# stream_pkt_arbiter_flat

`src/rtl/aes_stream_pkg.sv`:
```
// Shared types and helpers for the stream arbitration / AES scheduling blocks.
package aes_stream_pkg;

   typedef enum logic [0:0] {
      ARB_IDLE = 1'b0,
      ARB_LOCK = 1'b1
   } arb_state_t;

   // Width of an Avalon-ST empty field; never collapses to zero bits.
   function automatic int empty_width(input int data_width);
      return (data_width > 8) ? $clog2(data_width / 8) : 1;
   endfunction

endpackage

```
`src/rtl/avalon_st_if.sv`:
```
// Avalon-ST packet stream bundle: master drives the beat, slave drives ready.
interface avalon_st_if
   import aes_stream_pkg::*;
#(
   parameter int DATA_WIDTH  = 128,
   parameter int EMPTY_WIDTH = empty_width(DATA_WIDTH)
);
   logic                   valid;
   logic                   ready;
   logic                   sop;
   logic                   eop;
   logic [DATA_WIDTH-1:0]  data;
   logic [EMPTY_WIDTH-1:0] empty;

   modport master (output valid, sop, eop, data, empty, input ready);
   modport slave  (input valid, sop, eop, data, empty, output ready);
endinterface

```
`src/rtl/rr_pick.sv`:
```
// Combinational round-robin picker: first set req bit at or above ptr, wrapping.
// Zero latency; pick is 0 when no request is present (qualify with any).
module rr_pick #(
   parameter int NUM_SRC = 4,
   parameter int PTR_W   = $clog2(NUM_SRC)
) (
   input  logic [NUM_SRC-1:0] req,
   input  logic [PTR_W-1:0]   ptr,
   output logic [PTR_W-1:0]   pick,
   output logic               any
);
   logic [PTR_W-1:0] idx;

   assign any = |req;

   // Walk offsets from far to near so the closest requester to ptr wins.
   always_comb begin
      pick = '0;
      idx  = '0;
      for (int k = NUM_SRC - 1; k >= 0; k--) begin
         idx = PTR_W'((int'(ptr) + k) % NUM_SRC);
         if (req[idx]) pick = idx;
      end
   end
endmodule

```
`src/rtl/stream_pkt_arbiter.sv`:
```
// Packet-atomic round-robin arbiter feeding one header_adder: 1 cycle request to first beat,
// one idle cycle between packets; data_out.ready passes straight back to the granted source only.
module stream_pkt_arbiter
   import aes_stream_pkg::*;
#(
   parameter int NUM_SRC     = 4,
   parameter int DATA_WIDTH  = 128,
   parameter int HEADER_SIZE = 256,
   parameter int EMPTY_WIDTH = empty_width(DATA_WIDTH)
) (
   input  logic                           clk,
   input  logic                           rst,
   input  logic [NUM_SRC-1:0]             src_enable,
   input  logic [NUM_SRC*HEADER_SIZE-1:0] hdr_table,
   input  logic [NUM_SRC-1:0]             in_valid,
   output logic [NUM_SRC-1:0]             in_ready,
   input  logic [NUM_SRC-1:0]             in_sop,
   input  logic [NUM_SRC-1:0]             in_eop,
   input  logic [NUM_SRC*DATA_WIDTH-1:0]  in_data,
   input  logic [NUM_SRC*EMPTY_WIDTH-1:0] in_empty,
   avalon_st_if.master                    data_out,
   output logic [HEADER_SIZE-1:0]         header_data,
   output logic [$clog2(NUM_SRC)-1:0]     grant_id,
   output logic                           busy
);
   localparam int SEL_W = $clog2(NUM_SRC);

   arb_state_t       state;
   logic [SEL_W-1:0] rr_ptr;
   logic [SEL_W-1:0] pick;
   logic             any;
   logic [NUM_SRC-1:0] req;
   logic             locked;
   logic             xfer;

   logic [DATA_WIDTH-1:0]  data_arr  [NUM_SRC];
   logic [EMPTY_WIDTH-1:0] empty_arr [NUM_SRC];
   logic [HEADER_SIZE-1:0] hdr_arr   [NUM_SRC];

   for (genvar i = 0; i < NUM_SRC; i++) begin : g_unpack
      assign data_arr[i]  = in_data[i*DATA_WIDTH +: DATA_WIDTH];
      assign empty_arr[i] = in_empty[i*EMPTY_WIDTH +: EMPTY_WIDTH];
      assign hdr_arr[i]   = hdr_table[i*HEADER_SIZE +: HEADER_SIZE];
   end

   // Only packet heads compete; a stray mid-packet beat stalls rather than being flushed.
   assign req = in_valid & in_sop & src_enable;

   rr_pick #(
      .NUM_SRC (NUM_SRC),
      .PTR_W   (SEL_W)
   ) u_rr_pick (
      .req  (req),
      .ptr  (rr_ptr),
      .pick (pick),
      .any  (any)
   );

   assign locked = (state == ARB_LOCK);
   assign xfer   = data_out.valid & data_out.ready;

   always_comb begin
      in_ready       = '0;
      data_out.valid = locked & in_valid[grant_id];
      data_out.sop   = locked & in_sop[grant_id];
      data_out.eop   = locked & in_eop[grant_id];
      data_out.data  = data_arr[grant_id];
      data_out.empty = empty_arr[grant_id];
      if (locked) in_ready[grant_id] = data_out.ready;
   end

   always_ff @(posedge clk) begin
      if (rst) begin
         state       <= ARB_IDLE;
         rr_ptr      <= '0;
         grant_id    <= '0;
         header_data <= '0;
         busy        <= 1'b0;
      end else if (state == ARB_IDLE) begin
         if (any) begin
            grant_id    <= pick;
            header_data <= hdr_arr[pick];
            busy        <= 1'b1;
            state       <= ARB_LOCK;
         end
      end else if (xfer && data_out.eop) begin
         state  <= ARB_IDLE;
         busy   <= 1'b0;
         rr_ptr <= (grant_id == SEL_W'(NUM_SRC - 1)) ? '0 : grant_id + 1'b1;
      end
   end
endmodule

```
`src/flat_wrapper.sv`:
```
// flat-port wrapper written by rule: the top's interface ports become plain ports
module stream_pkt_arbiter_flat import aes_stream_pkg::*;
#(
   parameter int NUM_SRC     = 4,
   parameter int DATA_WIDTH  = 128,
   parameter int HEADER_SIZE = 256,
   parameter int EMPTY_WIDTH = empty_width(DATA_WIDTH)
)
  (clk, rst, src_enable, hdr_table, in_valid, in_ready, in_sop, in_eop, in_data, in_empty, header_data, grant_id, busy, data_out_valid, data_out_sop, data_out_eop, data_out_data, data_out_empty, data_out_ready);
  avalon_st_if #(.DATA_WIDTH(DATA_WIDTH), .EMPTY_WIDTH(EMPTY_WIDTH)) data_out_i ();
  input  logic clk;
  input  logic rst;
  input  logic [NUM_SRC-1:0] src_enable;
  input  logic [NUM_SRC*HEADER_SIZE-1:0] hdr_table;
  input  logic [NUM_SRC-1:0] in_valid;
  output logic [NUM_SRC-1:0] in_ready;
  input  logic [NUM_SRC-1:0] in_sop;
  input  logic [NUM_SRC-1:0] in_eop;
  input  logic [NUM_SRC*DATA_WIDTH-1:0] in_data;
  input  logic [NUM_SRC*EMPTY_WIDTH-1:0] in_empty;
  output logic [HEADER_SIZE-1:0] header_data;
  output logic [$clog2(NUM_SRC)-1:0] grant_id;
  output logic busy;
  output wire logic [$bits(data_out_i.valid)-1:0] data_out_valid;
  output wire logic [$bits(data_out_i.sop)-1:0] data_out_sop;
  output wire logic [$bits(data_out_i.eop)-1:0] data_out_eop;
  output wire logic [$bits(data_out_i.data)-1:0] data_out_data;
  output wire logic [$bits(data_out_i.empty)-1:0] data_out_empty;
  input wire logic [$bits(data_out_i.ready)-1:0] data_out_ready;
  assign data_out_valid = data_out_i.valid;
  assign data_out_sop = data_out_i.sop;
  assign data_out_eop = data_out_i.eop;
  assign data_out_data = data_out_i.data;
  assign data_out_empty = data_out_i.empty;
  assign data_out_i.ready = data_out_ready;
  stream_pkt_arbiter #(.NUM_SRC(NUM_SRC), .DATA_WIDTH(DATA_WIDTH), .HEADER_SIZE(HEADER_SIZE), .EMPTY_WIDTH(EMPTY_WIDTH)) u_core (.clk(clk), .rst(rst), .src_enable(src_enable), .hdr_table(hdr_table), .in_valid(in_valid), .in_ready(in_ready), .in_sop(in_sop), .in_eop(in_eop), .in_data(in_data), .in_empty(in_empty), .data_out(data_out_i), .header_data(header_data), .grant_id(grant_id), .busy(busy));
endmodule
```
`config.mk`:
```
export PLATFORM = sky130hd
export DESIGN_NAME = stream_pkt_arbiter_flat
export DESIGN_NICKNAME = d
export VERILOG_FILES = /design/src/rtl/aes_stream_pkg.sv /design/src/rtl/avalon_st_if.sv /design/src/rtl/rr_pick.sv /design/src/rtl/stream_pkt_arbiter.sv /design/src/flat_wrapper.sv
export SDC_FILE = /design/constraint.sdc
export NUM_CORES = 1
export LEC_CHECK = 0
export CORE_AREA = 2 2 759 761
export CTS_CLUSTER_DIAMETER = 60
export CTS_CLUSTER_SIZE = 30
export DETAILED_ROUTE_END_ITERATION = 8
export DIE_AREA = 0 0 761 763
export SLEW_MARGIN = 20
export SYNTH_ARGS = -nofsm -noshare
export SYNTH_HDL_FRONTEND = slang
export SYNTH_SLANG_ARGS = --single-unit
```
`constraint.sdc`:
```
create_clock -name clk -period 3.79 [get_ports clk]
set_clock_uncertainty 0.15 [all_clocks]
set_input_delay 1.137 -clock clk [delete_from_list [all_inputs] [get_ports clk]]
set_output_delay 1.137 -clock clk [all_outputs]
set_load 0.05 [all_outputs]
```
# if_stage_ctrl_flat

$ cat config.mk
export PLATFORM = sky130hd
export DESIGN_NAME = if_stage_ctrl_flat
export DESIGN_NICKNAME = d
export VERILOG_FILES = /design/src/rtl/if_stage_ctrl_if.sv /design/src/rtl/if_stage_ctrl.sv /design/src/flat_wrapper.sv
export SDC_FILE = /design/constraint.sdc
export NUM_CORES = 1
export LEC_CHECK = 0
export CAP_MARGIN = 5
export CORE_MARGIN = 4
export CORE_UTILIZATION = 46
export DETAILED_ROUTE_END_ITERATION = 10
export PLACE_DENSITY_LB_ADDON = 0.08
export SETUP_SLACK_MARGIN = 0.4
export SYNTH_ARGS = -nofsm -noshare
export SYNTH_HDL_FRONTEND = slang
export SYNTH_SLANG_ARGS = --single-unit
$ cat constraint.sdc
create_clock -name clk -period 2.6 [get_ports clk]
set_input_delay 0.65 -clock clk [delete_from_list [all_inputs] [get_ports clk]]
set_output_delay 0.65 -clock clk [all_outputs]
set_load 0.05 [all_outputs]
$ cat src/rtl/if_stage_ctrl_if.sv
// if_stage_ctrl_if: fetch-stage bus between hazard/EX/imem (master) and the fetch controller (slave).
interface if_stage_ctrl_if #(
    parameter int XLEN  = 32,
    parameter int CNT_W = 16
);
    logic             PCWrite;
    logic             IF_ID_Write;
    logic             redirect_valid;
    logic [XLEN-1:0]  redirect_pc;
    logic [XLEN-1:0]  imem_addr;
    logic [31:0]      imem_rdata;
    logic [XLEN-1:0]  IF_ID_PC;
    logic [31:0]      IF_ID_Instr;
    logic             IF_ID_Valid;
    logic [CNT_W-1:0] stall_count;
    logic [CNT_W-1:0] flush_count;

    modport master (
        output PCWrite, IF_ID_Write, redirect_valid, redirect_pc, imem_rdata,
        input  imem_addr, IF_ID_PC, IF_ID_Instr, IF_ID_Valid, stall_count, flush_count
    );

    modport slave (
        input  PCWrite, IF_ID_Write, redirect_valid, redirect_pc, imem_rdata,
        output imem_addr, IF_ID_PC, IF_ID_Instr, IF_ID_Valid, stall_count, flush_count
    );
endinterface

$ cat src/rtl/if_stage_ctrl.sv
// if_stage_ctrl: PC and IF/ID register with hazard freeze, EX redirect flush and saturating perf counters.
module if_stage_ctrl #(
    parameter int              XLEN      = 32,
    parameter logic [XLEN-1:0] RESET_PC  = '0,
    parameter logic [31:0]     NOP_INSTR = 32'h0000_0013,
    parameter int              CNT_W     = 16
) (
    input logic            clk,
    input logic            rst_n,
    if_stage_ctrl_if.slave bus
);
    localparam logic [XLEN-1:0] ALIGN_MASK = ~XLEN'(3);
    localparam logic [XLEN-1:0] PC_RST     = RESET_PC & ALIGN_MASK;

    logic [XLEN-1:0]  pc_q, pc_d;
    logic [XLEN-1:0]  if_id_pc_q, if_id_pc_d;
    logic [31:0]      if_id_instr_q, if_id_instr_d;
    logic             if_id_valid_q, if_id_valid_d;
    logic [CNT_W-1:0] stall_count_q, stall_count_d;
    logic [CNT_W-1:0] flush_count_q, flush_count_d;
    logic             flush, hold;

    always_comb begin
        flush = bus.redirect_valid;
        hold  = !bus.IF_ID_Write && !flush;
        pc_d  = flush ? (bus.redirect_pc & ALIGN_MASK) : bus.PCWrite ? pc_q + XLEN'(4) : pc_q;
        // flush beats hold, so a stalled ID slot is still squashed by a redirect
        if_id_pc_d    = flush ? '0 : hold ? if_id_pc_q : pc_q;
        if_id_instr_d = flush ? NOP_INSTR : hold ? if_id_instr_q : bus.imem_rdata;
        if_id_valid_d = flush ? 1'b0 : hold ? if_id_valid_q : 1'b1;
        stall_count_d = (hold && !(&stall_count_q)) ? stall_count_q + CNT_W'(1) : stall_count_q;
        flush_count_d = (flush && !(&flush_count_q)) ? flush_count_q + CNT_W'(1) : flush_count_q;
    end

    always_ff @(posedge clk or negedge rst_n) begin
        if (!rst_n) begin
            pc_q          <= PC_RST;
            if_id_pc_q    <= '0;
            if_id_instr_q <= NOP_INSTR;
            if_id_valid_q <= 1'b0;
            stall_count_q <= '0;
            flush_count_q <= '0;
        end else begin
            pc_q          <= pc_d;
            if_id_pc_q    <= if_id_pc_d;
            if_id_instr_q <= if_id_instr_d;
            if_id_valid_q <= if_id_valid_d;
            stall_count_q <= stall_count_d;
            flush_count_q <= flush_count_d;
        end
    end

    assign bus.imem_addr   = pc_q;
    assign bus.IF_ID_PC    = if_id_pc_q;
    assign bus.IF_ID_Instr = if_id_instr_q;
    assign bus.IF_ID_Valid = if_id_valid_q;
    assign bus.stall_count = stall_count_q;
    assign bus.flush_count = flush_count_q;
endmodule

$ cat src/flat_wrapper.sv
// flat-port wrapper written by rule: the top's interface ports become plain ports
module if_stage_ctrl_flat 
#(
    parameter int              XLEN      = 32,
    parameter logic [XLEN-1:0] RESET_PC  = '0,
    parameter logic [31:0]     NOP_INSTR = 32'h0000_0013,
    parameter int              CNT_W     = 16
)
  (clk, rst_n, bus_PCWrite, bus_IF_ID_Write, bus_redirect_valid, bus_redirect_pc, bus_imem_rdata, bus_imem_addr, bus_IF_ID_PC, bus_IF_ID_Instr, bus_IF_ID_Valid, bus_stall_count, bus_flush_count);
  if_stage_ctrl_if #(.XLEN(XLEN), .CNT_W(CNT_W)) bus_i ();
  input logic clk;
  input logic rst_n;
  input wire logic [$bits(bus_i.PCWrite)-1:0] bus_PCWrite;
  input wire logic [$bits(bus_i.IF_ID_Write)-1:0] bus_IF_ID_Write;
  input wire logic [$bits(bus_i.redirect_valid)-1:0] bus_redirect_valid;
  input wire logic [$bits(bus_i.redirect_pc)-1:0] bus_redirect_pc;
  input wire logic [$bits(bus_i.imem_rdata)-1:0] bus_imem_rdata;
  output wire logic [$bits(bus_i.imem_addr)-1:0] bus_imem_addr;
  output wire logic [$bits(bus_i.IF_ID_PC)-1:0] bus_IF_ID_PC;
  output wire logic [$bits(bus_i.IF_ID_Instr)-1:0] bus_IF_ID_Instr;
  output wire logic [$bits(bus_i.IF_ID_Valid)-1:0] bus_IF_ID_Valid;
  output wire logic [$bits(bus_i.stall_count)-1:0] bus_stall_count;
  output wire logic [$bits(bus_i.flush_count)-1:0] bus_flush_count;
  assign bus_i.PCWrite = bus_PCWrite;
  assign bus_i.IF_ID_Write = bus_IF_ID_Write;
  assign bus_i.redirect_valid = bus_redirect_valid;
  assign bus_i.redirect_pc = bus_redirect_pc;
  assign bus_i.imem_rdata = bus_imem_rdata;
  assign bus_imem_addr = bus_i.imem_addr;
  assign bus_IF_ID_PC = bus_i.IF_ID_PC;
  assign bus_IF_ID_Instr = bus_i.IF_ID_Instr;
  assign bus_IF_ID_Valid = bus_i.IF_ID_Valid;
  assign bus_stall_count = bus_i.stall_count;
  assign bus_flush_count = bus_i.flush_count;
  if_stage_ctrl #(.XLEN(XLEN), .RESET_PC(RESET_PC), .NOP_INSTR(NOP_INSTR), .CNT_W(CNT_W)) u_core (.clk(clk), .rst_n(rst_n), .bus(bus_i));
endmodule
Fig. 1: stream_pkt_arbiter_flat, where the registers sit
(1 px per micron) Other sequential cells in the stronger gray, the rest of the logic in the fainter gray.
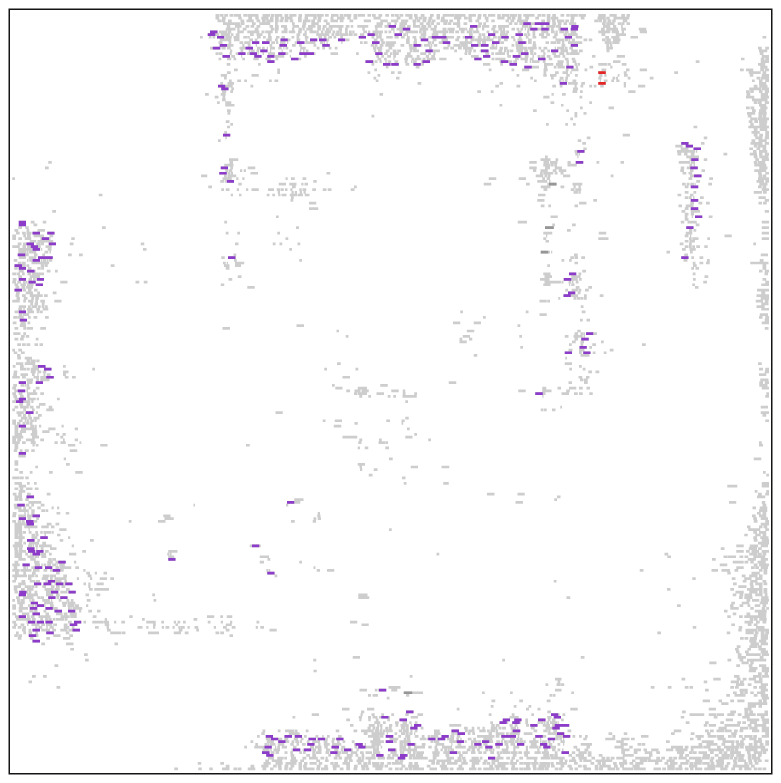
red -> u_core.rr_ptr  # flops 2
purple -> u_core.header_data  # flops 256, where all over the die
not colored = 4

==> summary.txt, stream_pkt_arbiter_flat <==
Entry: Yosys synthesis followed by OpenROAD place and route.

Critical path:
- STA classifies the critical path endpoint as an output pin.
- The run gives the endpoint of the worst-slack reg-to-reg timing path as u_core.header_data[193]$_SDFFE_PP0P_.
- The startpoint identified for the worst register-to-register timing path is u_core.rr_ptr[1]$_SDFFE_PP0P_.
- STA classifies the critical path startpoint as an input port.
- According to the timing report, the critical path is captured at data_out_data[28].
- The run gives the number of cells on the worst reg-to-reg path as 10.
- The run puts the data arrival time of the worst path at 2.55 ns.
- Tracing the worst setup path back leads to its startpoint at in_data[156].
- The run puts the register-to-register setup slack at 0.57 ns.
- The run puts the required time at the endpoint of the critical path at 2.50 ns.

STA:
- The run gives the hold violation total from the final report as 0.
- Across all setup checks in the final design, the least slack found is -0.0423 ns.
- The final max-slew violation count recorded for this run is 0.
- Setup violations remaining at the end of the flow were counted as 4.
- Summed over all failing endpoints, the final setup total negative slack is -0.110 ns.

Synth:
- The commonest cells after synthesis are dfxtp_1, nand2_1, nand4_1, o31ai_1, mux2i_1.
- The run puts the post-synthesis chip area from yosys at 0.0217 sq mm.
- After synthesis the cells add up to 0.0217 sq mm.
- The run gives the fraction of synthesized area in multiplexers as 0.250.
- In this run, the synthesized area fraction spent on and/or/nand/nor cells is recorded as 0.135.
- The synthesized design contains 0 enable-type register cells.

Drt:
- The run puts the vias per cell at 2.83.
- Per the detail_route report, the via count comes to 34600.
- In the final routed layout, each cell accounts on average for 37.3 microns.
- The first TritonRoute pass finished after 5 iterations.

Die:
- The run puts the floorplan die area at 0.581 sq mm.
- The run gives the number of top-level design ports as 1969.
- The run gives the die outline width as 761 microns.

Layout:
- The run gives the proportion of cell area spent on the clock network as 0.0295.
- Non-clock buffers in the final layout number 2359.
- The run gives the number of nets in the layout as 6014.
- The run gives the share of cells above drive strength 1 as 0.246.
- Leaving out filler cells and counting taps, the final layout contains 12200.
- The run puts the multi-input combinational gate total at 1765.

Power:
- The run puts the total power consumption of the routed design at 16200 uW.

Outcome:
- The run finished, with violations left.
- The final reports fail on setup timing.

Clocking:
- The run puts the number of buffers inserted for hold repair after clock tree synthesis at 0.
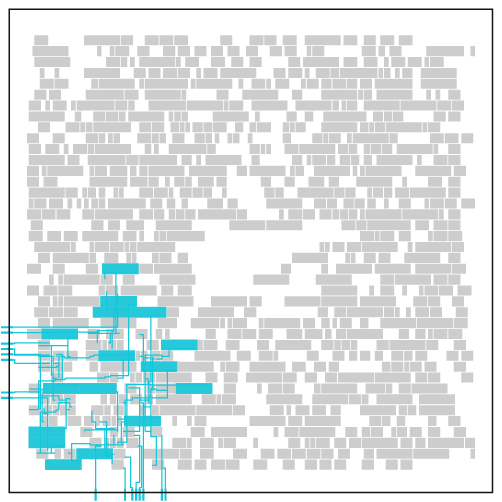
Fig. 2. I/O nets highlighted (if_stage_ctrl_flat).
(4 px per micron)
cyan -> bus_flush_count  # direction output, edge 8 left, 8 bottom, end cells 16, buffers 16, wire 809 microns

==> summary.txt, if_stage_ctrl_flat <==
Entry: Yosys synthesis followed by OpenROAD place and route.

Synth:
- The run gives the number of enable flip-flop cells as 0.
- Per the synthesis report, the AND-OR/OR-AND share of the synthesized area is 0.0712.
- For this run, asynchronously set or reset flops after synthesis account for 1.00.
- The run puts the fraction of synthesized area in multiplexers at 0.112.
- The run gives the biggest combinational cell group after synthesis as simple AND/OR/NAND/NOR gates.

Global route:
- The run gives the via count of the first global-routing pass as 5267.
- The run gives the global-route met1 utilization as 0.294.

Outcome:
- The flow ran to the end, and the final reports show no timing, DRC or antenna violations.

Critical path:
- The run gives the delay of the slowest cell on the worst path as 0.58 ns.
- The run gives the capture point of the critical path as bus_imem_addr[24].
- The run gives the dominant delay contributor by cell family on the critical path as buffers and inverters.
- STA classifies the critical path endpoint as an output pin.
- Per the timing report, the most critical flop-to-flop path originates at u_core.bus.imem_addr[9]$_DFFE_PN0N_.

Layout:
- The run gives the share of the final layout cell area in multi-input gates as 0.301.
- The fraction of final cell area spent on clock buffers and inverters in this run is 0.0717.
- In the final layout, excluding clock inverters the inverter count is 4.

Drt:
- The routed layout reports a DRC error count of 0.
- Signal nets in the final route climb as high as met4.

Power:
- Summed over all sequential cells, the power is 2420 uW.
- The run gives the clock-net power as 2410 uW.

STA:
- Per the slew report, the remaining headroom to the max-slew limit stands at 0.503.
- The run puts the maximum frequency from static timing analysis at 467 MHz.
- The run puts the number of max-slew violations in the final report at 0.
- The run puts the hold violation total from the final report at 0.

Run:
- The run gives the total number of warnings across the stage logs as 28.

Place:
- The run gives the minimum setup slack after placement as -0.0124 ns.

Min path:
- Checking hold timing, the worst path is listed with class in2async.

Clocking:
- The run gives the count of cells resized by post-cts repair as 128.

==> layout pictures side by side <==
Routed metal per tile.
(a)
(3 px per micron) The die is cut into 24 by 24 equal tiles; dark blue is low, red is high, scaled to the fullest tile. Values are wire area over tile area, all layers added.
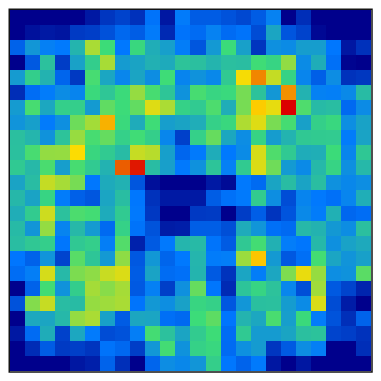
(b)
(0.5 px per micron) The die is cut into 38 by 38 equal tiles; dark blue is low, red is high, scaled to the fullest tile. Values are wire area over tile area, all layers added.
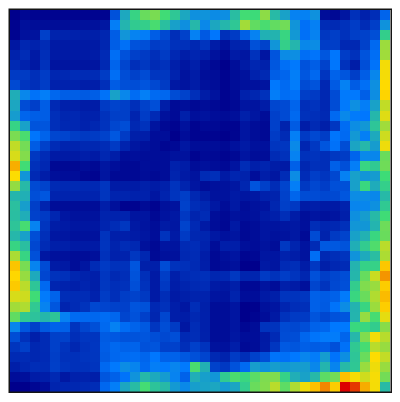
- stream_pkt_arbiter_flat = (b)
- if_stage_ctrl_flat = (a)
- largest die: (b)


# multicycle_controller

Fig. 3: multicycle_controller, routed metal per tile
(8 px per micron) The die is cut into 11 by 11 equal tiles; dark blue is low, red is high, scaled to the fullest tile. Values are wire area over tile area, all layers added.
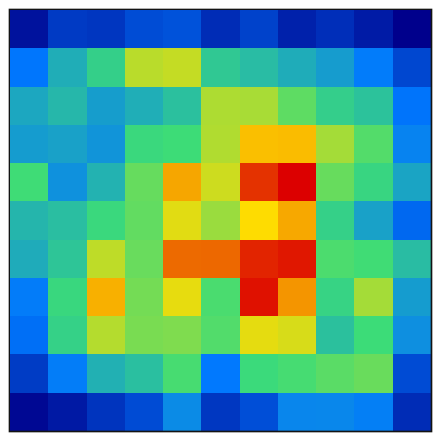

`src/rtl/multicycle_controller.sv`:
```
// Multi-cycle MIPS control unit: sequences one latched opcode at a time through
// DECODE/EXEC/(MUL_WAIT|MEM)/WB and drives the datapath controls per state.
module multicycle_controller #(
    parameter int unsigned MUL_LATENCY  = 4,
    parameter int unsigned MEM_TIMEOUT  = 16,
    parameter int unsigned ALU_OP_WIDTH = 4
) (
    input  logic                    clk,
    input  logic                    rst_n,
    input  logic                    instr_valid,
    input  logic [5:0]              opcode,
    output logic                    instr_ready,
    input  logic                    mem_ready,
    output logic                    reg_dst,
    output logic                    reg_write,
    output logic                    alu_src,
    output logic                    mem_write,
    output logic                    mem_read,
    output logic                    branch,
    output logic                    branch_ne,
    output logic                    mem_to_reg,
    output logic                    sign_ext,
    output logic [ALU_OP_WIDTH-1:0] alu_op,
    output logic                    busy,
    output logic                    error
);

    typedef enum logic [2:0] {StIdle, StDecode, StExec, StMulWait, StMem, StWb} state_e;
    typedef enum logic [2:0] {ClsAlu, ClsMul, ClsLoad, ClsStore, ClsBranch, ClsIllegal} class_e;

    localparam int unsigned MulLast = (MUL_LATENCY >= 2) ? MUL_LATENCY - 2 : 0;
    localparam int unsigned MemLast = (MEM_TIMEOUT >= 1) ? MEM_TIMEOUT - 1 : 0;
    localparam int unsigned MulCntW = (MulLast >= 1) ? $clog2(MulLast + 1) : 1;
    localparam int unsigned MemCntW = (MemLast >= 1) ? $clog2(MemLast + 1) : 1;

    state_e               state_q, state_d;
    logic [5:0]           opcode_q;
    logic [MulCntW-1:0]   mul_cnt_q, mul_cnt_d;
    logic [MemCntW-1:0]   mem_cnt_q, mem_cnt_d;
    logic                 tmo_q, tmo_d;

    class_e     cls;
    logic [3:0] dec_alu;
    logic       dec_sext, dec_src, dec_dst;

    // Class decode works only on the latched opcode, never the live bus.
    always_comb begin
        cls      = ClsAlu;
        dec_alu  = 4'b0001;
        dec_sext = 1'b0;
        dec_src  = 1'b0;
        dec_dst  = 1'b0;
        case (opcode_q)
            6'b000000: {dec_alu, dec_sext, dec_src, dec_dst} = {4'b0000, 3'b100};
            6'b011111: {dec_alu, dec_sext, dec_src, dec_dst} = {4'b0000, 3'b011};
            6'b011100: begin
                {dec_alu, dec_sext, dec_src, dec_dst} = {4'b1100, 3'b100};
                cls = ClsMul;
            end
            6'b001001: {dec_alu, dec_sext, dec_src, dec_dst} = {4'b0111, 3'b011};
            6'b001000: {dec_alu, dec_sext, dec_src, dec_dst} = {4'b0001, 3'b111};
            6'b001100: {dec_alu, dec_sext, dec_src, dec_dst} = {4'b0100, 3'b011};
            6'b001101: {dec_alu, dec_sext, dec_src, dec_dst} = {4'b0011, 3'b011};
            6'b001110: {dec_alu, dec_sext, dec_src, dec_dst} = {4'b0101, 3'b011};
            6'b001010: {dec_alu, dec_sext, dec_src, dec_dst} = {4'b1010, 3'b111};
            6'b001011: {dec_alu, dec_sext, dec_src, dec_dst} = {4'b1011, 3'b111};
            6'b100011: begin
                {dec_alu, dec_sext, dec_src, dec_dst} = {4'b0001, 3'b111};
                cls = ClsLoad;
            end
            6'b101011: begin
                {dec_alu, dec_sext, dec_src, dec_dst} = {4'b0001, 3'b111};
                cls = ClsStore;
            end
            6'b000100, 6'b000101: begin
                {dec_alu, dec_sext, dec_src, dec_dst} = {4'b0010, 3'b100};
                cls = ClsBranch;
            end
            default: cls = ClsIllegal;
        endcase
    end

    always_comb begin
        state_d     = state_q;
        mul_cnt_d   = mul_cnt_q;
        mem_cnt_d   = mem_cnt_q;
        tmo_d       = 1'b0;
        instr_ready = 1'b0;
        reg_dst     = 1'b0;
        reg_write   = 1'b0;
        alu_src     = 1'b0;
        mem_write   = 1'b0;
        mem_read    = 1'b0;
        branch      = 1'b0;
        branch_ne   = 1'b0;
        mem_to_reg  = 1'b0;
        sign_ext    = 1'b0;
        alu_op      = ALU_OP_WIDTH'(4'b0001);
        busy        = (state_q != StIdle);
        error       = tmo_q;

        if (state_q != StIdle) begin
            alu_op   = ALU_OP_WIDTH'(dec_alu);
            alu_src  = dec_src;
            sign_ext = dec_sext;
            reg_dst  = dec_dst;
        end

        unique case (state_q)
            StIdle: begin
                instr_ready = 1'b1;
                if (instr_valid) state_d = StDecode;
            end
            StDecode: begin
                if (cls == ClsIllegal) begin
                    error   = 1'b1;
                    state_d = StIdle;
                end else begin
                    state_d = StExec;
                end
            end
            StExec: begin
                case (cls)
                    ClsMul:             state_d = (MUL_LATENCY > 1) ? StMulWait : StWb;
                    ClsLoad, ClsStore:  state_d = StMem;
                    ClsBranch: begin
                        branch    = 1'b1;
                        branch_ne = (opcode_q == 6'b000101);
                        state_d   = StIdle;
                    end
                    default:            state_d = StWb;
                endcase
            end
            StMulWait: begin
                if (mul_cnt_q == MulCntW'(MulLast)) begin
                    mul_cnt_d = '0;
                    state_d   = StWb;
                end else begin
                    mul_cnt_d = mul_cnt_q + MulCntW'(1);
                end
            end
            StMem: begin
                mem_read  = (cls == ClsLoad);
                mem_write = (cls == ClsStore);
                // A ready response on the last allowed cycle beats the timeout.
                if (mem_ready) begin
                    mem_cnt_d = '0;
                    state_d   = (cls == ClsLoad) ? StWb : StIdle;
                end else if (MEM_TIMEOUT != 0 && mem_cnt_q == MemCntW'(MemLast)) begin
                    mem_cnt_d = '0;
                    tmo_d     = 1'b1;
                    state_d   = StIdle;
                end else begin
                    mem_cnt_d = mem_cnt_q + MemCntW'(1);
                end
            end
            StWb: begin
                reg_write  = 1'b1;
                mem_to_reg = (cls == ClsLoad);
                state_d    = StIdle;
            end
            default: state_d = StIdle;
        endcase
    end

    always_ff @(posedge clk or negedge rst_n) begin
        if (!rst_n) begin
            state_q   <= StIdle;
            opcode_q  <= '0;
            mul_cnt_q <= '0;
            mem_cnt_q <= '0;
            tmo_q     <= 1'b0;
        end else begin
            state_q   <= state_d;
            mul_cnt_q <= mul_cnt_d;
            mem_cnt_q <= mem_cnt_d;
            tmo_q     <= tmo_d;
            if (state_q == StIdle && instr_valid) opcode_q <= opcode;
        end
    end

endmodule
```
`config.mk`:
```
export PLATFORM = sky130hd
export DESIGN_NAME = multicycle_controller
export DESIGN_NICKNAME = d
export VERILOG_FILES = /design/src/rtl/multicycle_controller.sv
export SDC_FILE = /design/constraint.sdc
export NUM_CORES = 1
export LEC_CHECK = 0
export CORE_UTILIZATION = 44
export CTS_CLUSTER_SIZE = 20
export DETAILED_ROUTE_END_ITERATION = 12
export PLACE_DENSITY = 0.74
export SYNTH_ARGS = -nofsm -noshare
export SYNTH_HDL_FRONTEND = slang
export SYNTH_SLANG_ARGS = --single-unit
```
`constraint.sdc`:
```
create_clock -name clk -period 1.57 [get_ports clk]
set_input_delay 0.314 -clock clk [delete_from_list [all_inputs] [get_ports clk]]
set_output_delay 0.314 -clock clk [all_outputs]
set_load 0.03 [all_outputs]
```
# conva1_stream_ctrl

File: src/rtl/conva1_stream_ctrl_pkg.sv
// Shared types and sizing helpers for the ConvA1 stream controller.
package conva1_stream_ctrl_pkg;

  // Two cycles after the last IFM read drain the push and window-tag pipeline.
  localparam int DRAIN_CYCLES = 2;

  typedef enum logic [2:0] {
    S_IDLE    = 3'd0,
    S_LOAD_WM = 3'd1,
    S_STREAM  = 3'd2,
    S_DRAIN   = 3'd3,
    S_DONE    = 3'd4
  } state_t;

  // Counter width for a range of n values (at least one bit).
  function automatic int cnt_w(input int n);
    return (n > 1) ? $clog2(n) : 1;
  endfunction

  // Number of valid convolution windows per filter.
  function automatic int win_count(input int ifm_size, input int kernal_size);
    return (ifm_size - kernal_size + 1) * (ifm_size - kernal_size + 1);
  endfunction

  // Cycles spent on one filter: weight load, raster stream, drain.
  function automatic int filter_cycles(input int ifm_size, input int kernal_size);
    return kernal_size * kernal_size + ifm_size * ifm_size + DRAIN_CYCLES;
  endfunction

endpackage

File: src/rtl/conva1_stream_ctrl_raster_counter.sv
// Row/column/linear raster counter. Saturates on the last position;
// returning to 0 only happens through i_clear.
module conva1_stream_ctrl_raster_counter
  import conva1_stream_ctrl_pkg::*;
#(
  parameter int ROWS  = 5,
  parameter int COLS  = 5,
  parameter int ROW_W = cnt_w(ROWS),
  parameter int COL_W = cnt_w(COLS),
  parameter int LIN_W = cnt_w(ROWS * COLS)
) (
  input  logic             clk,
  input  logic             rst_n,
  input  logic             i_clear,
  input  logic             i_enable,
  output logic [ROW_W-1:0] o_row,
  output logic [COL_W-1:0] o_col,
  output logic [LIN_W-1:0] o_lin,
  output logic             o_last
);

  logic [ROW_W-1:0] r_row;
  logic [COL_W-1:0] r_col;
  logic [LIN_W-1:0] r_lin;
  logic             w_col_end;
  logic             w_last;

  assign w_col_end = (r_col == COL_W'(COLS - 1));
  assign w_last    = w_col_end && (r_row == ROW_W'(ROWS - 1));

  // Advance in raster order; hold at the final position until cleared.
  always_ff @(posedge clk or negedge rst_n) begin
    if (!rst_n) begin
      r_row <= '0;
      r_col <= '0;
      r_lin <= '0;
    end else if (i_clear) begin
      r_row <= '0;
      r_col <= '0;
      r_lin <= '0;
    end else if (i_enable && !w_last) begin
      r_lin <= r_lin + 1'b1;
      if (w_col_end) begin
        r_col <= '0;
        r_row <= r_row + 1'b1;
      end else begin
        r_col <= r_col + 1'b1;
      end
    end
  end

  assign o_row  = r_row;
  assign o_col  = r_col;
  assign o_lin  = r_lin;
  assign o_last = w_last;

endmodule

File: src/rtl/conva1_stream_ctrl.sv
// ConvA1 stream controller: per filter, load KERNAL_SIZE^2 weights into the
// weight FIFO, then stream one IFM channel in raster order into the line
// buffer, flagging every cycle where a complete window has been pushed.
//
//  state     | meaning
//  ----------+-----------------------------------------------------------
//  S_IDLE    | waiting for start; filter index held at 0
//  S_LOAD_WM | reading weight k of the current filter (k = 0..K^2-1)
//  S_STREAM  | reading IFM pixel p in raster order (p = 0..IFM^2-1)
//  S_DRAIN   | two cycles flushing the push / window-tag pipeline
//  S_DONE    | one-cycle done pulse, then back to idle
module conva1_stream_ctrl
  import conva1_stream_ctrl_pkg::*;
#(
  parameter int DATA_WIDTH        = 32,
  parameter int IFM_SIZE          = 32,
  parameter int KERNAL_SIZE       = 5,
  parameter int NUMBER_OF_FILTERS = 6,
  parameter int IFM_SIZE_NEXT     = IFM_SIZE - KERNAL_SIZE + 1,
  parameter int ADDRESS_SIZE_IFM  = $clog2(IFM_SIZE * IFM_SIZE),
  parameter int ADDRESS_SIZE_WM   = $clog2(KERNAL_SIZE * KERNAL_SIZE * NUMBER_OF_FILTERS)
) (
  input  logic                                  clk,
  input  logic                                  reset,
  input  logic                                  start,
  input  logic [DATA_WIDTH-1:0]                 ifm_data_in,
  output logic [ADDRESS_SIZE_IFM-1:0]           ifm_address,
  output logic                                  ifm_enable_read,
  output logic [ADDRESS_SIZE_WM-1:0]            wm_address,
  output logic                                  wm_enable_read,
  output logic                                  wm_fifo_enable,
  output logic [DATA_WIDTH-1:0]                 unit_data_out,
  output logic                                  fifo_enable,
  output logic                                  conv_enable,
  output logic [cnt_w(NUMBER_OF_FILTERS)-1:0]   filter_index,
  output logic                                  busy,
  output logic                                  done
);

  localparam int KK        = KERNAL_SIZE * KERNAL_SIZE;
  localparam int KR_W      = cnt_w(KERNAL_SIZE);
  localparam int KL_W      = cnt_w(KK);
  localparam int PR_W      = cnt_w(IFM_SIZE);
  localparam int PL_W      = cnt_w(IFM_SIZE * IFM_SIZE);
  localparam int FI_W      = cnt_w(NUMBER_OF_FILTERS);
  // First row/column at which a full window lies inside the IFM.
  localparam int WIN_START = IFM_SIZE - IFM_SIZE_NEXT;

  state_t r_state;
  state_t w_next;

  logic [FI_W-1:0] r_filter_idx;
  logic            r_drain;
  logic            r_wm_rd_d;
  logic            r_ifm_rd_d;
  logic            r_win_d1;
  logic            r_win_d2;

  logic            w_wm_rd;
  logic            w_ifm_rd;
  logic            w_done;
  logic            w_busy;
  logic            w_win;
  logic            w_last_filter;

  // The kernel walk only needs its linear index as the weight offset.
  logic [KR_W-1:0] w_k_row_unused;
  logic [KR_W-1:0] w_k_col_unused;
  logic [KL_W-1:0] w_k_lin;
  logic            w_k_last;

  logic [PR_W-1:0] w_p_row;
  logic [PR_W-1:0] w_p_col;
  logic [PL_W-1:0] w_p_lin;
  logic            w_p_last;

  logic [ADDRESS_SIZE_WM-1:0] w_wm_addr;

  conva1_stream_ctrl_raster_counter #(
    .ROWS (KERNAL_SIZE),
    .COLS (KERNAL_SIZE)
  ) u_k_cnt (
    .clk      (clk),
    .rst_n    (reset),
    .i_clear  (r_state != S_LOAD_WM),
    .i_enable (w_wm_rd),
    .o_row    (w_k_row_unused),
    .o_col    (w_k_col_unused),
    .o_lin    (w_k_lin),
    .o_last   (w_k_last)
  );

  conva1_stream_ctrl_raster_counter #(
    .ROWS (IFM_SIZE),
    .COLS (IFM_SIZE)
  ) u_p_cnt (
    .clk      (clk),
    .rst_n    (reset),
    .i_clear  (r_state != S_STREAM),
    .i_enable (w_ifm_rd),
    .o_row    (w_p_row),
    .o_col    (w_p_col),
    .o_lin    (w_p_lin),
    .o_last   (w_p_last)
  );

  assign w_last_filter = (r_filter_idx == FI_W'(NUMBER_OF_FILTERS - 1));
  assign w_win = w_ifm_rd && (w_p_row >= PR_W'(WIN_START)) && (w_p_col >= PR_W'(WIN_START));
  assign w_wm_addr = ADDRESS_SIZE_WM'(r_filter_idx) * ADDRESS_SIZE_WM'(KK)
                   + ADDRESS_SIZE_WM'(w_k_lin);

  // State register.
  always_ff @(posedge clk or negedge reset) begin
    if (!reset) begin
      r_state <= S_IDLE;
    end else begin
      r_state <= w_next;
    end
  end

  // Next-state and strobe decode.
  always_comb begin
    w_next   = r_state;
    w_wm_rd  = 1'b0;
    w_ifm_rd = 1'b0;
    w_done   = 1'b0;
    w_busy   = 1'b1;
    unique case (r_state)
      S_IDLE: begin
        w_busy = 1'b0;
        if (start) w_next = S_LOAD_WM;
      end
      S_LOAD_WM: begin
        w_wm_rd = 1'b1;
        if (w_k_last) w_next = S_STREAM;
      end
      S_STREAM: begin
        w_ifm_rd = 1'b1;
        if (w_p_last) w_next = S_DRAIN;
      end
      S_DRAIN: begin
        if (r_drain) w_next = w_last_filter ? S_DONE : S_LOAD_WM;
      end
      S_DONE: begin
        w_done = 1'b1;
        w_next = S_IDLE;
      end
      default: w_next = S_IDLE;
    endcase
  end

  // Drain cycle marker and filter index; the index only moves on the
  // second drain cycle and is forced back to 0 while idle.
  always_ff @(posedge clk or negedge reset) begin
    if (!reset) begin
      r_drain      <= 1'b0;
      r_filter_idx <= '0;
    end else begin
      r_drain <= (r_state == S_DRAIN) && !r_drain;
      if (r_state == S_IDLE) begin
        r_filter_idx <= '0;
      end else if ((r_state == S_DRAIN) && r_drain && !w_last_filter) begin
        r_filter_idx <= r_filter_idx + 1'b1;
      end
    end
  end

  // Memory read data lands one cycle after the strobe, so pushes follow the
  // reads by one cycle and the window tag rides one stage further.
  always_ff @(posedge clk or negedge reset) begin
    if (!reset) begin
      r_wm_rd_d  <= 1'b0;
      r_ifm_rd_d <= 1'b0;
      r_win_d1   <= 1'b0;
      r_win_d2   <= 1'b0;
    end else begin
      r_wm_rd_d  <= w_wm_rd;
      r_ifm_rd_d <= w_ifm_rd;
      r_win_d1   <= w_win;
      r_win_d2   <= r_win_d1;
    end
  end

  assign wm_enable_read  = w_wm_rd;
  assign wm_address      = w_wm_rd ? w_wm_addr : '0;
  assign wm_fifo_enable  = r_wm_rd_d;
  assign ifm_enable_read = w_ifm_rd;
  assign ifm_address     = w_ifm_rd ? ADDRESS_SIZE_IFM'(w_p_lin) : '0;
  assign fifo_enable     = r_ifm_rd_d;
  assign conv_enable     = r_win_d2;
  assign unit_data_out   = ifm_data_in;
  assign filter_index    = r_filter_idx;
  assign busy            = w_busy;
  assign done            = w_done;

endmodule

File: config.mk
export PLATFORM = sky130hd
export DESIGN_NAME = conva1_stream_ctrl
export DESIGN_NICKNAME = d
export VERILOG_FILES = /design/src/rtl/conva1_stream_ctrl_pkg.sv /design/src/rtl/conva1_stream_ctrl_raster_counter.sv /design/src/rtl/conva1_stream_ctrl.sv
export SDC_FILE = /design/constraint.sdc
export NUM_CORES = 1
export LEC_CHECK = 0
export ABC_AREA = 1
export CAP_MARGIN = 20
export CORE_MARGIN = 5
export CORE_UTILIZATION = 43
export DETAILED_ROUTE_END_ITERATION = 16
export PLACE_DENSITY = 0.81
export SLEW_MARGIN = 10
export SYNTH_ARGS = -nofsm -noshare
export SYNTH_HDL_FRONTEND = slang
export SYNTH_HIERARCHICAL = 1
export SYNTH_SLANG_ARGS = --single-unit
File: constraint.sdc
create_clock -name clk -period 2.5 [get_ports clk]
set_input_delay 0.625 -clock clk [delete_from_list [all_inputs] [get_ports clk]]
set_output_delay 0.625 -clock clk [all_outputs]
set_load 0.02 [all_outputs]
# spi_result_transmitter

--- src/rtl/spi_result_transmitter.sv ---
// SPI mode-0 peripheral transmitter: drives CIPO from a one-entry holding register,
// with SCLK/CS oversampled into the clk domain.
module spi_result_transmitter #(
  parameter int unsigned SYNC_STAGES = 2,
  parameter logic [7:0]  IDLE_BYTE   = 8'hFF
) (
  input  logic       clk,
  input  logic       rst_n,
  input  logic       SCLK,
  input  logic       spi_cs_n,
  output logic       CIPO,
  output logic       cipo_oe,
  input  logic [7:0] tx_data,
  input  logic       tx_valid,
  output logic       tx_ready,
  output logic       byte_sent,
  output logic       underrun,
  output logic       aborted
);
  localparam int unsigned LAST = SYNC_STAGES - 1;

  typedef enum logic [1:0] {ST_IDLE = 2'd0, ST_LOAD = 2'd1, ST_SHIFT = 2'd2} state_t;

  logic [SYNC_STAGES-1:0] r_sclk_sync, r_cs_sync;
  logic       r_sclk_d, r_cs_d;
  state_t     r_state, w_state_nxt;
  logic [7:0] r_hold, r_shift, w_shift_nxt, w_load_byte;
  logic       r_hold_full;
  logic [3:0] r_bit_cnt, w_bit_cnt_nxt;
  logic       r_reload, w_reload_nxt;
  logic       r_cipo, w_cipo_nxt, r_oe, w_oe_nxt;
  logic       r_byte_sent, w_byte_sent_nxt;
  logic       r_underrun, w_underrun_nxt;
  logic       r_aborted, w_aborted_nxt;
  logic       w_pop, w_do_load;
  logic       w_sclk_rise, w_sclk_fall, w_cs_fall, w_cs_rise;

  always_ff @(posedge clk or negedge rst_n) begin
    if (!rst_n) begin
      r_sclk_sync <= '0;
      r_cs_sync   <= '1;
      r_sclk_d    <= 1'b0;
      r_cs_d      <= 1'b1;
    end else begin
      r_sclk_sync <= {r_sclk_sync[SYNC_STAGES-2:0], SCLK};
      r_cs_sync   <= {r_cs_sync[SYNC_STAGES-2:0], spi_cs_n};
      r_sclk_d    <= r_sclk_sync[LAST];
      r_cs_d      <= r_cs_sync[LAST];
    end
  end

  assign w_sclk_rise = r_sclk_sync[LAST] & ~r_sclk_d;
  assign w_sclk_fall = ~r_sclk_sync[LAST] & r_sclk_d;
  assign w_cs_fall   = ~r_cs_sync[LAST] & r_cs_d;
  assign w_cs_rise   = r_cs_sync[LAST] & ~r_cs_d;

  // Push and pop are mutually exclusive: push needs empty, pop needs full.
  always_ff @(posedge clk or negedge rst_n) begin
    if (!rst_n) begin
      r_hold      <= 8'h00;
      r_hold_full <= 1'b0;
    end else if (tx_valid && !r_hold_full) begin
      r_hold      <= tx_data;
      r_hold_full <= 1'b1;
    end else if (w_pop) begin
      r_hold_full <= 1'b0;
    end else begin
      r_hold_full <= r_hold_full;
    end
  end

  assign w_load_byte = r_hold_full ? r_hold : IDLE_BYTE;

  always_comb begin
    w_state_nxt     = r_state;
    w_shift_nxt     = r_shift;
    w_bit_cnt_nxt   = r_bit_cnt;
    w_reload_nxt    = r_reload;
    w_cipo_nxt      = r_cipo;
    w_oe_nxt        = r_oe;
    w_byte_sent_nxt = 1'b0;
    w_underrun_nxt  = 1'b0;
    w_aborted_nxt   = 1'b0;
    w_pop           = 1'b0;
    w_do_load       = 1'b0;
    case (r_state)
      ST_IDLE: begin
        w_oe_nxt   = 1'b0;
        w_cipo_nxt = 1'b0;
        if (w_cs_fall) begin
          w_state_nxt = ST_LOAD;
        end else begin
          w_state_nxt = ST_IDLE;
        end
      end
      ST_LOAD: begin
        w_do_load   = 1'b1;
        w_state_nxt = ST_SHIFT;
      end
      ST_SHIFT: begin
        // CS release wins over any SCLK edge seen in the same cycle.
        if (w_cs_rise) begin
          w_state_nxt   = ST_IDLE;
          w_oe_nxt      = 1'b0;
          w_cipo_nxt    = 1'b0;
          w_reload_nxt  = 1'b0;
          w_aborted_nxt = (r_bit_cnt >= 4'd1) && (r_bit_cnt <= 4'd7);
        end else if (w_sclk_rise) begin
          w_bit_cnt_nxt = r_bit_cnt + 4'd1;
          if (r_bit_cnt == 4'd7) begin
            w_byte_sent_nxt = 1'b1;
            w_reload_nxt    = 1'b1;
          end else begin
            w_reload_nxt    = r_reload;
          end
        end else if (w_sclk_fall) begin
          if (r_reload) begin
            w_do_load = 1'b1;
          end else begin
            w_shift_nxt = {r_shift[6:0], 1'b0};
            w_cipo_nxt  = r_shift[6];
          end
        end else begin
          w_state_nxt = ST_SHIFT;
        end
      end
      default: begin
        w_state_nxt = ST_IDLE;
      end
    endcase
    if (w_do_load) begin
      w_shift_nxt    = w_load_byte;
      w_pop          = r_hold_full;
      w_underrun_nxt = ~r_hold_full;
      w_bit_cnt_nxt  = 4'd0;
      w_reload_nxt   = 1'b0;
      w_oe_nxt       = 1'b1;
      w_cipo_nxt     = w_load_byte[7];
    end else begin
      w_pop          = 1'b0;
    end
  end

  always_ff @(posedge clk or negedge rst_n) begin
    if (!rst_n) begin
      r_state     <= ST_IDLE;
      r_shift     <= 8'h00;
      r_bit_cnt   <= 4'd0;
      r_reload    <= 1'b0;
      r_cipo      <= 1'b0;
      r_oe        <= 1'b0;
      r_byte_sent <= 1'b0;
      r_underrun  <= 1'b0;
      r_aborted   <= 1'b0;
    end else begin
      r_state     <= w_state_nxt;
      r_shift     <= w_shift_nxt;
      r_bit_cnt   <= w_bit_cnt_nxt;
      r_reload    <= w_reload_nxt;
      r_cipo      <= w_cipo_nxt;
      r_oe        <= w_oe_nxt;
      r_byte_sent <= w_byte_sent_nxt;
      r_underrun  <= w_underrun_nxt;
      r_aborted   <= w_aborted_nxt;
    end
  end

  assign CIPO      = r_cipo;
  assign cipo_oe   = r_oe;
  assign tx_ready  = ~r_hold_full;
  assign byte_sent = r_byte_sent;
  assign underrun  = r_underrun;
  assign aborted   = r_aborted;
endmodule

--- config.mk ---
export PLATFORM = sky130hd
export DESIGN_NAME = spi_result_transmitter
export DESIGN_NICKNAME = d
export VERILOG_FILES = /design/src/rtl/spi_result_transmitter.sv
export SDC_FILE = /design/constraint.sdc
export NUM_CORES = 1
export LEC_CHECK = 0
export CAP_MARGIN = 20
export CELL_PAD_IN_SITES_DETAIL_PLACEMENT = 0
export CELL_PAD_IN_SITES_GLOBAL_PLACEMENT = 2
export CORE_MARGIN = 2
export CORE_UTILIZATION = 40
export DETAILED_ROUTE_END_ITERATION = 10
export PLACE_DENSITY_LB_ADDON = 0.1
export RECOVER_POWER = 25
export SKIP_LAST_GASP = 1
export SYNTH_ARGS = -nofsm -noshare
export SYNTH_HDL_FRONTEND = slang
export SYNTH_SLANG_ARGS = --single-unit
--- constraint.sdc ---
create_clock -name clk -period 2.9 [get_ports clk]
set_input_delay 0.29 -clock clk [delete_from_list [all_inputs] [get_ports clk]]
set_output_delay 0.29 -clock clk [all_outputs]
set_load 0.005 [all_outputs]
Fig. 4: multicycle_controller, placement view
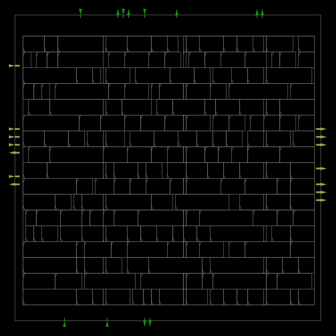
layout filler cell count: 42
area of the core region: 0.00232 sq mm
site row count: 17

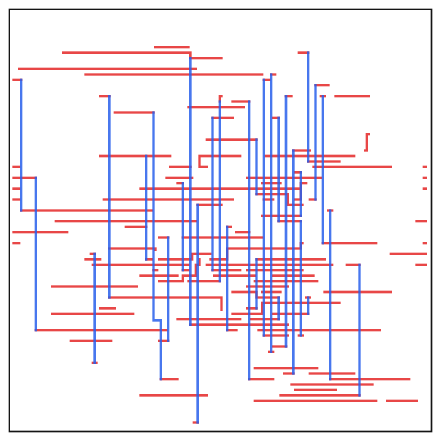
Fig. 5. Routed metal, one color a layer (multicycle_controller).
(8 px per micron) Only two layers are drawn.
blue -> met4  # wire length 554 microns
red -> met3  # wire length 645 microns

Notes on Fig. 3 above:
nearly empty tiles = 1.7%
fullest tile = 0.94
tiles over half the peak = 41%
densest ninth of the die = center
mean over tiles = 0.42

==> summary.txt, multicycle_controller <==
Entry: Yosys synthesis followed by OpenROAD place and route.

Synth:
- Synthesis handed over a netlist of 136 instances.
- The run puts the synthesized net count at 147.

Layout:
- Registers represent a cell area share of 0.180.
- The largest registers in the layout are opcode_q: 6 flops, mem_cnt_q: 4 flops, state_q: 3 flops.
- The most common logic cells in the final layout are buf_4, buf_6, dfrtp_1.
- The post-route utilization of the core is recorded as 0.966.
- The run gives the post-synthesis to final-layout area growth as 98.9%.
- The run gives the clock buffer instance count of the final layout as 3.
- The run gives the proportion of cell area spent on the clock network as 0.0101.
- The run puts the flop count at 16.
- The run gives the non-clock inverter count in the final layout as 6.
- The run gives the non-filler instance count after layout as 240.
- The run puts the multi-input combinational cell area at 956 sq um.

Drt:
- The run gives the number of optimization iterations in the first detailed-route pass as 5.
- The run gives the met2 wirelength from detailed routing as 3080 microns.
- The run puts the count of vias placed by the detailed router at 1665.
- Summed over all layers, the routed wires come to 6550 microns.
- The run gives the topmost layer with routed signal wires as met4.

STA:
- The run gives the maximum frequency from static timing analysis as 455 MHz.
- The run puts the hold violation total from the final report at 0.
- The run gives the post-route worst setup slack as -0.628 ns.
- The max-slew check reports its worst relative slack as 0.705.
- The run puts the setup TNS at -9.81 ns.
- The final report lists the setup-violating endpoint count as 28.

Power:
- The run gives the cell internal power dissipation as 2680 uW.
- The run gives the portion of total power attributed to the clock network as 0.045.
- The clock network consumes a total of 239 uW.
- The run puts the leakage power figure at 0.000960 uW.
- The run gives the sequential cell fraction of total power as 0.152.

Global route:
- The run puts the met2 usage in global routing at 0.614.

Clocking:
- The run puts the latest clock arrival within the worst-skew pair at 0.30 ns.
- The run gives the number of buffers created by CTS as 3.
- In this run the clock root is driven by a clkbuf_4.

Critical path:
- According to the timing report, the critical path is captured at error.
- The run gives the required time at the endpoint of the critical path as 1.26 ns.
- The run gives the type of element launching the critical path as a flop.

Outcome:
- The checks that failed: setup timing.
- The run finished, with violations left.

Die:
- The run gives the number of top-level design ports as 26.
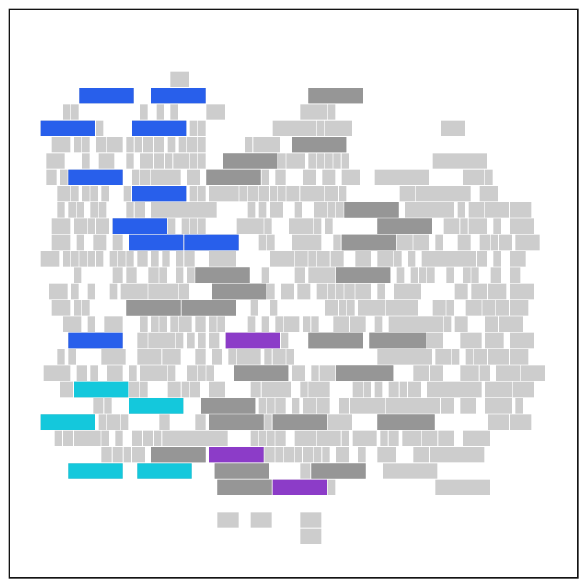
Fig. 6. Where the registers sit (conva1_stream_ctrl).
(6 px per micron) Other sequential cells in the stronger gray, the rest of the logic in the fainter gray.
cyan -> u_p_cnt/o_row  # flops 5, where lower left
purple -> r_state  # flops 3
blue -> u_p_cnt/o_lin  # flops 10
not colored = 24

==> summary.txt, conva1_stream_ctrl <==
Entry: Yosys synthesis followed by OpenROAD place and route.

Outcome:
- The flow ran to the end, but the final reports show violations.
- The final reports fail on setup timing.

Synth:
- The run gives the dominant register cell as dfrtp_1.
- Of the total synthesized cell area, the portion taken by AND, OR, NAND and NOR gates is 0.309.
- The run puts the area fraction in xor and xnor cells at 0.00855.

Power:
- The run gives the total power consumption of the routed design as 2690 uW.
- The run puts the areal power density over the cells at 715 mW/mm^2.

STA:
- The run puts the hold violation total from the final report at 0.
- The run puts the post-route worst setup slack at -0.378 ns.
- The run puts the maximum frequency from static timing analysis at 347 MHz.
- The run puts the number of setup violations in the final report at 6.

Global route:
- The run gives the largest net degree at the start of global routing as 25.

Layout:
- The run gives the number of non-clock buffers in the layout as 54.
- In the final layout, the share of cells above drive strength 1 is 0.259.

Clocking:
- The run gives the count of cells resized by post-cts repair as 72.
- The run gives the total clock sinks as 42.
- The run gives the clock tree from TritonCTS as done.

Die:
- The run puts the starting utilization of the core area at 0.447.

Drt:
- The run gives the met2 wirelength from detailed routing as 3380 microns.

Critical path:
- The run gives the kind of capture point of the worst setup path as an output pin.
- In this run the register-to-register setup slack is 0.63 ns.
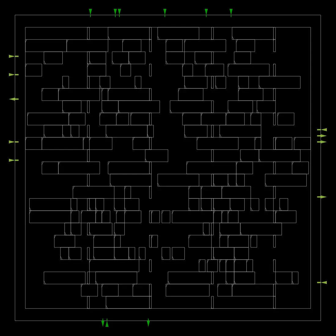
Fig. 7. Placement view (spi_result_transmitter).
Final Util: 0.505
Taps Inserted: 50
non-filler cells, final: 210

==> summary.txt, spi_result_transmitter <==
Entry: Yosys synthesis followed by OpenROAD place and route.

Place:
- The detailed placer reported the number of placed instances as 202.

Layout:
- Of the cells placed in the final design, the portion with a size suffix greater than 1 is 0.188.
- The run puts the sequential cell area share at 0.426.
- Counting only logic cells after layout, the most numerous master is dfrtp_1.
- The run puts the number of non-clock buffers in the layout at 20.
- The run puts the clock buffer instance count of the final layout at 6.
- The run gives the tally of filler cells in the layout as 372.
- The largest registers in the layout are r_hold: 8 flops, r_shift: 7 flops, r_bit_cnt: 4 flops.

Power:
- Total power normalized to cell area comes to 869 mW/mm^2.
- The run gives the power share of the combinational group as 0.290.
- The run gives the leakage power figure as 0.000882 uW.
- The run gives the peak supply drop as 0.344 mV.

STA:
- Counting pins that exceed their max-slew limit in the final report gives 35.

Drt:
- The run puts the sum of routed wire segments on met1 at 1380 microns.

Synth:
- The run puts the number of enable flip-flop cells at 0.
- The run gives the simple logic cell fraction of the synthesized area as 0.118.

Global route:
- The initial antenna violation count is 0.
- Across every metal layer, demand over resource in global routing totals 0.146.
- The run puts the via count of the first global-routing pass at 1032.
- The run gives the met2 usage in global routing as 0.209.

Critical path:
- The data arrival time reported for the critical path is 2.32 ns.

Die:
- Per the OpenROAD floorplan log, the height of the die is 68.0 microns.
- The run gives the placeable core region as 0.00397 sq mm.

Run:
- The run gives the max capacitance violation total as 1.

Min path:
- The run gives the worst hold endpoint as r_sclk_sync[1]$_DFF_PN0_.

Outcome:
- The flow ran to the end, but the final reports show violations.
- The final reports fail on capacitance limit, slew limit.

# zigzag_varint_enc_flat

Fig. 8: zigzag_varint_enc_flat, routed metal, one color a layer
(3 px per micron) Only two layers are drawn.
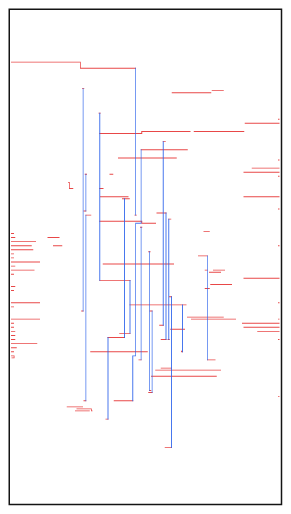

[config.mk]
export PLATFORM = sky130hd
export DESIGN_NAME = zigzag_varint_enc_flat
export DESIGN_NICKNAME = d
export VERILOG_FILES = /design/src/rtl/zigzag_varint_enc_pkg.sv /design/src/rtl/zigzag_varint_enc_if.sv /design/src/rtl/zigzag_varint_enc_core.sv /design/src/rtl/zigzag_varint_enc.sv /design/src/flat_wrapper.sv
export SDC_FILE = /design/constraint.sdc
export NUM_CORES = 1
export LEC_CHECK = 0
export CAP_MARGIN = 20
export CORE_ASPECT_RATIO = 2
export CORE_MARGIN = 8
export CORE_UTILIZATION = 45
export CTS_BUF_LIST = sky130_fd_sc_hd__clkbuf_8
export DETAILED_ROUTE_END_ITERATION = 8
export PLACE_DENSITY_LB_ADDON = 0.2
export SLEW_MARGIN = 30
export SYNTH_ARGS = -nofsm -noshare
export SYNTH_HDL_FRONTEND = slang
export SYNTH_HIERARCHICAL = 1
export SYNTH_SLANG_ARGS = --single-unit
[constraint.sdc]
create_clock -name clk -period 3.49 [get_ports clk]
set_clock_uncertainty 0.05 [all_clocks]
set_input_delay 0.349 -clock clk [delete_from_list [all_inputs] [get_ports clk]]
set_output_delay 0.349 -clock clk [all_outputs]
set_load 0.1 [all_outputs]
[src/rtl/zigzag_varint_enc_pkg.sv]
`default_nettype none
// ============================================================================
// Module   : zigzag_pkg
// Brief    : Shared types, constants and helpers for the zigzag varint encoder
// Revision : 1.0 - initial release
// ============================================================================
package zigzag_pkg;

   // Encoding mode as presented on in_mode
   typedef enum logic [1:0] {
      MODE_RAW  = 2'd0,
      MODE_ZZ32 = 2'd1,
      MODE_ZZ64 = 2'd2,
      MODE_RSVD = 2'd3
   } mode_e;

   // Encoder control states
   typedef enum logic [0:0] {
      ST_IDLE = 1'b0,
      ST_EMIT = 1'b1
   } state_e;

   // A 64-bit value never needs more than ten 7-bit groups
   localparam int MAX_VARINT_BYTES = 10;

   // Number of varint bytes needed for a value; zero still takes one byte
   function automatic logic [3:0] varint_len(input logic [63:0] value);
      logic [3:0] len;
      len = 4'd1;
      for (int i = 1; i < MAX_VARINT_BYTES; i++) begin
         if ((value >> (7 * i)) != 64'd0) begin
            len = 4'(i + 1);
         end
      end
      return len;
   endfunction

endpackage : zigzag_pkg
`default_nettype wire

[src/rtl/zigzag_varint_enc_if.sv]
`default_nettype none
// ============================================================================
// Module   : zigzag_varint_enc_if
// Brief    : Input-value and output-byte stream bundle of the varint encoder
// Revision : 1.0 - initial release
// ============================================================================
interface zigzag_varint_enc_if #(
   parameter int MAX_W = 64
);
   logic             en;
   logic             in_valid;
   logic             in_ready;
   logic [MAX_W-1:0] in_val;
   logic [1:0]       in_mode;
   logic             out_valid;
   logic             out_ready;
   logic [7:0]       out_byte;
   logic             out_last;
   logic [3:0]       out_len;

   // Producer of values / consumer of bytes
   modport master (
      output en, in_valid, in_val, in_mode, out_ready,
      input  in_ready, out_valid, out_byte, out_last, out_len
   );

   // The encoder itself
   modport slave (
      input  en, in_valid, in_val, in_mode, out_ready,
      output in_ready, out_valid, out_byte, out_last, out_len
   );
endinterface : zigzag_varint_enc_if
`default_nettype wire

[src/rtl/zigzag_varint_enc_core.sv]
`default_nettype none
// ============================================================================
// Module   : zigzag_core
// Brief    : Combinational zigzag / raw transform selected by encoding mode
// Revision : 1.0 - initial release
// ============================================================================
module zigzag_core
   import zigzag_pkg::*;
#(
   parameter int MAX_W  = 64,
   parameter int EN_RAW = 1
) (
   input  logic [MAX_W-1:0] in_val,
   input  mode_e            mode,
   output logic [MAX_W-1:0] out_val
);

   mode_e            w_mode;
   logic [31:0]      w_zz32;
   logic [MAX_W-1:0] w_zz32_ext;
   logic [MAX_W-1:0] w_zz64;

   // 32-bit zigzag: shift left and flip all bits when the value is negative
   assign w_zz32 = {in_val[30:0], 1'b0} ^ {32{in_val[31]}};

   generate
      if (MAX_W == 64) begin : g_w64
         assign w_zz32_ext = {{(MAX_W-32){1'b0}}, w_zz32};
         assign w_zz64     = {in_val[MAX_W-2:0], 1'b0} ^ {MAX_W{in_val[MAX_W-1]}};
      end else begin : g_w32
         // Narrow build: 64-bit zigzag collapses onto the 32-bit one
         assign w_zz32_ext = w_zz32;
         assign w_zz64     = w_zz32;
      end
   endgenerate

   // Resolve reserved and disabled-raw modes onto a real transform
   always_comb begin
      w_mode = mode;
      if (w_mode == MODE_RSVD) begin
         w_mode = MODE_RAW;
      end
      if ((EN_RAW == 0) && (w_mode == MODE_RAW)) begin
         w_mode = (MAX_W == 32) ? MODE_ZZ32 : MODE_ZZ64;
      end
   end

   // Select the transformed value
   always_comb begin
      out_val = in_val;
      case (w_mode)
         MODE_ZZ32: out_val = w_zz32_ext;
         MODE_ZZ64: out_val = w_zz64;
         default:   out_val = in_val;
      endcase
   end

endmodule : zigzag_core
`default_nettype wire

[src/rtl/zigzag_varint_enc.sv]
`default_nettype none
// ============================================================================
// Module   : zigzag_varint_enc
// Brief    : Zigzag-transforms a value and streams it out as LEB128 varint
//            bytes, one per output handshake, with back-to-back support
// Revision : 1.0 - initial release
// ============================================================================
module zigzag_varint_enc
   import zigzag_pkg::*;
#(
   parameter int MAX_W  = 64,
   parameter int EN_RAW = 1
) (
   input  logic                clk,
   input  logic                rst_n,
   zigzag_varint_enc_if.slave  bus
);

   state_e           r_state;
   state_e           w_state_nxt;
   logic [MAX_W-1:0] r_rem;
   logic [MAX_W-1:0] w_rem_nxt;
   logic [3:0]       r_len;
   logic [3:0]       w_len_nxt;
   logic [MAX_W-1:0] w_enc;
   logic             w_cont;
   logic             w_emit;
   logic             w_out_valid;
   logic             w_out_hs;
   logic             w_last_hs;
   logic             w_in_ready;
   logic             w_in_hs;

   zigzag_core #(
      .MAX_W  (MAX_W),
      .EN_RAW (EN_RAW)
   ) u_core (
      .in_val  (bus.in_val),
      .mode    (mode_e'(bus.in_mode)),
      .out_val (w_enc)
   );

   // More bytes follow while anything remains above the low 7 bits
   assign w_cont      = |r_rem[MAX_W-1:7];
   assign w_emit      = (r_state == ST_EMIT);
   assign w_out_valid = w_emit & bus.en;
   assign w_out_hs    = w_out_valid & bus.out_ready;
   assign w_last_hs   = w_out_hs & ~w_cont;
   // Reset gates in_ready directly so it is low for the whole reset pulse
   assign w_in_ready  = rst_n & bus.en & (~w_emit | w_last_hs);
   assign w_in_hs     = w_in_ready & bus.in_valid;

   assign bus.in_ready  = w_in_ready;
   assign bus.out_valid = w_out_valid;
   assign bus.out_byte  = w_emit ? {w_cont, r_rem[6:0]} : 8'h00;
   assign bus.out_last  = w_emit & ~w_cont;
   assign bus.out_len   = r_len;

   // Next state, remaining value and length; a new capture wins over the shift
   always_comb begin
      w_state_nxt = r_state;
      w_rem_nxt   = r_rem;
      w_len_nxt   = r_len;
      if (w_in_hs) begin
         w_state_nxt = ST_EMIT;
         w_rem_nxt   = w_enc;
         w_len_nxt   = varint_len(64'(w_enc));
      end else if (w_out_hs) begin
         w_rem_nxt = r_rem >> 7;
         if (!w_cont) begin
            w_state_nxt = ST_IDLE;
         end
      end
   end

   // State, remaining-value shift register and length register
   always_ff @(posedge clk or negedge rst_n) begin
      if (!rst_n) begin
         r_state <= ST_IDLE;
         r_rem   <= '0;
         r_len   <= '0;
      end else begin
         r_state <= w_state_nxt;
         r_rem   <= w_rem_nxt;
         r_len   <= w_len_nxt;
      end
   end

endmodule : zigzag_varint_enc
`default_nettype wire

[src/flat_wrapper.sv]
// flat-port wrapper written by rule: the top's interface ports become plain ports
module zigzag_varint_enc_flat import zigzag_pkg::*;
#(
   parameter int MAX_W  = 64,
   parameter int EN_RAW = 1
)
  (clk, rst_n, bus_en, bus_in_valid, bus_in_val, bus_in_mode, bus_out_ready, bus_in_ready, bus_out_valid, bus_out_byte, bus_out_last, bus_out_len);
  zigzag_varint_enc_if #(.MAX_W(MAX_W)) bus_i ();
  input  logic clk;
  input  logic rst_n;
  input wire logic [$bits(bus_i.en)-1:0] bus_en;
  input wire logic [$bits(bus_i.in_valid)-1:0] bus_in_valid;
  input wire logic [$bits(bus_i.in_val)-1:0] bus_in_val;
  input wire logic [$bits(bus_i.in_mode)-1:0] bus_in_mode;
  input wire logic [$bits(bus_i.out_ready)-1:0] bus_out_ready;
  output wire logic [$bits(bus_i.in_ready)-1:0] bus_in_ready;
  output wire logic [$bits(bus_i.out_valid)-1:0] bus_out_valid;
  output wire logic [$bits(bus_i.out_byte)-1:0] bus_out_byte;
  output wire logic [$bits(bus_i.out_last)-1:0] bus_out_last;
  output wire logic [$bits(bus_i.out_len)-1:0] bus_out_len;
  assign bus_i.en = bus_en;
  assign bus_i.in_valid = bus_in_valid;
  assign bus_i.in_val = bus_in_val;
  assign bus_i.in_mode = bus_in_mode;
  assign bus_i.out_ready = bus_out_ready;
  assign bus_in_ready = bus_i.in_ready;
  assign bus_out_valid = bus_i.out_valid;
  assign bus_out_byte = bus_i.out_byte;
  assign bus_out_last = bus_i.out_last;
  assign bus_out_len = bus_i.out_len;
  zigzag_varint_enc #(.MAX_W(MAX_W), .EN_RAW(EN_RAW)) u_core (.clk(clk), .rst_n(rst_n), .bus(bus_i));
endmodule
# kyber_rej_sampler

## src/rtl/kyber_rej_sampler.sv

```systemverilog
// rtl/kyber_rej_sampler.sv - Kyber uniform rejection sampler (Parse) over SHAKE128 squeeze blocks
module kyber_rej_sampler #(
  parameter int Q          = 3329,
  parameter int N          = 256,
  parameter int RATE_BYTES = 168
) (
  input  logic                    clk,
  input  logic                    rst_n,
  input  logic                    start,
  input  logic [8*RATE_BYTES-1:0] blk_data,
  input  logic                    blk_valid,
  output logic                    blk_ready,
  output logic [11:0]             coef,
  output logic [7:0]              coef_idx,
  output logic                    coef_valid,
  input  logic                    coef_ready,
  output logic                    busy,
  output logic                    done
);

  localparam int BLK_W = 8 * RATE_BYTES;
  localparam int NCAND = 2 * RATE_BYTES / 3;
  localparam int CIW   = $clog2(NCAND);

  localparam logic [CIW-1:0] LAST_CAND = CIW'(NCAND - 1);
  localparam logic [8:0]     LAST_ACC  = 9'(N - 1);
  localparam logic [11:0]    Q_VAL     = 12'(Q);

  localparam logic [1:0] ST_IDLE     = 2'd0;
  localparam logic [1:0] ST_WAIT_BLK = 2'd1;
  localparam logic [1:0] ST_PARSE    = 2'd2;
  localparam logic [1:0] ST_DONE     = 2'd3;

  logic [1:0]       state;
  logic [BLK_W-1:0] blk_reg;
  logic [CIW-1:0]   cand_idx;
  logic [8:0]       acc_cnt;

  logic [23:0] grp;
  logic [11:0] cand_d;
  logic        accept;
  logic        in_parse;
  logic        advance;

  // The block register is shifted down by one 3-byte group after each odd
  // candidate, so the current group always sits in the low 24 bits.
  always_comb begin
    grp      = blk_reg[23:0];
    cand_d   = cand_idx[0] ? {grp[23:16], grp[15:12]} : {grp[11:8], grp[7:0]};
    accept   = (cand_d < Q_VAL);
    in_parse = (state == ST_PARSE);
    advance  = in_parse && (!accept || coef_ready);
  end

  // Outputs are decoded from registered state; coef fields read zero when not valid.
  always_comb begin
    coef_valid = in_parse && accept;
    coef       = coef_valid ? cand_d : 12'd0;
    coef_idx   = coef_valid ? acc_cnt[7:0] : 8'd0;
    blk_ready  = (state == ST_WAIT_BLK);
    busy       = (state != ST_IDLE);
    done       = (state == ST_DONE);
  end

  // Control FSM: request blocks, walk candidates, count accepted coefficients.
  always_ff @(posedge clk or negedge rst_n) begin
    if (!rst_n) begin
      state    <= ST_IDLE;
      blk_reg  <= '0;
      cand_idx <= '0;
      acc_cnt  <= '0;
    end else begin
      case (state)
        ST_IDLE: begin
          if (start) begin
            acc_cnt <= '0;
            state   <= ST_WAIT_BLK;
          end
        end
        ST_WAIT_BLK: begin
          if (blk_valid) begin
            blk_reg  <= blk_data;
            cand_idx <= '0;
            state    <= ST_PARSE;
          end
        end
        ST_PARSE: begin
          if (advance) begin
            if (accept) begin
              acc_cnt <= acc_cnt + 9'd1;
            end
            if (cand_idx[0]) begin
              blk_reg <= blk_reg >> 24;
            end
            cand_idx <= cand_idx + 1'b1;
            // Reaching N wins over running out of candidates.
            if (accept && (acc_cnt == LAST_ACC)) begin
              state <= ST_DONE;
            end else if (cand_idx == LAST_CAND) begin
              state <= ST_WAIT_BLK;
            end
          end
        end
        ST_DONE: begin
          state <= ST_IDLE;
        end
        default: begin
          state <= ST_IDLE;
        end
      endcase
    end
  end

endmodule

```

## config.mk

```make
export PLATFORM = sky130hd
export DESIGN_NAME = kyber_rej_sampler
export DESIGN_NICKNAME = d
export VERILOG_FILES = /design/src/rtl/kyber_rej_sampler.sv
export SDC_FILE = /design/constraint.sdc
export NUM_CORES = 2
export LEC_CHECK = 0
export ABC_CLOCK_PERIOD_IN_PS = 2840
export CELL_PAD_IN_SITES_DETAIL_PLACEMENT = 0
export CELL_PAD_IN_SITES_GLOBAL_PLACEMENT = 1
export CORE_AREA = 8 8 533 535
export CTS_CLUSTER_DIAMETER = 80
export DETAILED_ROUTE_END_ITERATION = 16
export DIE_AREA = 0 0 541 543
export HOLD_SLACK_MARGIN = 0.15
export PLACE_DENSITY = 0.6
export SLEW_MARGIN = 20
export SYNTH_ARGS = -nofsm -noshare
export SYNTH_HDL_FRONTEND = slang
export SYNTH_SLANG_ARGS = --single-unit
```

## constraint.sdc

```tcl
create_clock -name clk -period 2.84 [get_ports clk]
set_input_delay 0.426 -clock clk [delete_from_list [all_inputs] [get_ports clk]]
set_output_delay 0.426 -clock clk [all_outputs]
set_load 0.05 [all_outputs]
```


## Gallery

I/O nets highlighted.
picture 1
(1 px per micron)
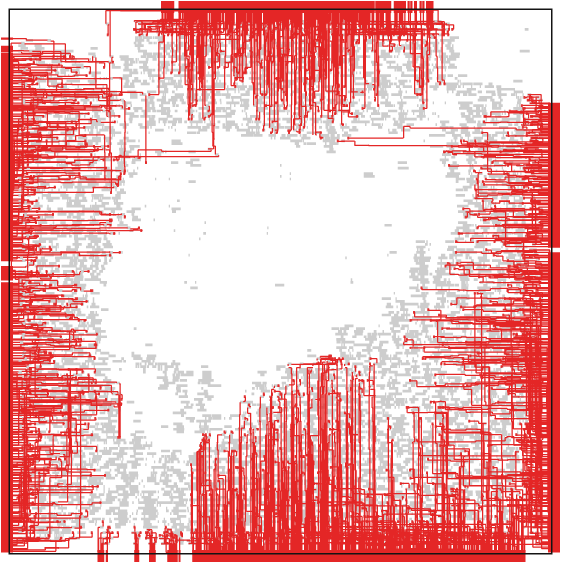
picture 2
(4 px per micron)
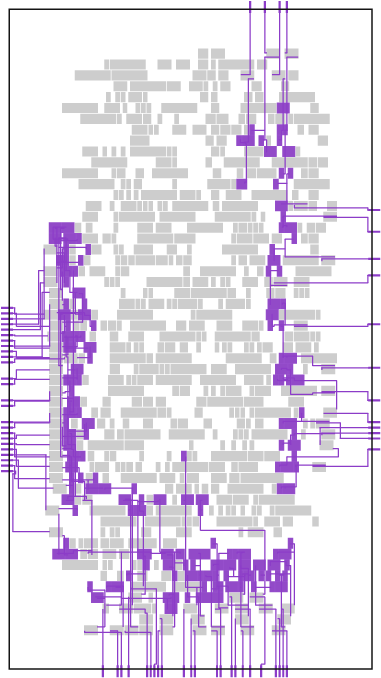
The one with the largest die is picture 1.
Picture 2 is zigzag_varint_enc_flat.
Picture 1 is kyber_rej_sampler.

Fig. 9: zigzag_varint_enc_flat, placement view
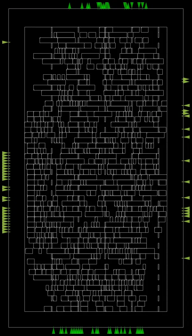
Taps Inserted: 140
layout filler cell count: 1081
Flop Count: 69

## Picture notes: Fig. 8
blue -> met4  # wire length 792 microns
red -> met3  # wire length 579 microns

==> summary.txt, zigzag_varint_enc_flat <==
Entry: Yosys synthesis followed by OpenROAD place and route.

Clocking:
- The clock passes through at most 2 buffers.
- Per the repair_timing log after CTS, setup buffers inserted total 0.

Layout:
- The run puts the flip-flop count of the largest register after layout at 64.
- The library cells used most frequently in the layout, excluding fill and tap cells, are nand2_1, clkdlybuf4s50_1, dfrtp_1.
- The run gives the share of the final layout cell area in multi-input gates as 0.455.
- The run gives the cell class with the largest area share as multi-input combinational cells.
- The run gives the number of non-clock buffers in the layout as 108.

Synth:
- Per the post-synthesis report, the nets total 700.
- For reference, the top logic cell family by area is simple AND/OR/NAND/NOR gates.

Critical path:
- The report lists the cells along the critical path as clkdlybuf4s50_1, inv_1, ha_2, a221o_2, nor2_1, a221oi_1, or4_1, o211ai_1, a21oi_1, o32ai_1, mux2_2.
- The largest single stage delay on the critical path is 0.57 ns.
- The launch point of the worst register-to-register path is recorded as u_core/r_rem[60]$_DFFE_PN0P_.

Outcome:
- The flow ran to the end, and the final reports show no timing, DRC or antenna violations.

Drt:
- The run gives the final antenna-violating net count as 0.

STA:
- The run puts the number of setup violations in the final report at 0.
- The run gives the setup TNS as 0 ns.
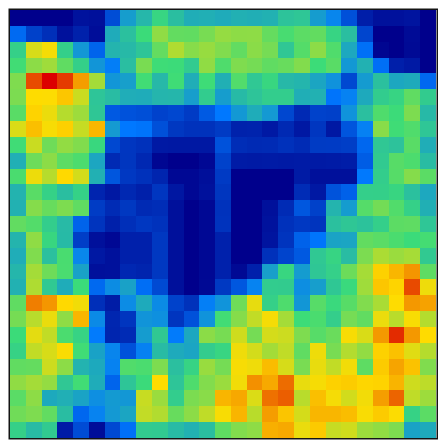
Fig. 10. Routed metal per tile (kyber_rej_sampler).
The die is cut into 27 by 27 equal tiles; dark blue is low, red is high, scaled to the fullest tile. Values are wire area over tile area, all layers added.
emptiest ninth of the die = center
tiles over half the peak = 40%
mean over tiles = 0.17
fullest tile = 0.42
nearly empty tiles = 6.7%

==> summary.txt, kyber_rej_sampler <==
Entry: Yosys synthesis followed by OpenROAD place and route.

STA:
- The run gives the number of setup violations in the final report as 21.
- The run gives the worst slew margin relative to its limit as 0.437.
- The run puts the post-route worst setup slack at -0.201 ns.
- The run puts the maximum clock skew at final layout at 0.0540 ns.

Layout:
- The count of cells in the finished layout, fillers not included, comes to 12400.
- By instance count after routing, the leading logic cell types are nand2_1, dfrtp_1, clkdlybuf4s50_1.
- The run puts the number of non-clock buffers in the layout at 1635.
- There are 1362 flip-flops and latches.

Global route:
- The run puts the largest net degree at the start of global routing at 166.
- The layer flagged by global routing as most heavily used is met2.
- In the global route stage, met2 resource usage came out at 0.339.

Power:
- The run puts the leakage power figure at 0.0445 uW.
- The run gives the portion of total power attributed to the clock network as 0.229.
- The run puts the power in sequential cells at 35200 uW.

Run:
- OpenROAD emitted warnings numbering 38.
- The run puts the max capacitance violation total at 0.

Synth:
- The run gives the count of warnings emitted by yosys as 0.
- The run gives the dominant register cell as dfrtp_1.
- The run puts the fraction of registers with async set or reset after synthesis at 1.00.
- The run gives the synthesized net count as 8606.

Outcome:
- The run finished, with violations left.
- The checks that failed: setup timing.

Place:
- Timing analysis after detailed placement gives a worst setup slack of -0.250 ns.

Critical path:
- The run gives the worst flop-to-flop path startpoint as cand_idx[0]$_DFFE_PN0P_.
- The worst register-to-register path has a setup slack of 0.15 ns.
- The worst setup path is launched from a flop.

Drt:
- The run gives the topmost layer with routed signal wires as met5.
- In the routed design, unresolved DRC markers number 0.
- For this sky-water flow run, the detailed-routed wirelength per cell is reported as 25.0 microns.

Min path:
- The run gives the worst min-delay path class as in2async.

Clocking:
- TritonCTS built the clock tree.
- For the worst-skew pair, the clock arrives at the later sink with an insertion delay of 0.82 ns.
- The run puts the count of cells resized by post-cts repair at 64.

# moc_bank_arbiter

`src/rtl/moc_bank_arbiter.sv`:
```
// moc_bank_arbiter: shares one single-port RAM macro between NUM_REQ requesters.
// Port 0 (AHB side) has fixed priority over the native ports 1..NUM_REQ-1, which
// are served round-robin. A per-port wait counter forces a grant to any native
// port that has been denied MAX_WAIT cycles in a row. Read data comes back
// RD_LAT cycles after the grant, tagged with the requester index.
module moc_bank_arbiter #(
    parameter int NUM_REQ    = 4,
    parameter int RAM_ADDR_W = 10,
    parameter int RAM_DATA_W = 32,
    parameter int BYTE_W     = RAM_DATA_W / 8,
    parameter int RD_LAT     = 1,
    parameter int MAX_WAIT   = 7
) (
    input  logic                             HCLK,
    input  logic                             HRESET,
    input  logic [NUM_REQ-1:0]               req_valid,
    output logic [NUM_REQ-1:0]               req_ready,
    input  logic [NUM_REQ-1:0]               req_wr,
    input  logic [NUM_REQ*RAM_ADDR_W-1:0]    req_addr,
    input  logic [NUM_REQ*RAM_DATA_W-1:0]    req_wdata,
    input  logic [NUM_REQ*BYTE_W-1:0]        req_wmask,
    output logic [NUM_REQ-1:0]               rsp_valid,
    output logic [RAM_DATA_W-1:0]            rsp_rdata,
    output logic                             ram_cen,
    output logic                             ram_wen,
    output logic [RAM_ADDR_W-1:0]            ram_addr,
    output logic [RAM_DATA_W-1:0]            ram_wdata,
    output logic [BYTE_W-1:0]                ram_wmask,
    input  logic [RAM_DATA_W-1:0]            ram_rdata,
    output logic [$clog2(NUM_REQ)-1:0]       grant_id,
    output logic                             starve_ovr
);

    localparam int ID_W  = $clog2(NUM_REQ);
    localparam int CNT_W = 8;
    localparam logic [CNT_W-1:0] MAX_W = CNT_W'(MAX_WAIT);

    logic [ID_W-1:0]  rr_ptr;
    logic [CNT_W-1:0] wait_cnt [1:NUM_REQ-1];

    logic             gnt_any;
    logic             gnt_ovr;
    logic             gnt_rd;
    logic [ID_W-1:0]  gnt_idx;
    int               rr_cand;

    logic             pipe_vld [RD_LAT];
    logic [ID_W-1:0]  pipe_id  [RD_LAT];

    // Grant selection: starvation override, then port 0, then round-robin from rr_ptr.
    // No grants are issued while reset is asserted so the RAM stays quiet.
    always_comb begin
        gnt_any = 1'b0;
        gnt_ovr = 1'b0;
        gnt_idx = '0;
        rr_cand = 0;
        if (!HRESET) begin
            // Descending scan so the lowest starving index wins.
            for (int i = NUM_REQ - 1; i >= 1; i--) begin
                if (req_valid[i] && wait_cnt[i] == MAX_W) begin
                    gnt_any = 1'b1;
                    gnt_ovr = 1'b1;
                    gnt_idx = ID_W'(i);
                end
            end
            if (!gnt_any && req_valid[0]) begin
                gnt_any = 1'b1;
                gnt_idx = '0;
            end
            for (int k = 0; k < NUM_REQ - 1; k++) begin
                rr_cand = int'(rr_ptr) + k;
                if (rr_cand > NUM_REQ - 1) begin
                    rr_cand = rr_cand - (NUM_REQ - 1);
                end
                for (int j = 1; j < NUM_REQ; j++) begin
                    if (!gnt_any && j == rr_cand && req_valid[j]) begin
                        gnt_any = 1'b1;
                        gnt_idx = ID_W'(j);
                    end
                end
            end
        end
    end

    // Route the grantee's payload to the RAM; everything is zero when idle.
    always_comb begin
        req_ready = '0;
        ram_wen   = 1'b0;
        ram_addr  = '0;
        ram_wdata = '0;
        ram_wmask = '0;
        gnt_rd    = 1'b0;
        for (int i = 0; i < NUM_REQ; i++) begin
            if (gnt_any && gnt_idx == ID_W'(i)) begin
                req_ready[i] = 1'b1;
                ram_wen      = req_wr[i];
                ram_addr     = req_addr[i*RAM_ADDR_W +: RAM_ADDR_W];
                ram_wdata    = req_wdata[i*RAM_DATA_W +: RAM_DATA_W];
                ram_wmask    = req_wr[i] ? req_wmask[i*BYTE_W +: BYTE_W] : '0;
                gnt_rd       = !req_wr[i];
            end
        end
    end

    assign ram_cen    = gnt_any;
    assign grant_id   = gnt_idx;
    assign starve_ovr = gnt_ovr;

    // Round-robin pointer and per-port wait counters.
    always_ff @(posedge HCLK) begin
        if (HRESET) begin
            rr_ptr <= ID_W'(1);
            for (int i = 1; i < NUM_REQ; i++) begin
                wait_cnt[i] <= '0;
            end
        end else begin
            if (gnt_any && gnt_idx != '0) begin
                rr_ptr <= (gnt_idx == ID_W'(NUM_REQ - 1)) ? ID_W'(1) : gnt_idx + ID_W'(1);
            end
            for (int i = 1; i < NUM_REQ; i++) begin
                if (!req_valid[i] || (gnt_any && gnt_idx == ID_W'(i))) begin
                    wait_cnt[i] <= '0;
                end else if (wait_cnt[i] != MAX_W) begin
                    wait_cnt[i] <= wait_cnt[i] + CNT_W'(1);
                end
            end
        end
    end

    // Response tag pipeline, aligned with the RAM read latency; reset drops in-flight reads.
    always_ff @(posedge HCLK) begin
        if (HRESET) begin
            for (int s = 0; s < RD_LAT; s++) begin
                pipe_vld[s] <= 1'b0;
                pipe_id[s]  <= '0;
            end
        end else begin
            pipe_vld[0] <= gnt_rd;
            pipe_id[0]  <= gnt_idx;
            for (int s = 1; s < RD_LAT; s++) begin
                pipe_vld[s] <= pipe_vld[s-1];
                pipe_id[s]  <= pipe_id[s-1];
            end
        end
    end

    // Present the returning word to its requester; shared data bus is zero otherwise.
    always_comb begin
        rsp_valid = '0;
        rsp_rdata = '0;
        if (pipe_vld[RD_LAT-1]) begin
            rsp_rdata = ram_rdata;
            for (int i = 0; i < NUM_REQ; i++) begin
                if (pipe_id[RD_LAT-1] == ID_W'(i)) begin
                    rsp_valid[i] = 1'b1;
                end
            end
        end
    end

endmodule

```
`config.mk`:
```
export PLATFORM = sky130hd
export DESIGN_NAME = moc_bank_arbiter
export DESIGN_NICKNAME = d
export VERILOG_FILES = /design/src/rtl/moc_bank_arbiter.sv
export SDC_FILE = /design/constraint.sdc
export NUM_CORES = 1
export LEC_CHECK = 0
export CORE_AREA = 2 2 124 126
export DETAILED_ROUTE_END_ITERATION = 12
export DIE_AREA = 0 0 126 128
export HOLD_SLACK_MARGIN = 0.1
export PLACE_DENSITY = 0.66
export SYNTH_ARGS = -nofsm -noshare
export SYNTH_HDL_FRONTEND = slang
export SYNTH_SLANG_ARGS = --single-unit
export TNS_END_PERCENT = 10
```
`constraint.sdc`:
```
create_clock -name HCLK -period 4.1 [get_ports HCLK]
set_clock_uncertainty 0.05 [all_clocks]
set_input_delay 0.82 -clock HCLK [delete_from_list [all_inputs] [get_ports HCLK]]
set_output_delay 0.82 -clock HCLK [all_outputs]
set_load 0.02 [all_outputs]
```
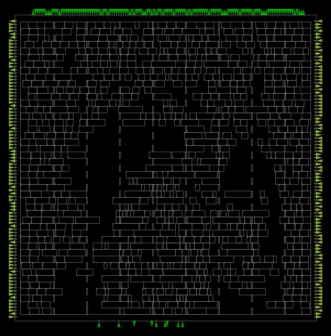
Fig. 11. Placement view (moc_bank_arbiter).
Taps Inserted: 188
layout filler cell count: 1312

==> summary.txt <==
Entry: Yosys synthesis followed by OpenROAD place and route.

Layout:
- The run puts the flip-flop count of the largest register after layout at 24.
- Leaving out fill and tap cells, the most frequent cells in the layout are clkdlybuf4s50_1, buf_4, a22oi_1.
- The run gives the sequential cell area as 823 sq um.
- The layout has 10 inverters outside the clock class.
- The run puts the sequential cell area share at 0.0946.
- The run puts the post-synthesis to final-layout area growth at 147%.
- The run gives the top logic cell by instance count in the layout as clkdlybuf4s50_1.
- The run gives the count of inserted antenna diode cells as 0.

Synth:
- Per the synthesis report, the number of distinct cell types is 57.
- By area the synthesized netlist is led by edfxtp_1, a22oi_1, o21bai_1.
- In this run, the synthesized area fraction spent on xor and xnor cells is recorded as 0.0448.
- The run puts the summed instance area of the synthesized netlist at 0.00352 sq mm.
- Counting instances in the post-synthesis netlist gives the leading cell types as a21oi_1, o22ai_1, a22oi_1, o21bai_1, and2_1.
- In this run, the synthesized area fraction spent on and/or/nand/nor cells is recorded as 0.222.
- Of the total synthesized cell area, the portion taken by AND-OR and OR-AND cells is 0.386.

Critical path:
- The run puts the delay of the slowest cell on the worst path at 0.35 ns.
- The run gives the number of cells on the worst reg-to-reg path as 13.
- The run puts the number of buffers and inverters on the critical path at 4.
- STA lists the endpoint of the worst register-to-register path as wait_cnt[0][22]$_SDFFCE_PN0P_.
- STA classifies the critical path startpoint as an input port.

STA:
- Per the final report, max-transition violations number 0.
- The run gives the hold violation total from the final report as 0.
- The run gives the post-route worst setup slack as 0.0231 ns.
- Setup repair after global routing could not meet its margin everywhere.

Min path:
- For hold timing, the worst endpoint is rr_ptr[1]$_SDFFE_PP0P_.

Place:
- The run puts the minimum setup slack after placement at -0.951 ns.
- Port buffering added 316 buffers.
- The run puts the HPWL reported at the end of detailed placement at 15600 microns.

Drt:
- The script parses the final routing iteration and logs DRC violations as 0.
- The run puts the routed wire length on met3 at 1640 microns.
- Once detail routing completed, the nets flagged for antenna violations numbered 0.
- The run puts the count of vias placed by the detailed router at 5290.
- In the log, the iteration count for the first detailed-route pass is 4.

Clocking:
- The run gives the root buffer cell as clkbuf_16.
- TritonCTS built the clock tree.

Global route:
- The initial antenna violation count was 0.
- The run gives the global-route wire length before repair as 29000 microns.
- Summed over all layers, the global routing overflow is 0.

Die:
- The floorplan step records an initial core utilization of 0.237.

Outcome:
- The run finished with clean final reports.


## Gallery

Routed metal per tile.
shot_01.png
(3 px per micron) The die is cut into 25 by 26 equal tiles; dark blue is low, red is high, scaled to the fullest tile. Values are wire area over tile area, all layers added.
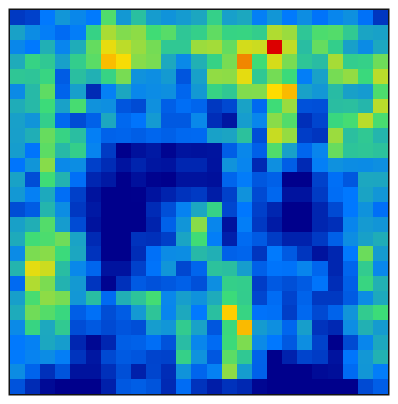
shot_02.png
(4 px per micron) The die is cut into 19 by 19 equal tiles; dark blue is low, red is high, scaled to the fullest tile. Values are wire area over tile area, all layers added.
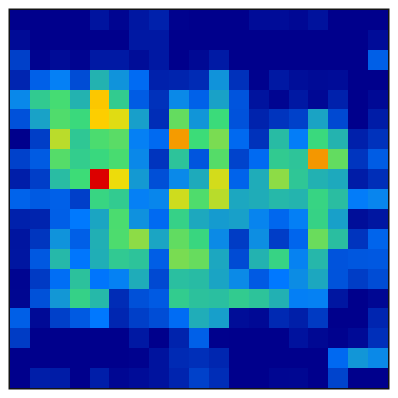
shot_03.png
(6 px per micron) The die is cut into 14 by 14 equal tiles; dark blue is low, red is high, scaled to the fullest tile. Values are wire area over tile area, all layers added.
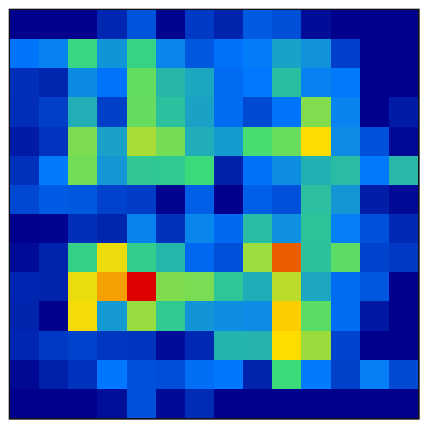
shot_04.png
(3 px per micron) The die is cut into 18 by 33 equal tiles; dark blue is low, red is high, scaled to the fullest tile. Values are wire area over tile area, all layers added.
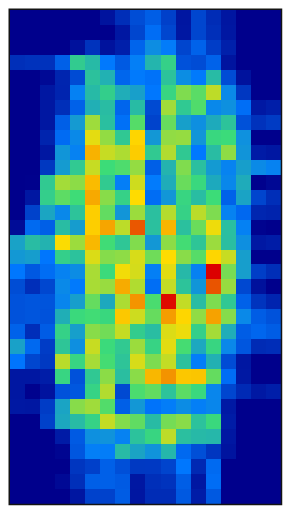
moc_bank_arbiter: shot_01.png
conva1_stream_ctrl: shot_02.png
zigzag_varint_enc_flat: shot_04.png
spi_result_transmitter: shot_03.png
The one with the smallest die is shot_03.png.


==> layout pictures side by side <==
Routed metal, one color a layer.
image #1
(6 px per micron) Only two layers are drawn.
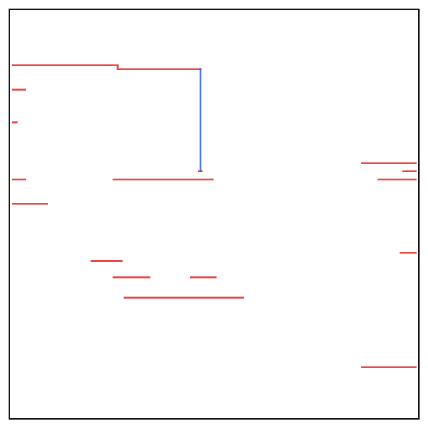
image #2
(3 px per micron) Only two layers are drawn.
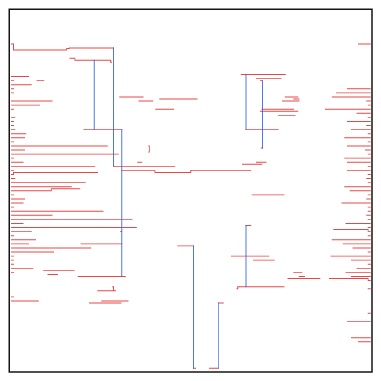
image #3
(4 px per micron) Only two layers are drawn.
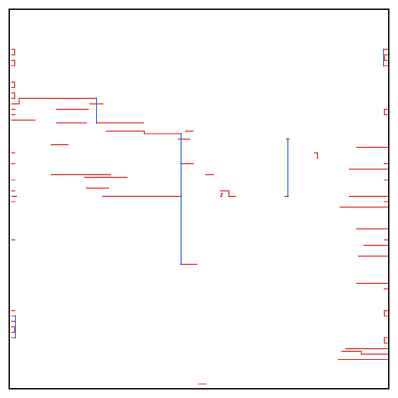
image #4
(1 px per micron) Only two layers are drawn.
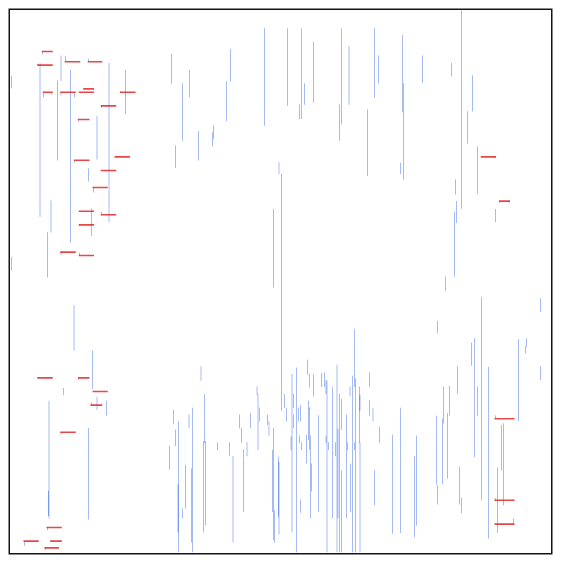
image #5
(3 px per micron) Only two layers are drawn.
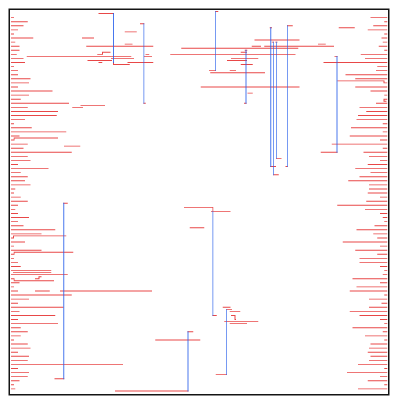
image #6
(1 px per micron) Only two layers are drawn.
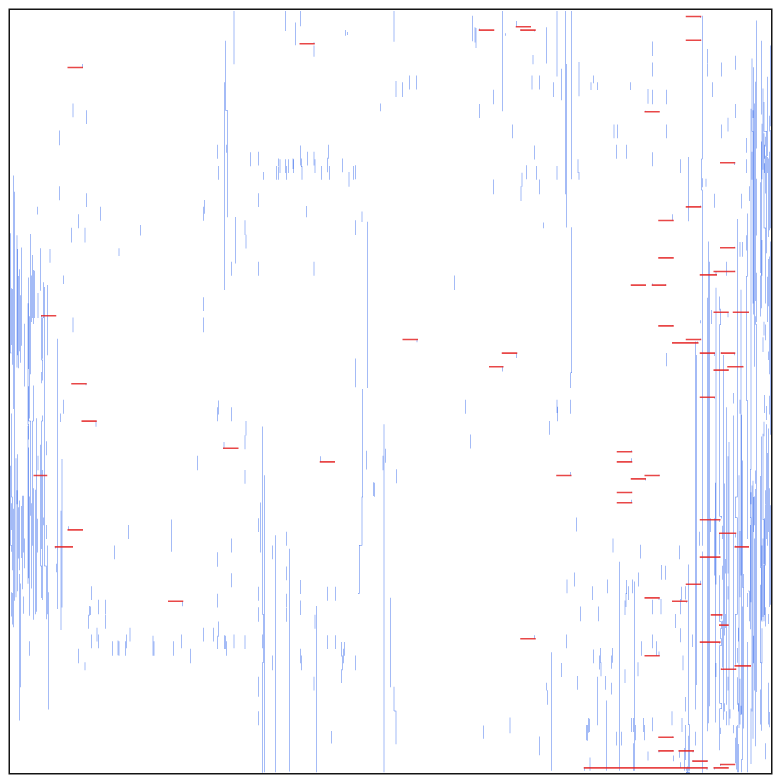
The one with the least wire is image #1.
The one with the most wire is image #6.
- if_stage_ctrl_flat = image #2
- kyber_rej_sampler = image #4
- spi_result_transmitter = image #1
- stream_pkt_arbiter_flat = image #6
- conva1_stream_ctrl = image #3
- moc_bank_arbiter = image #5

Power is estimated from default activity; no workload was simulated.
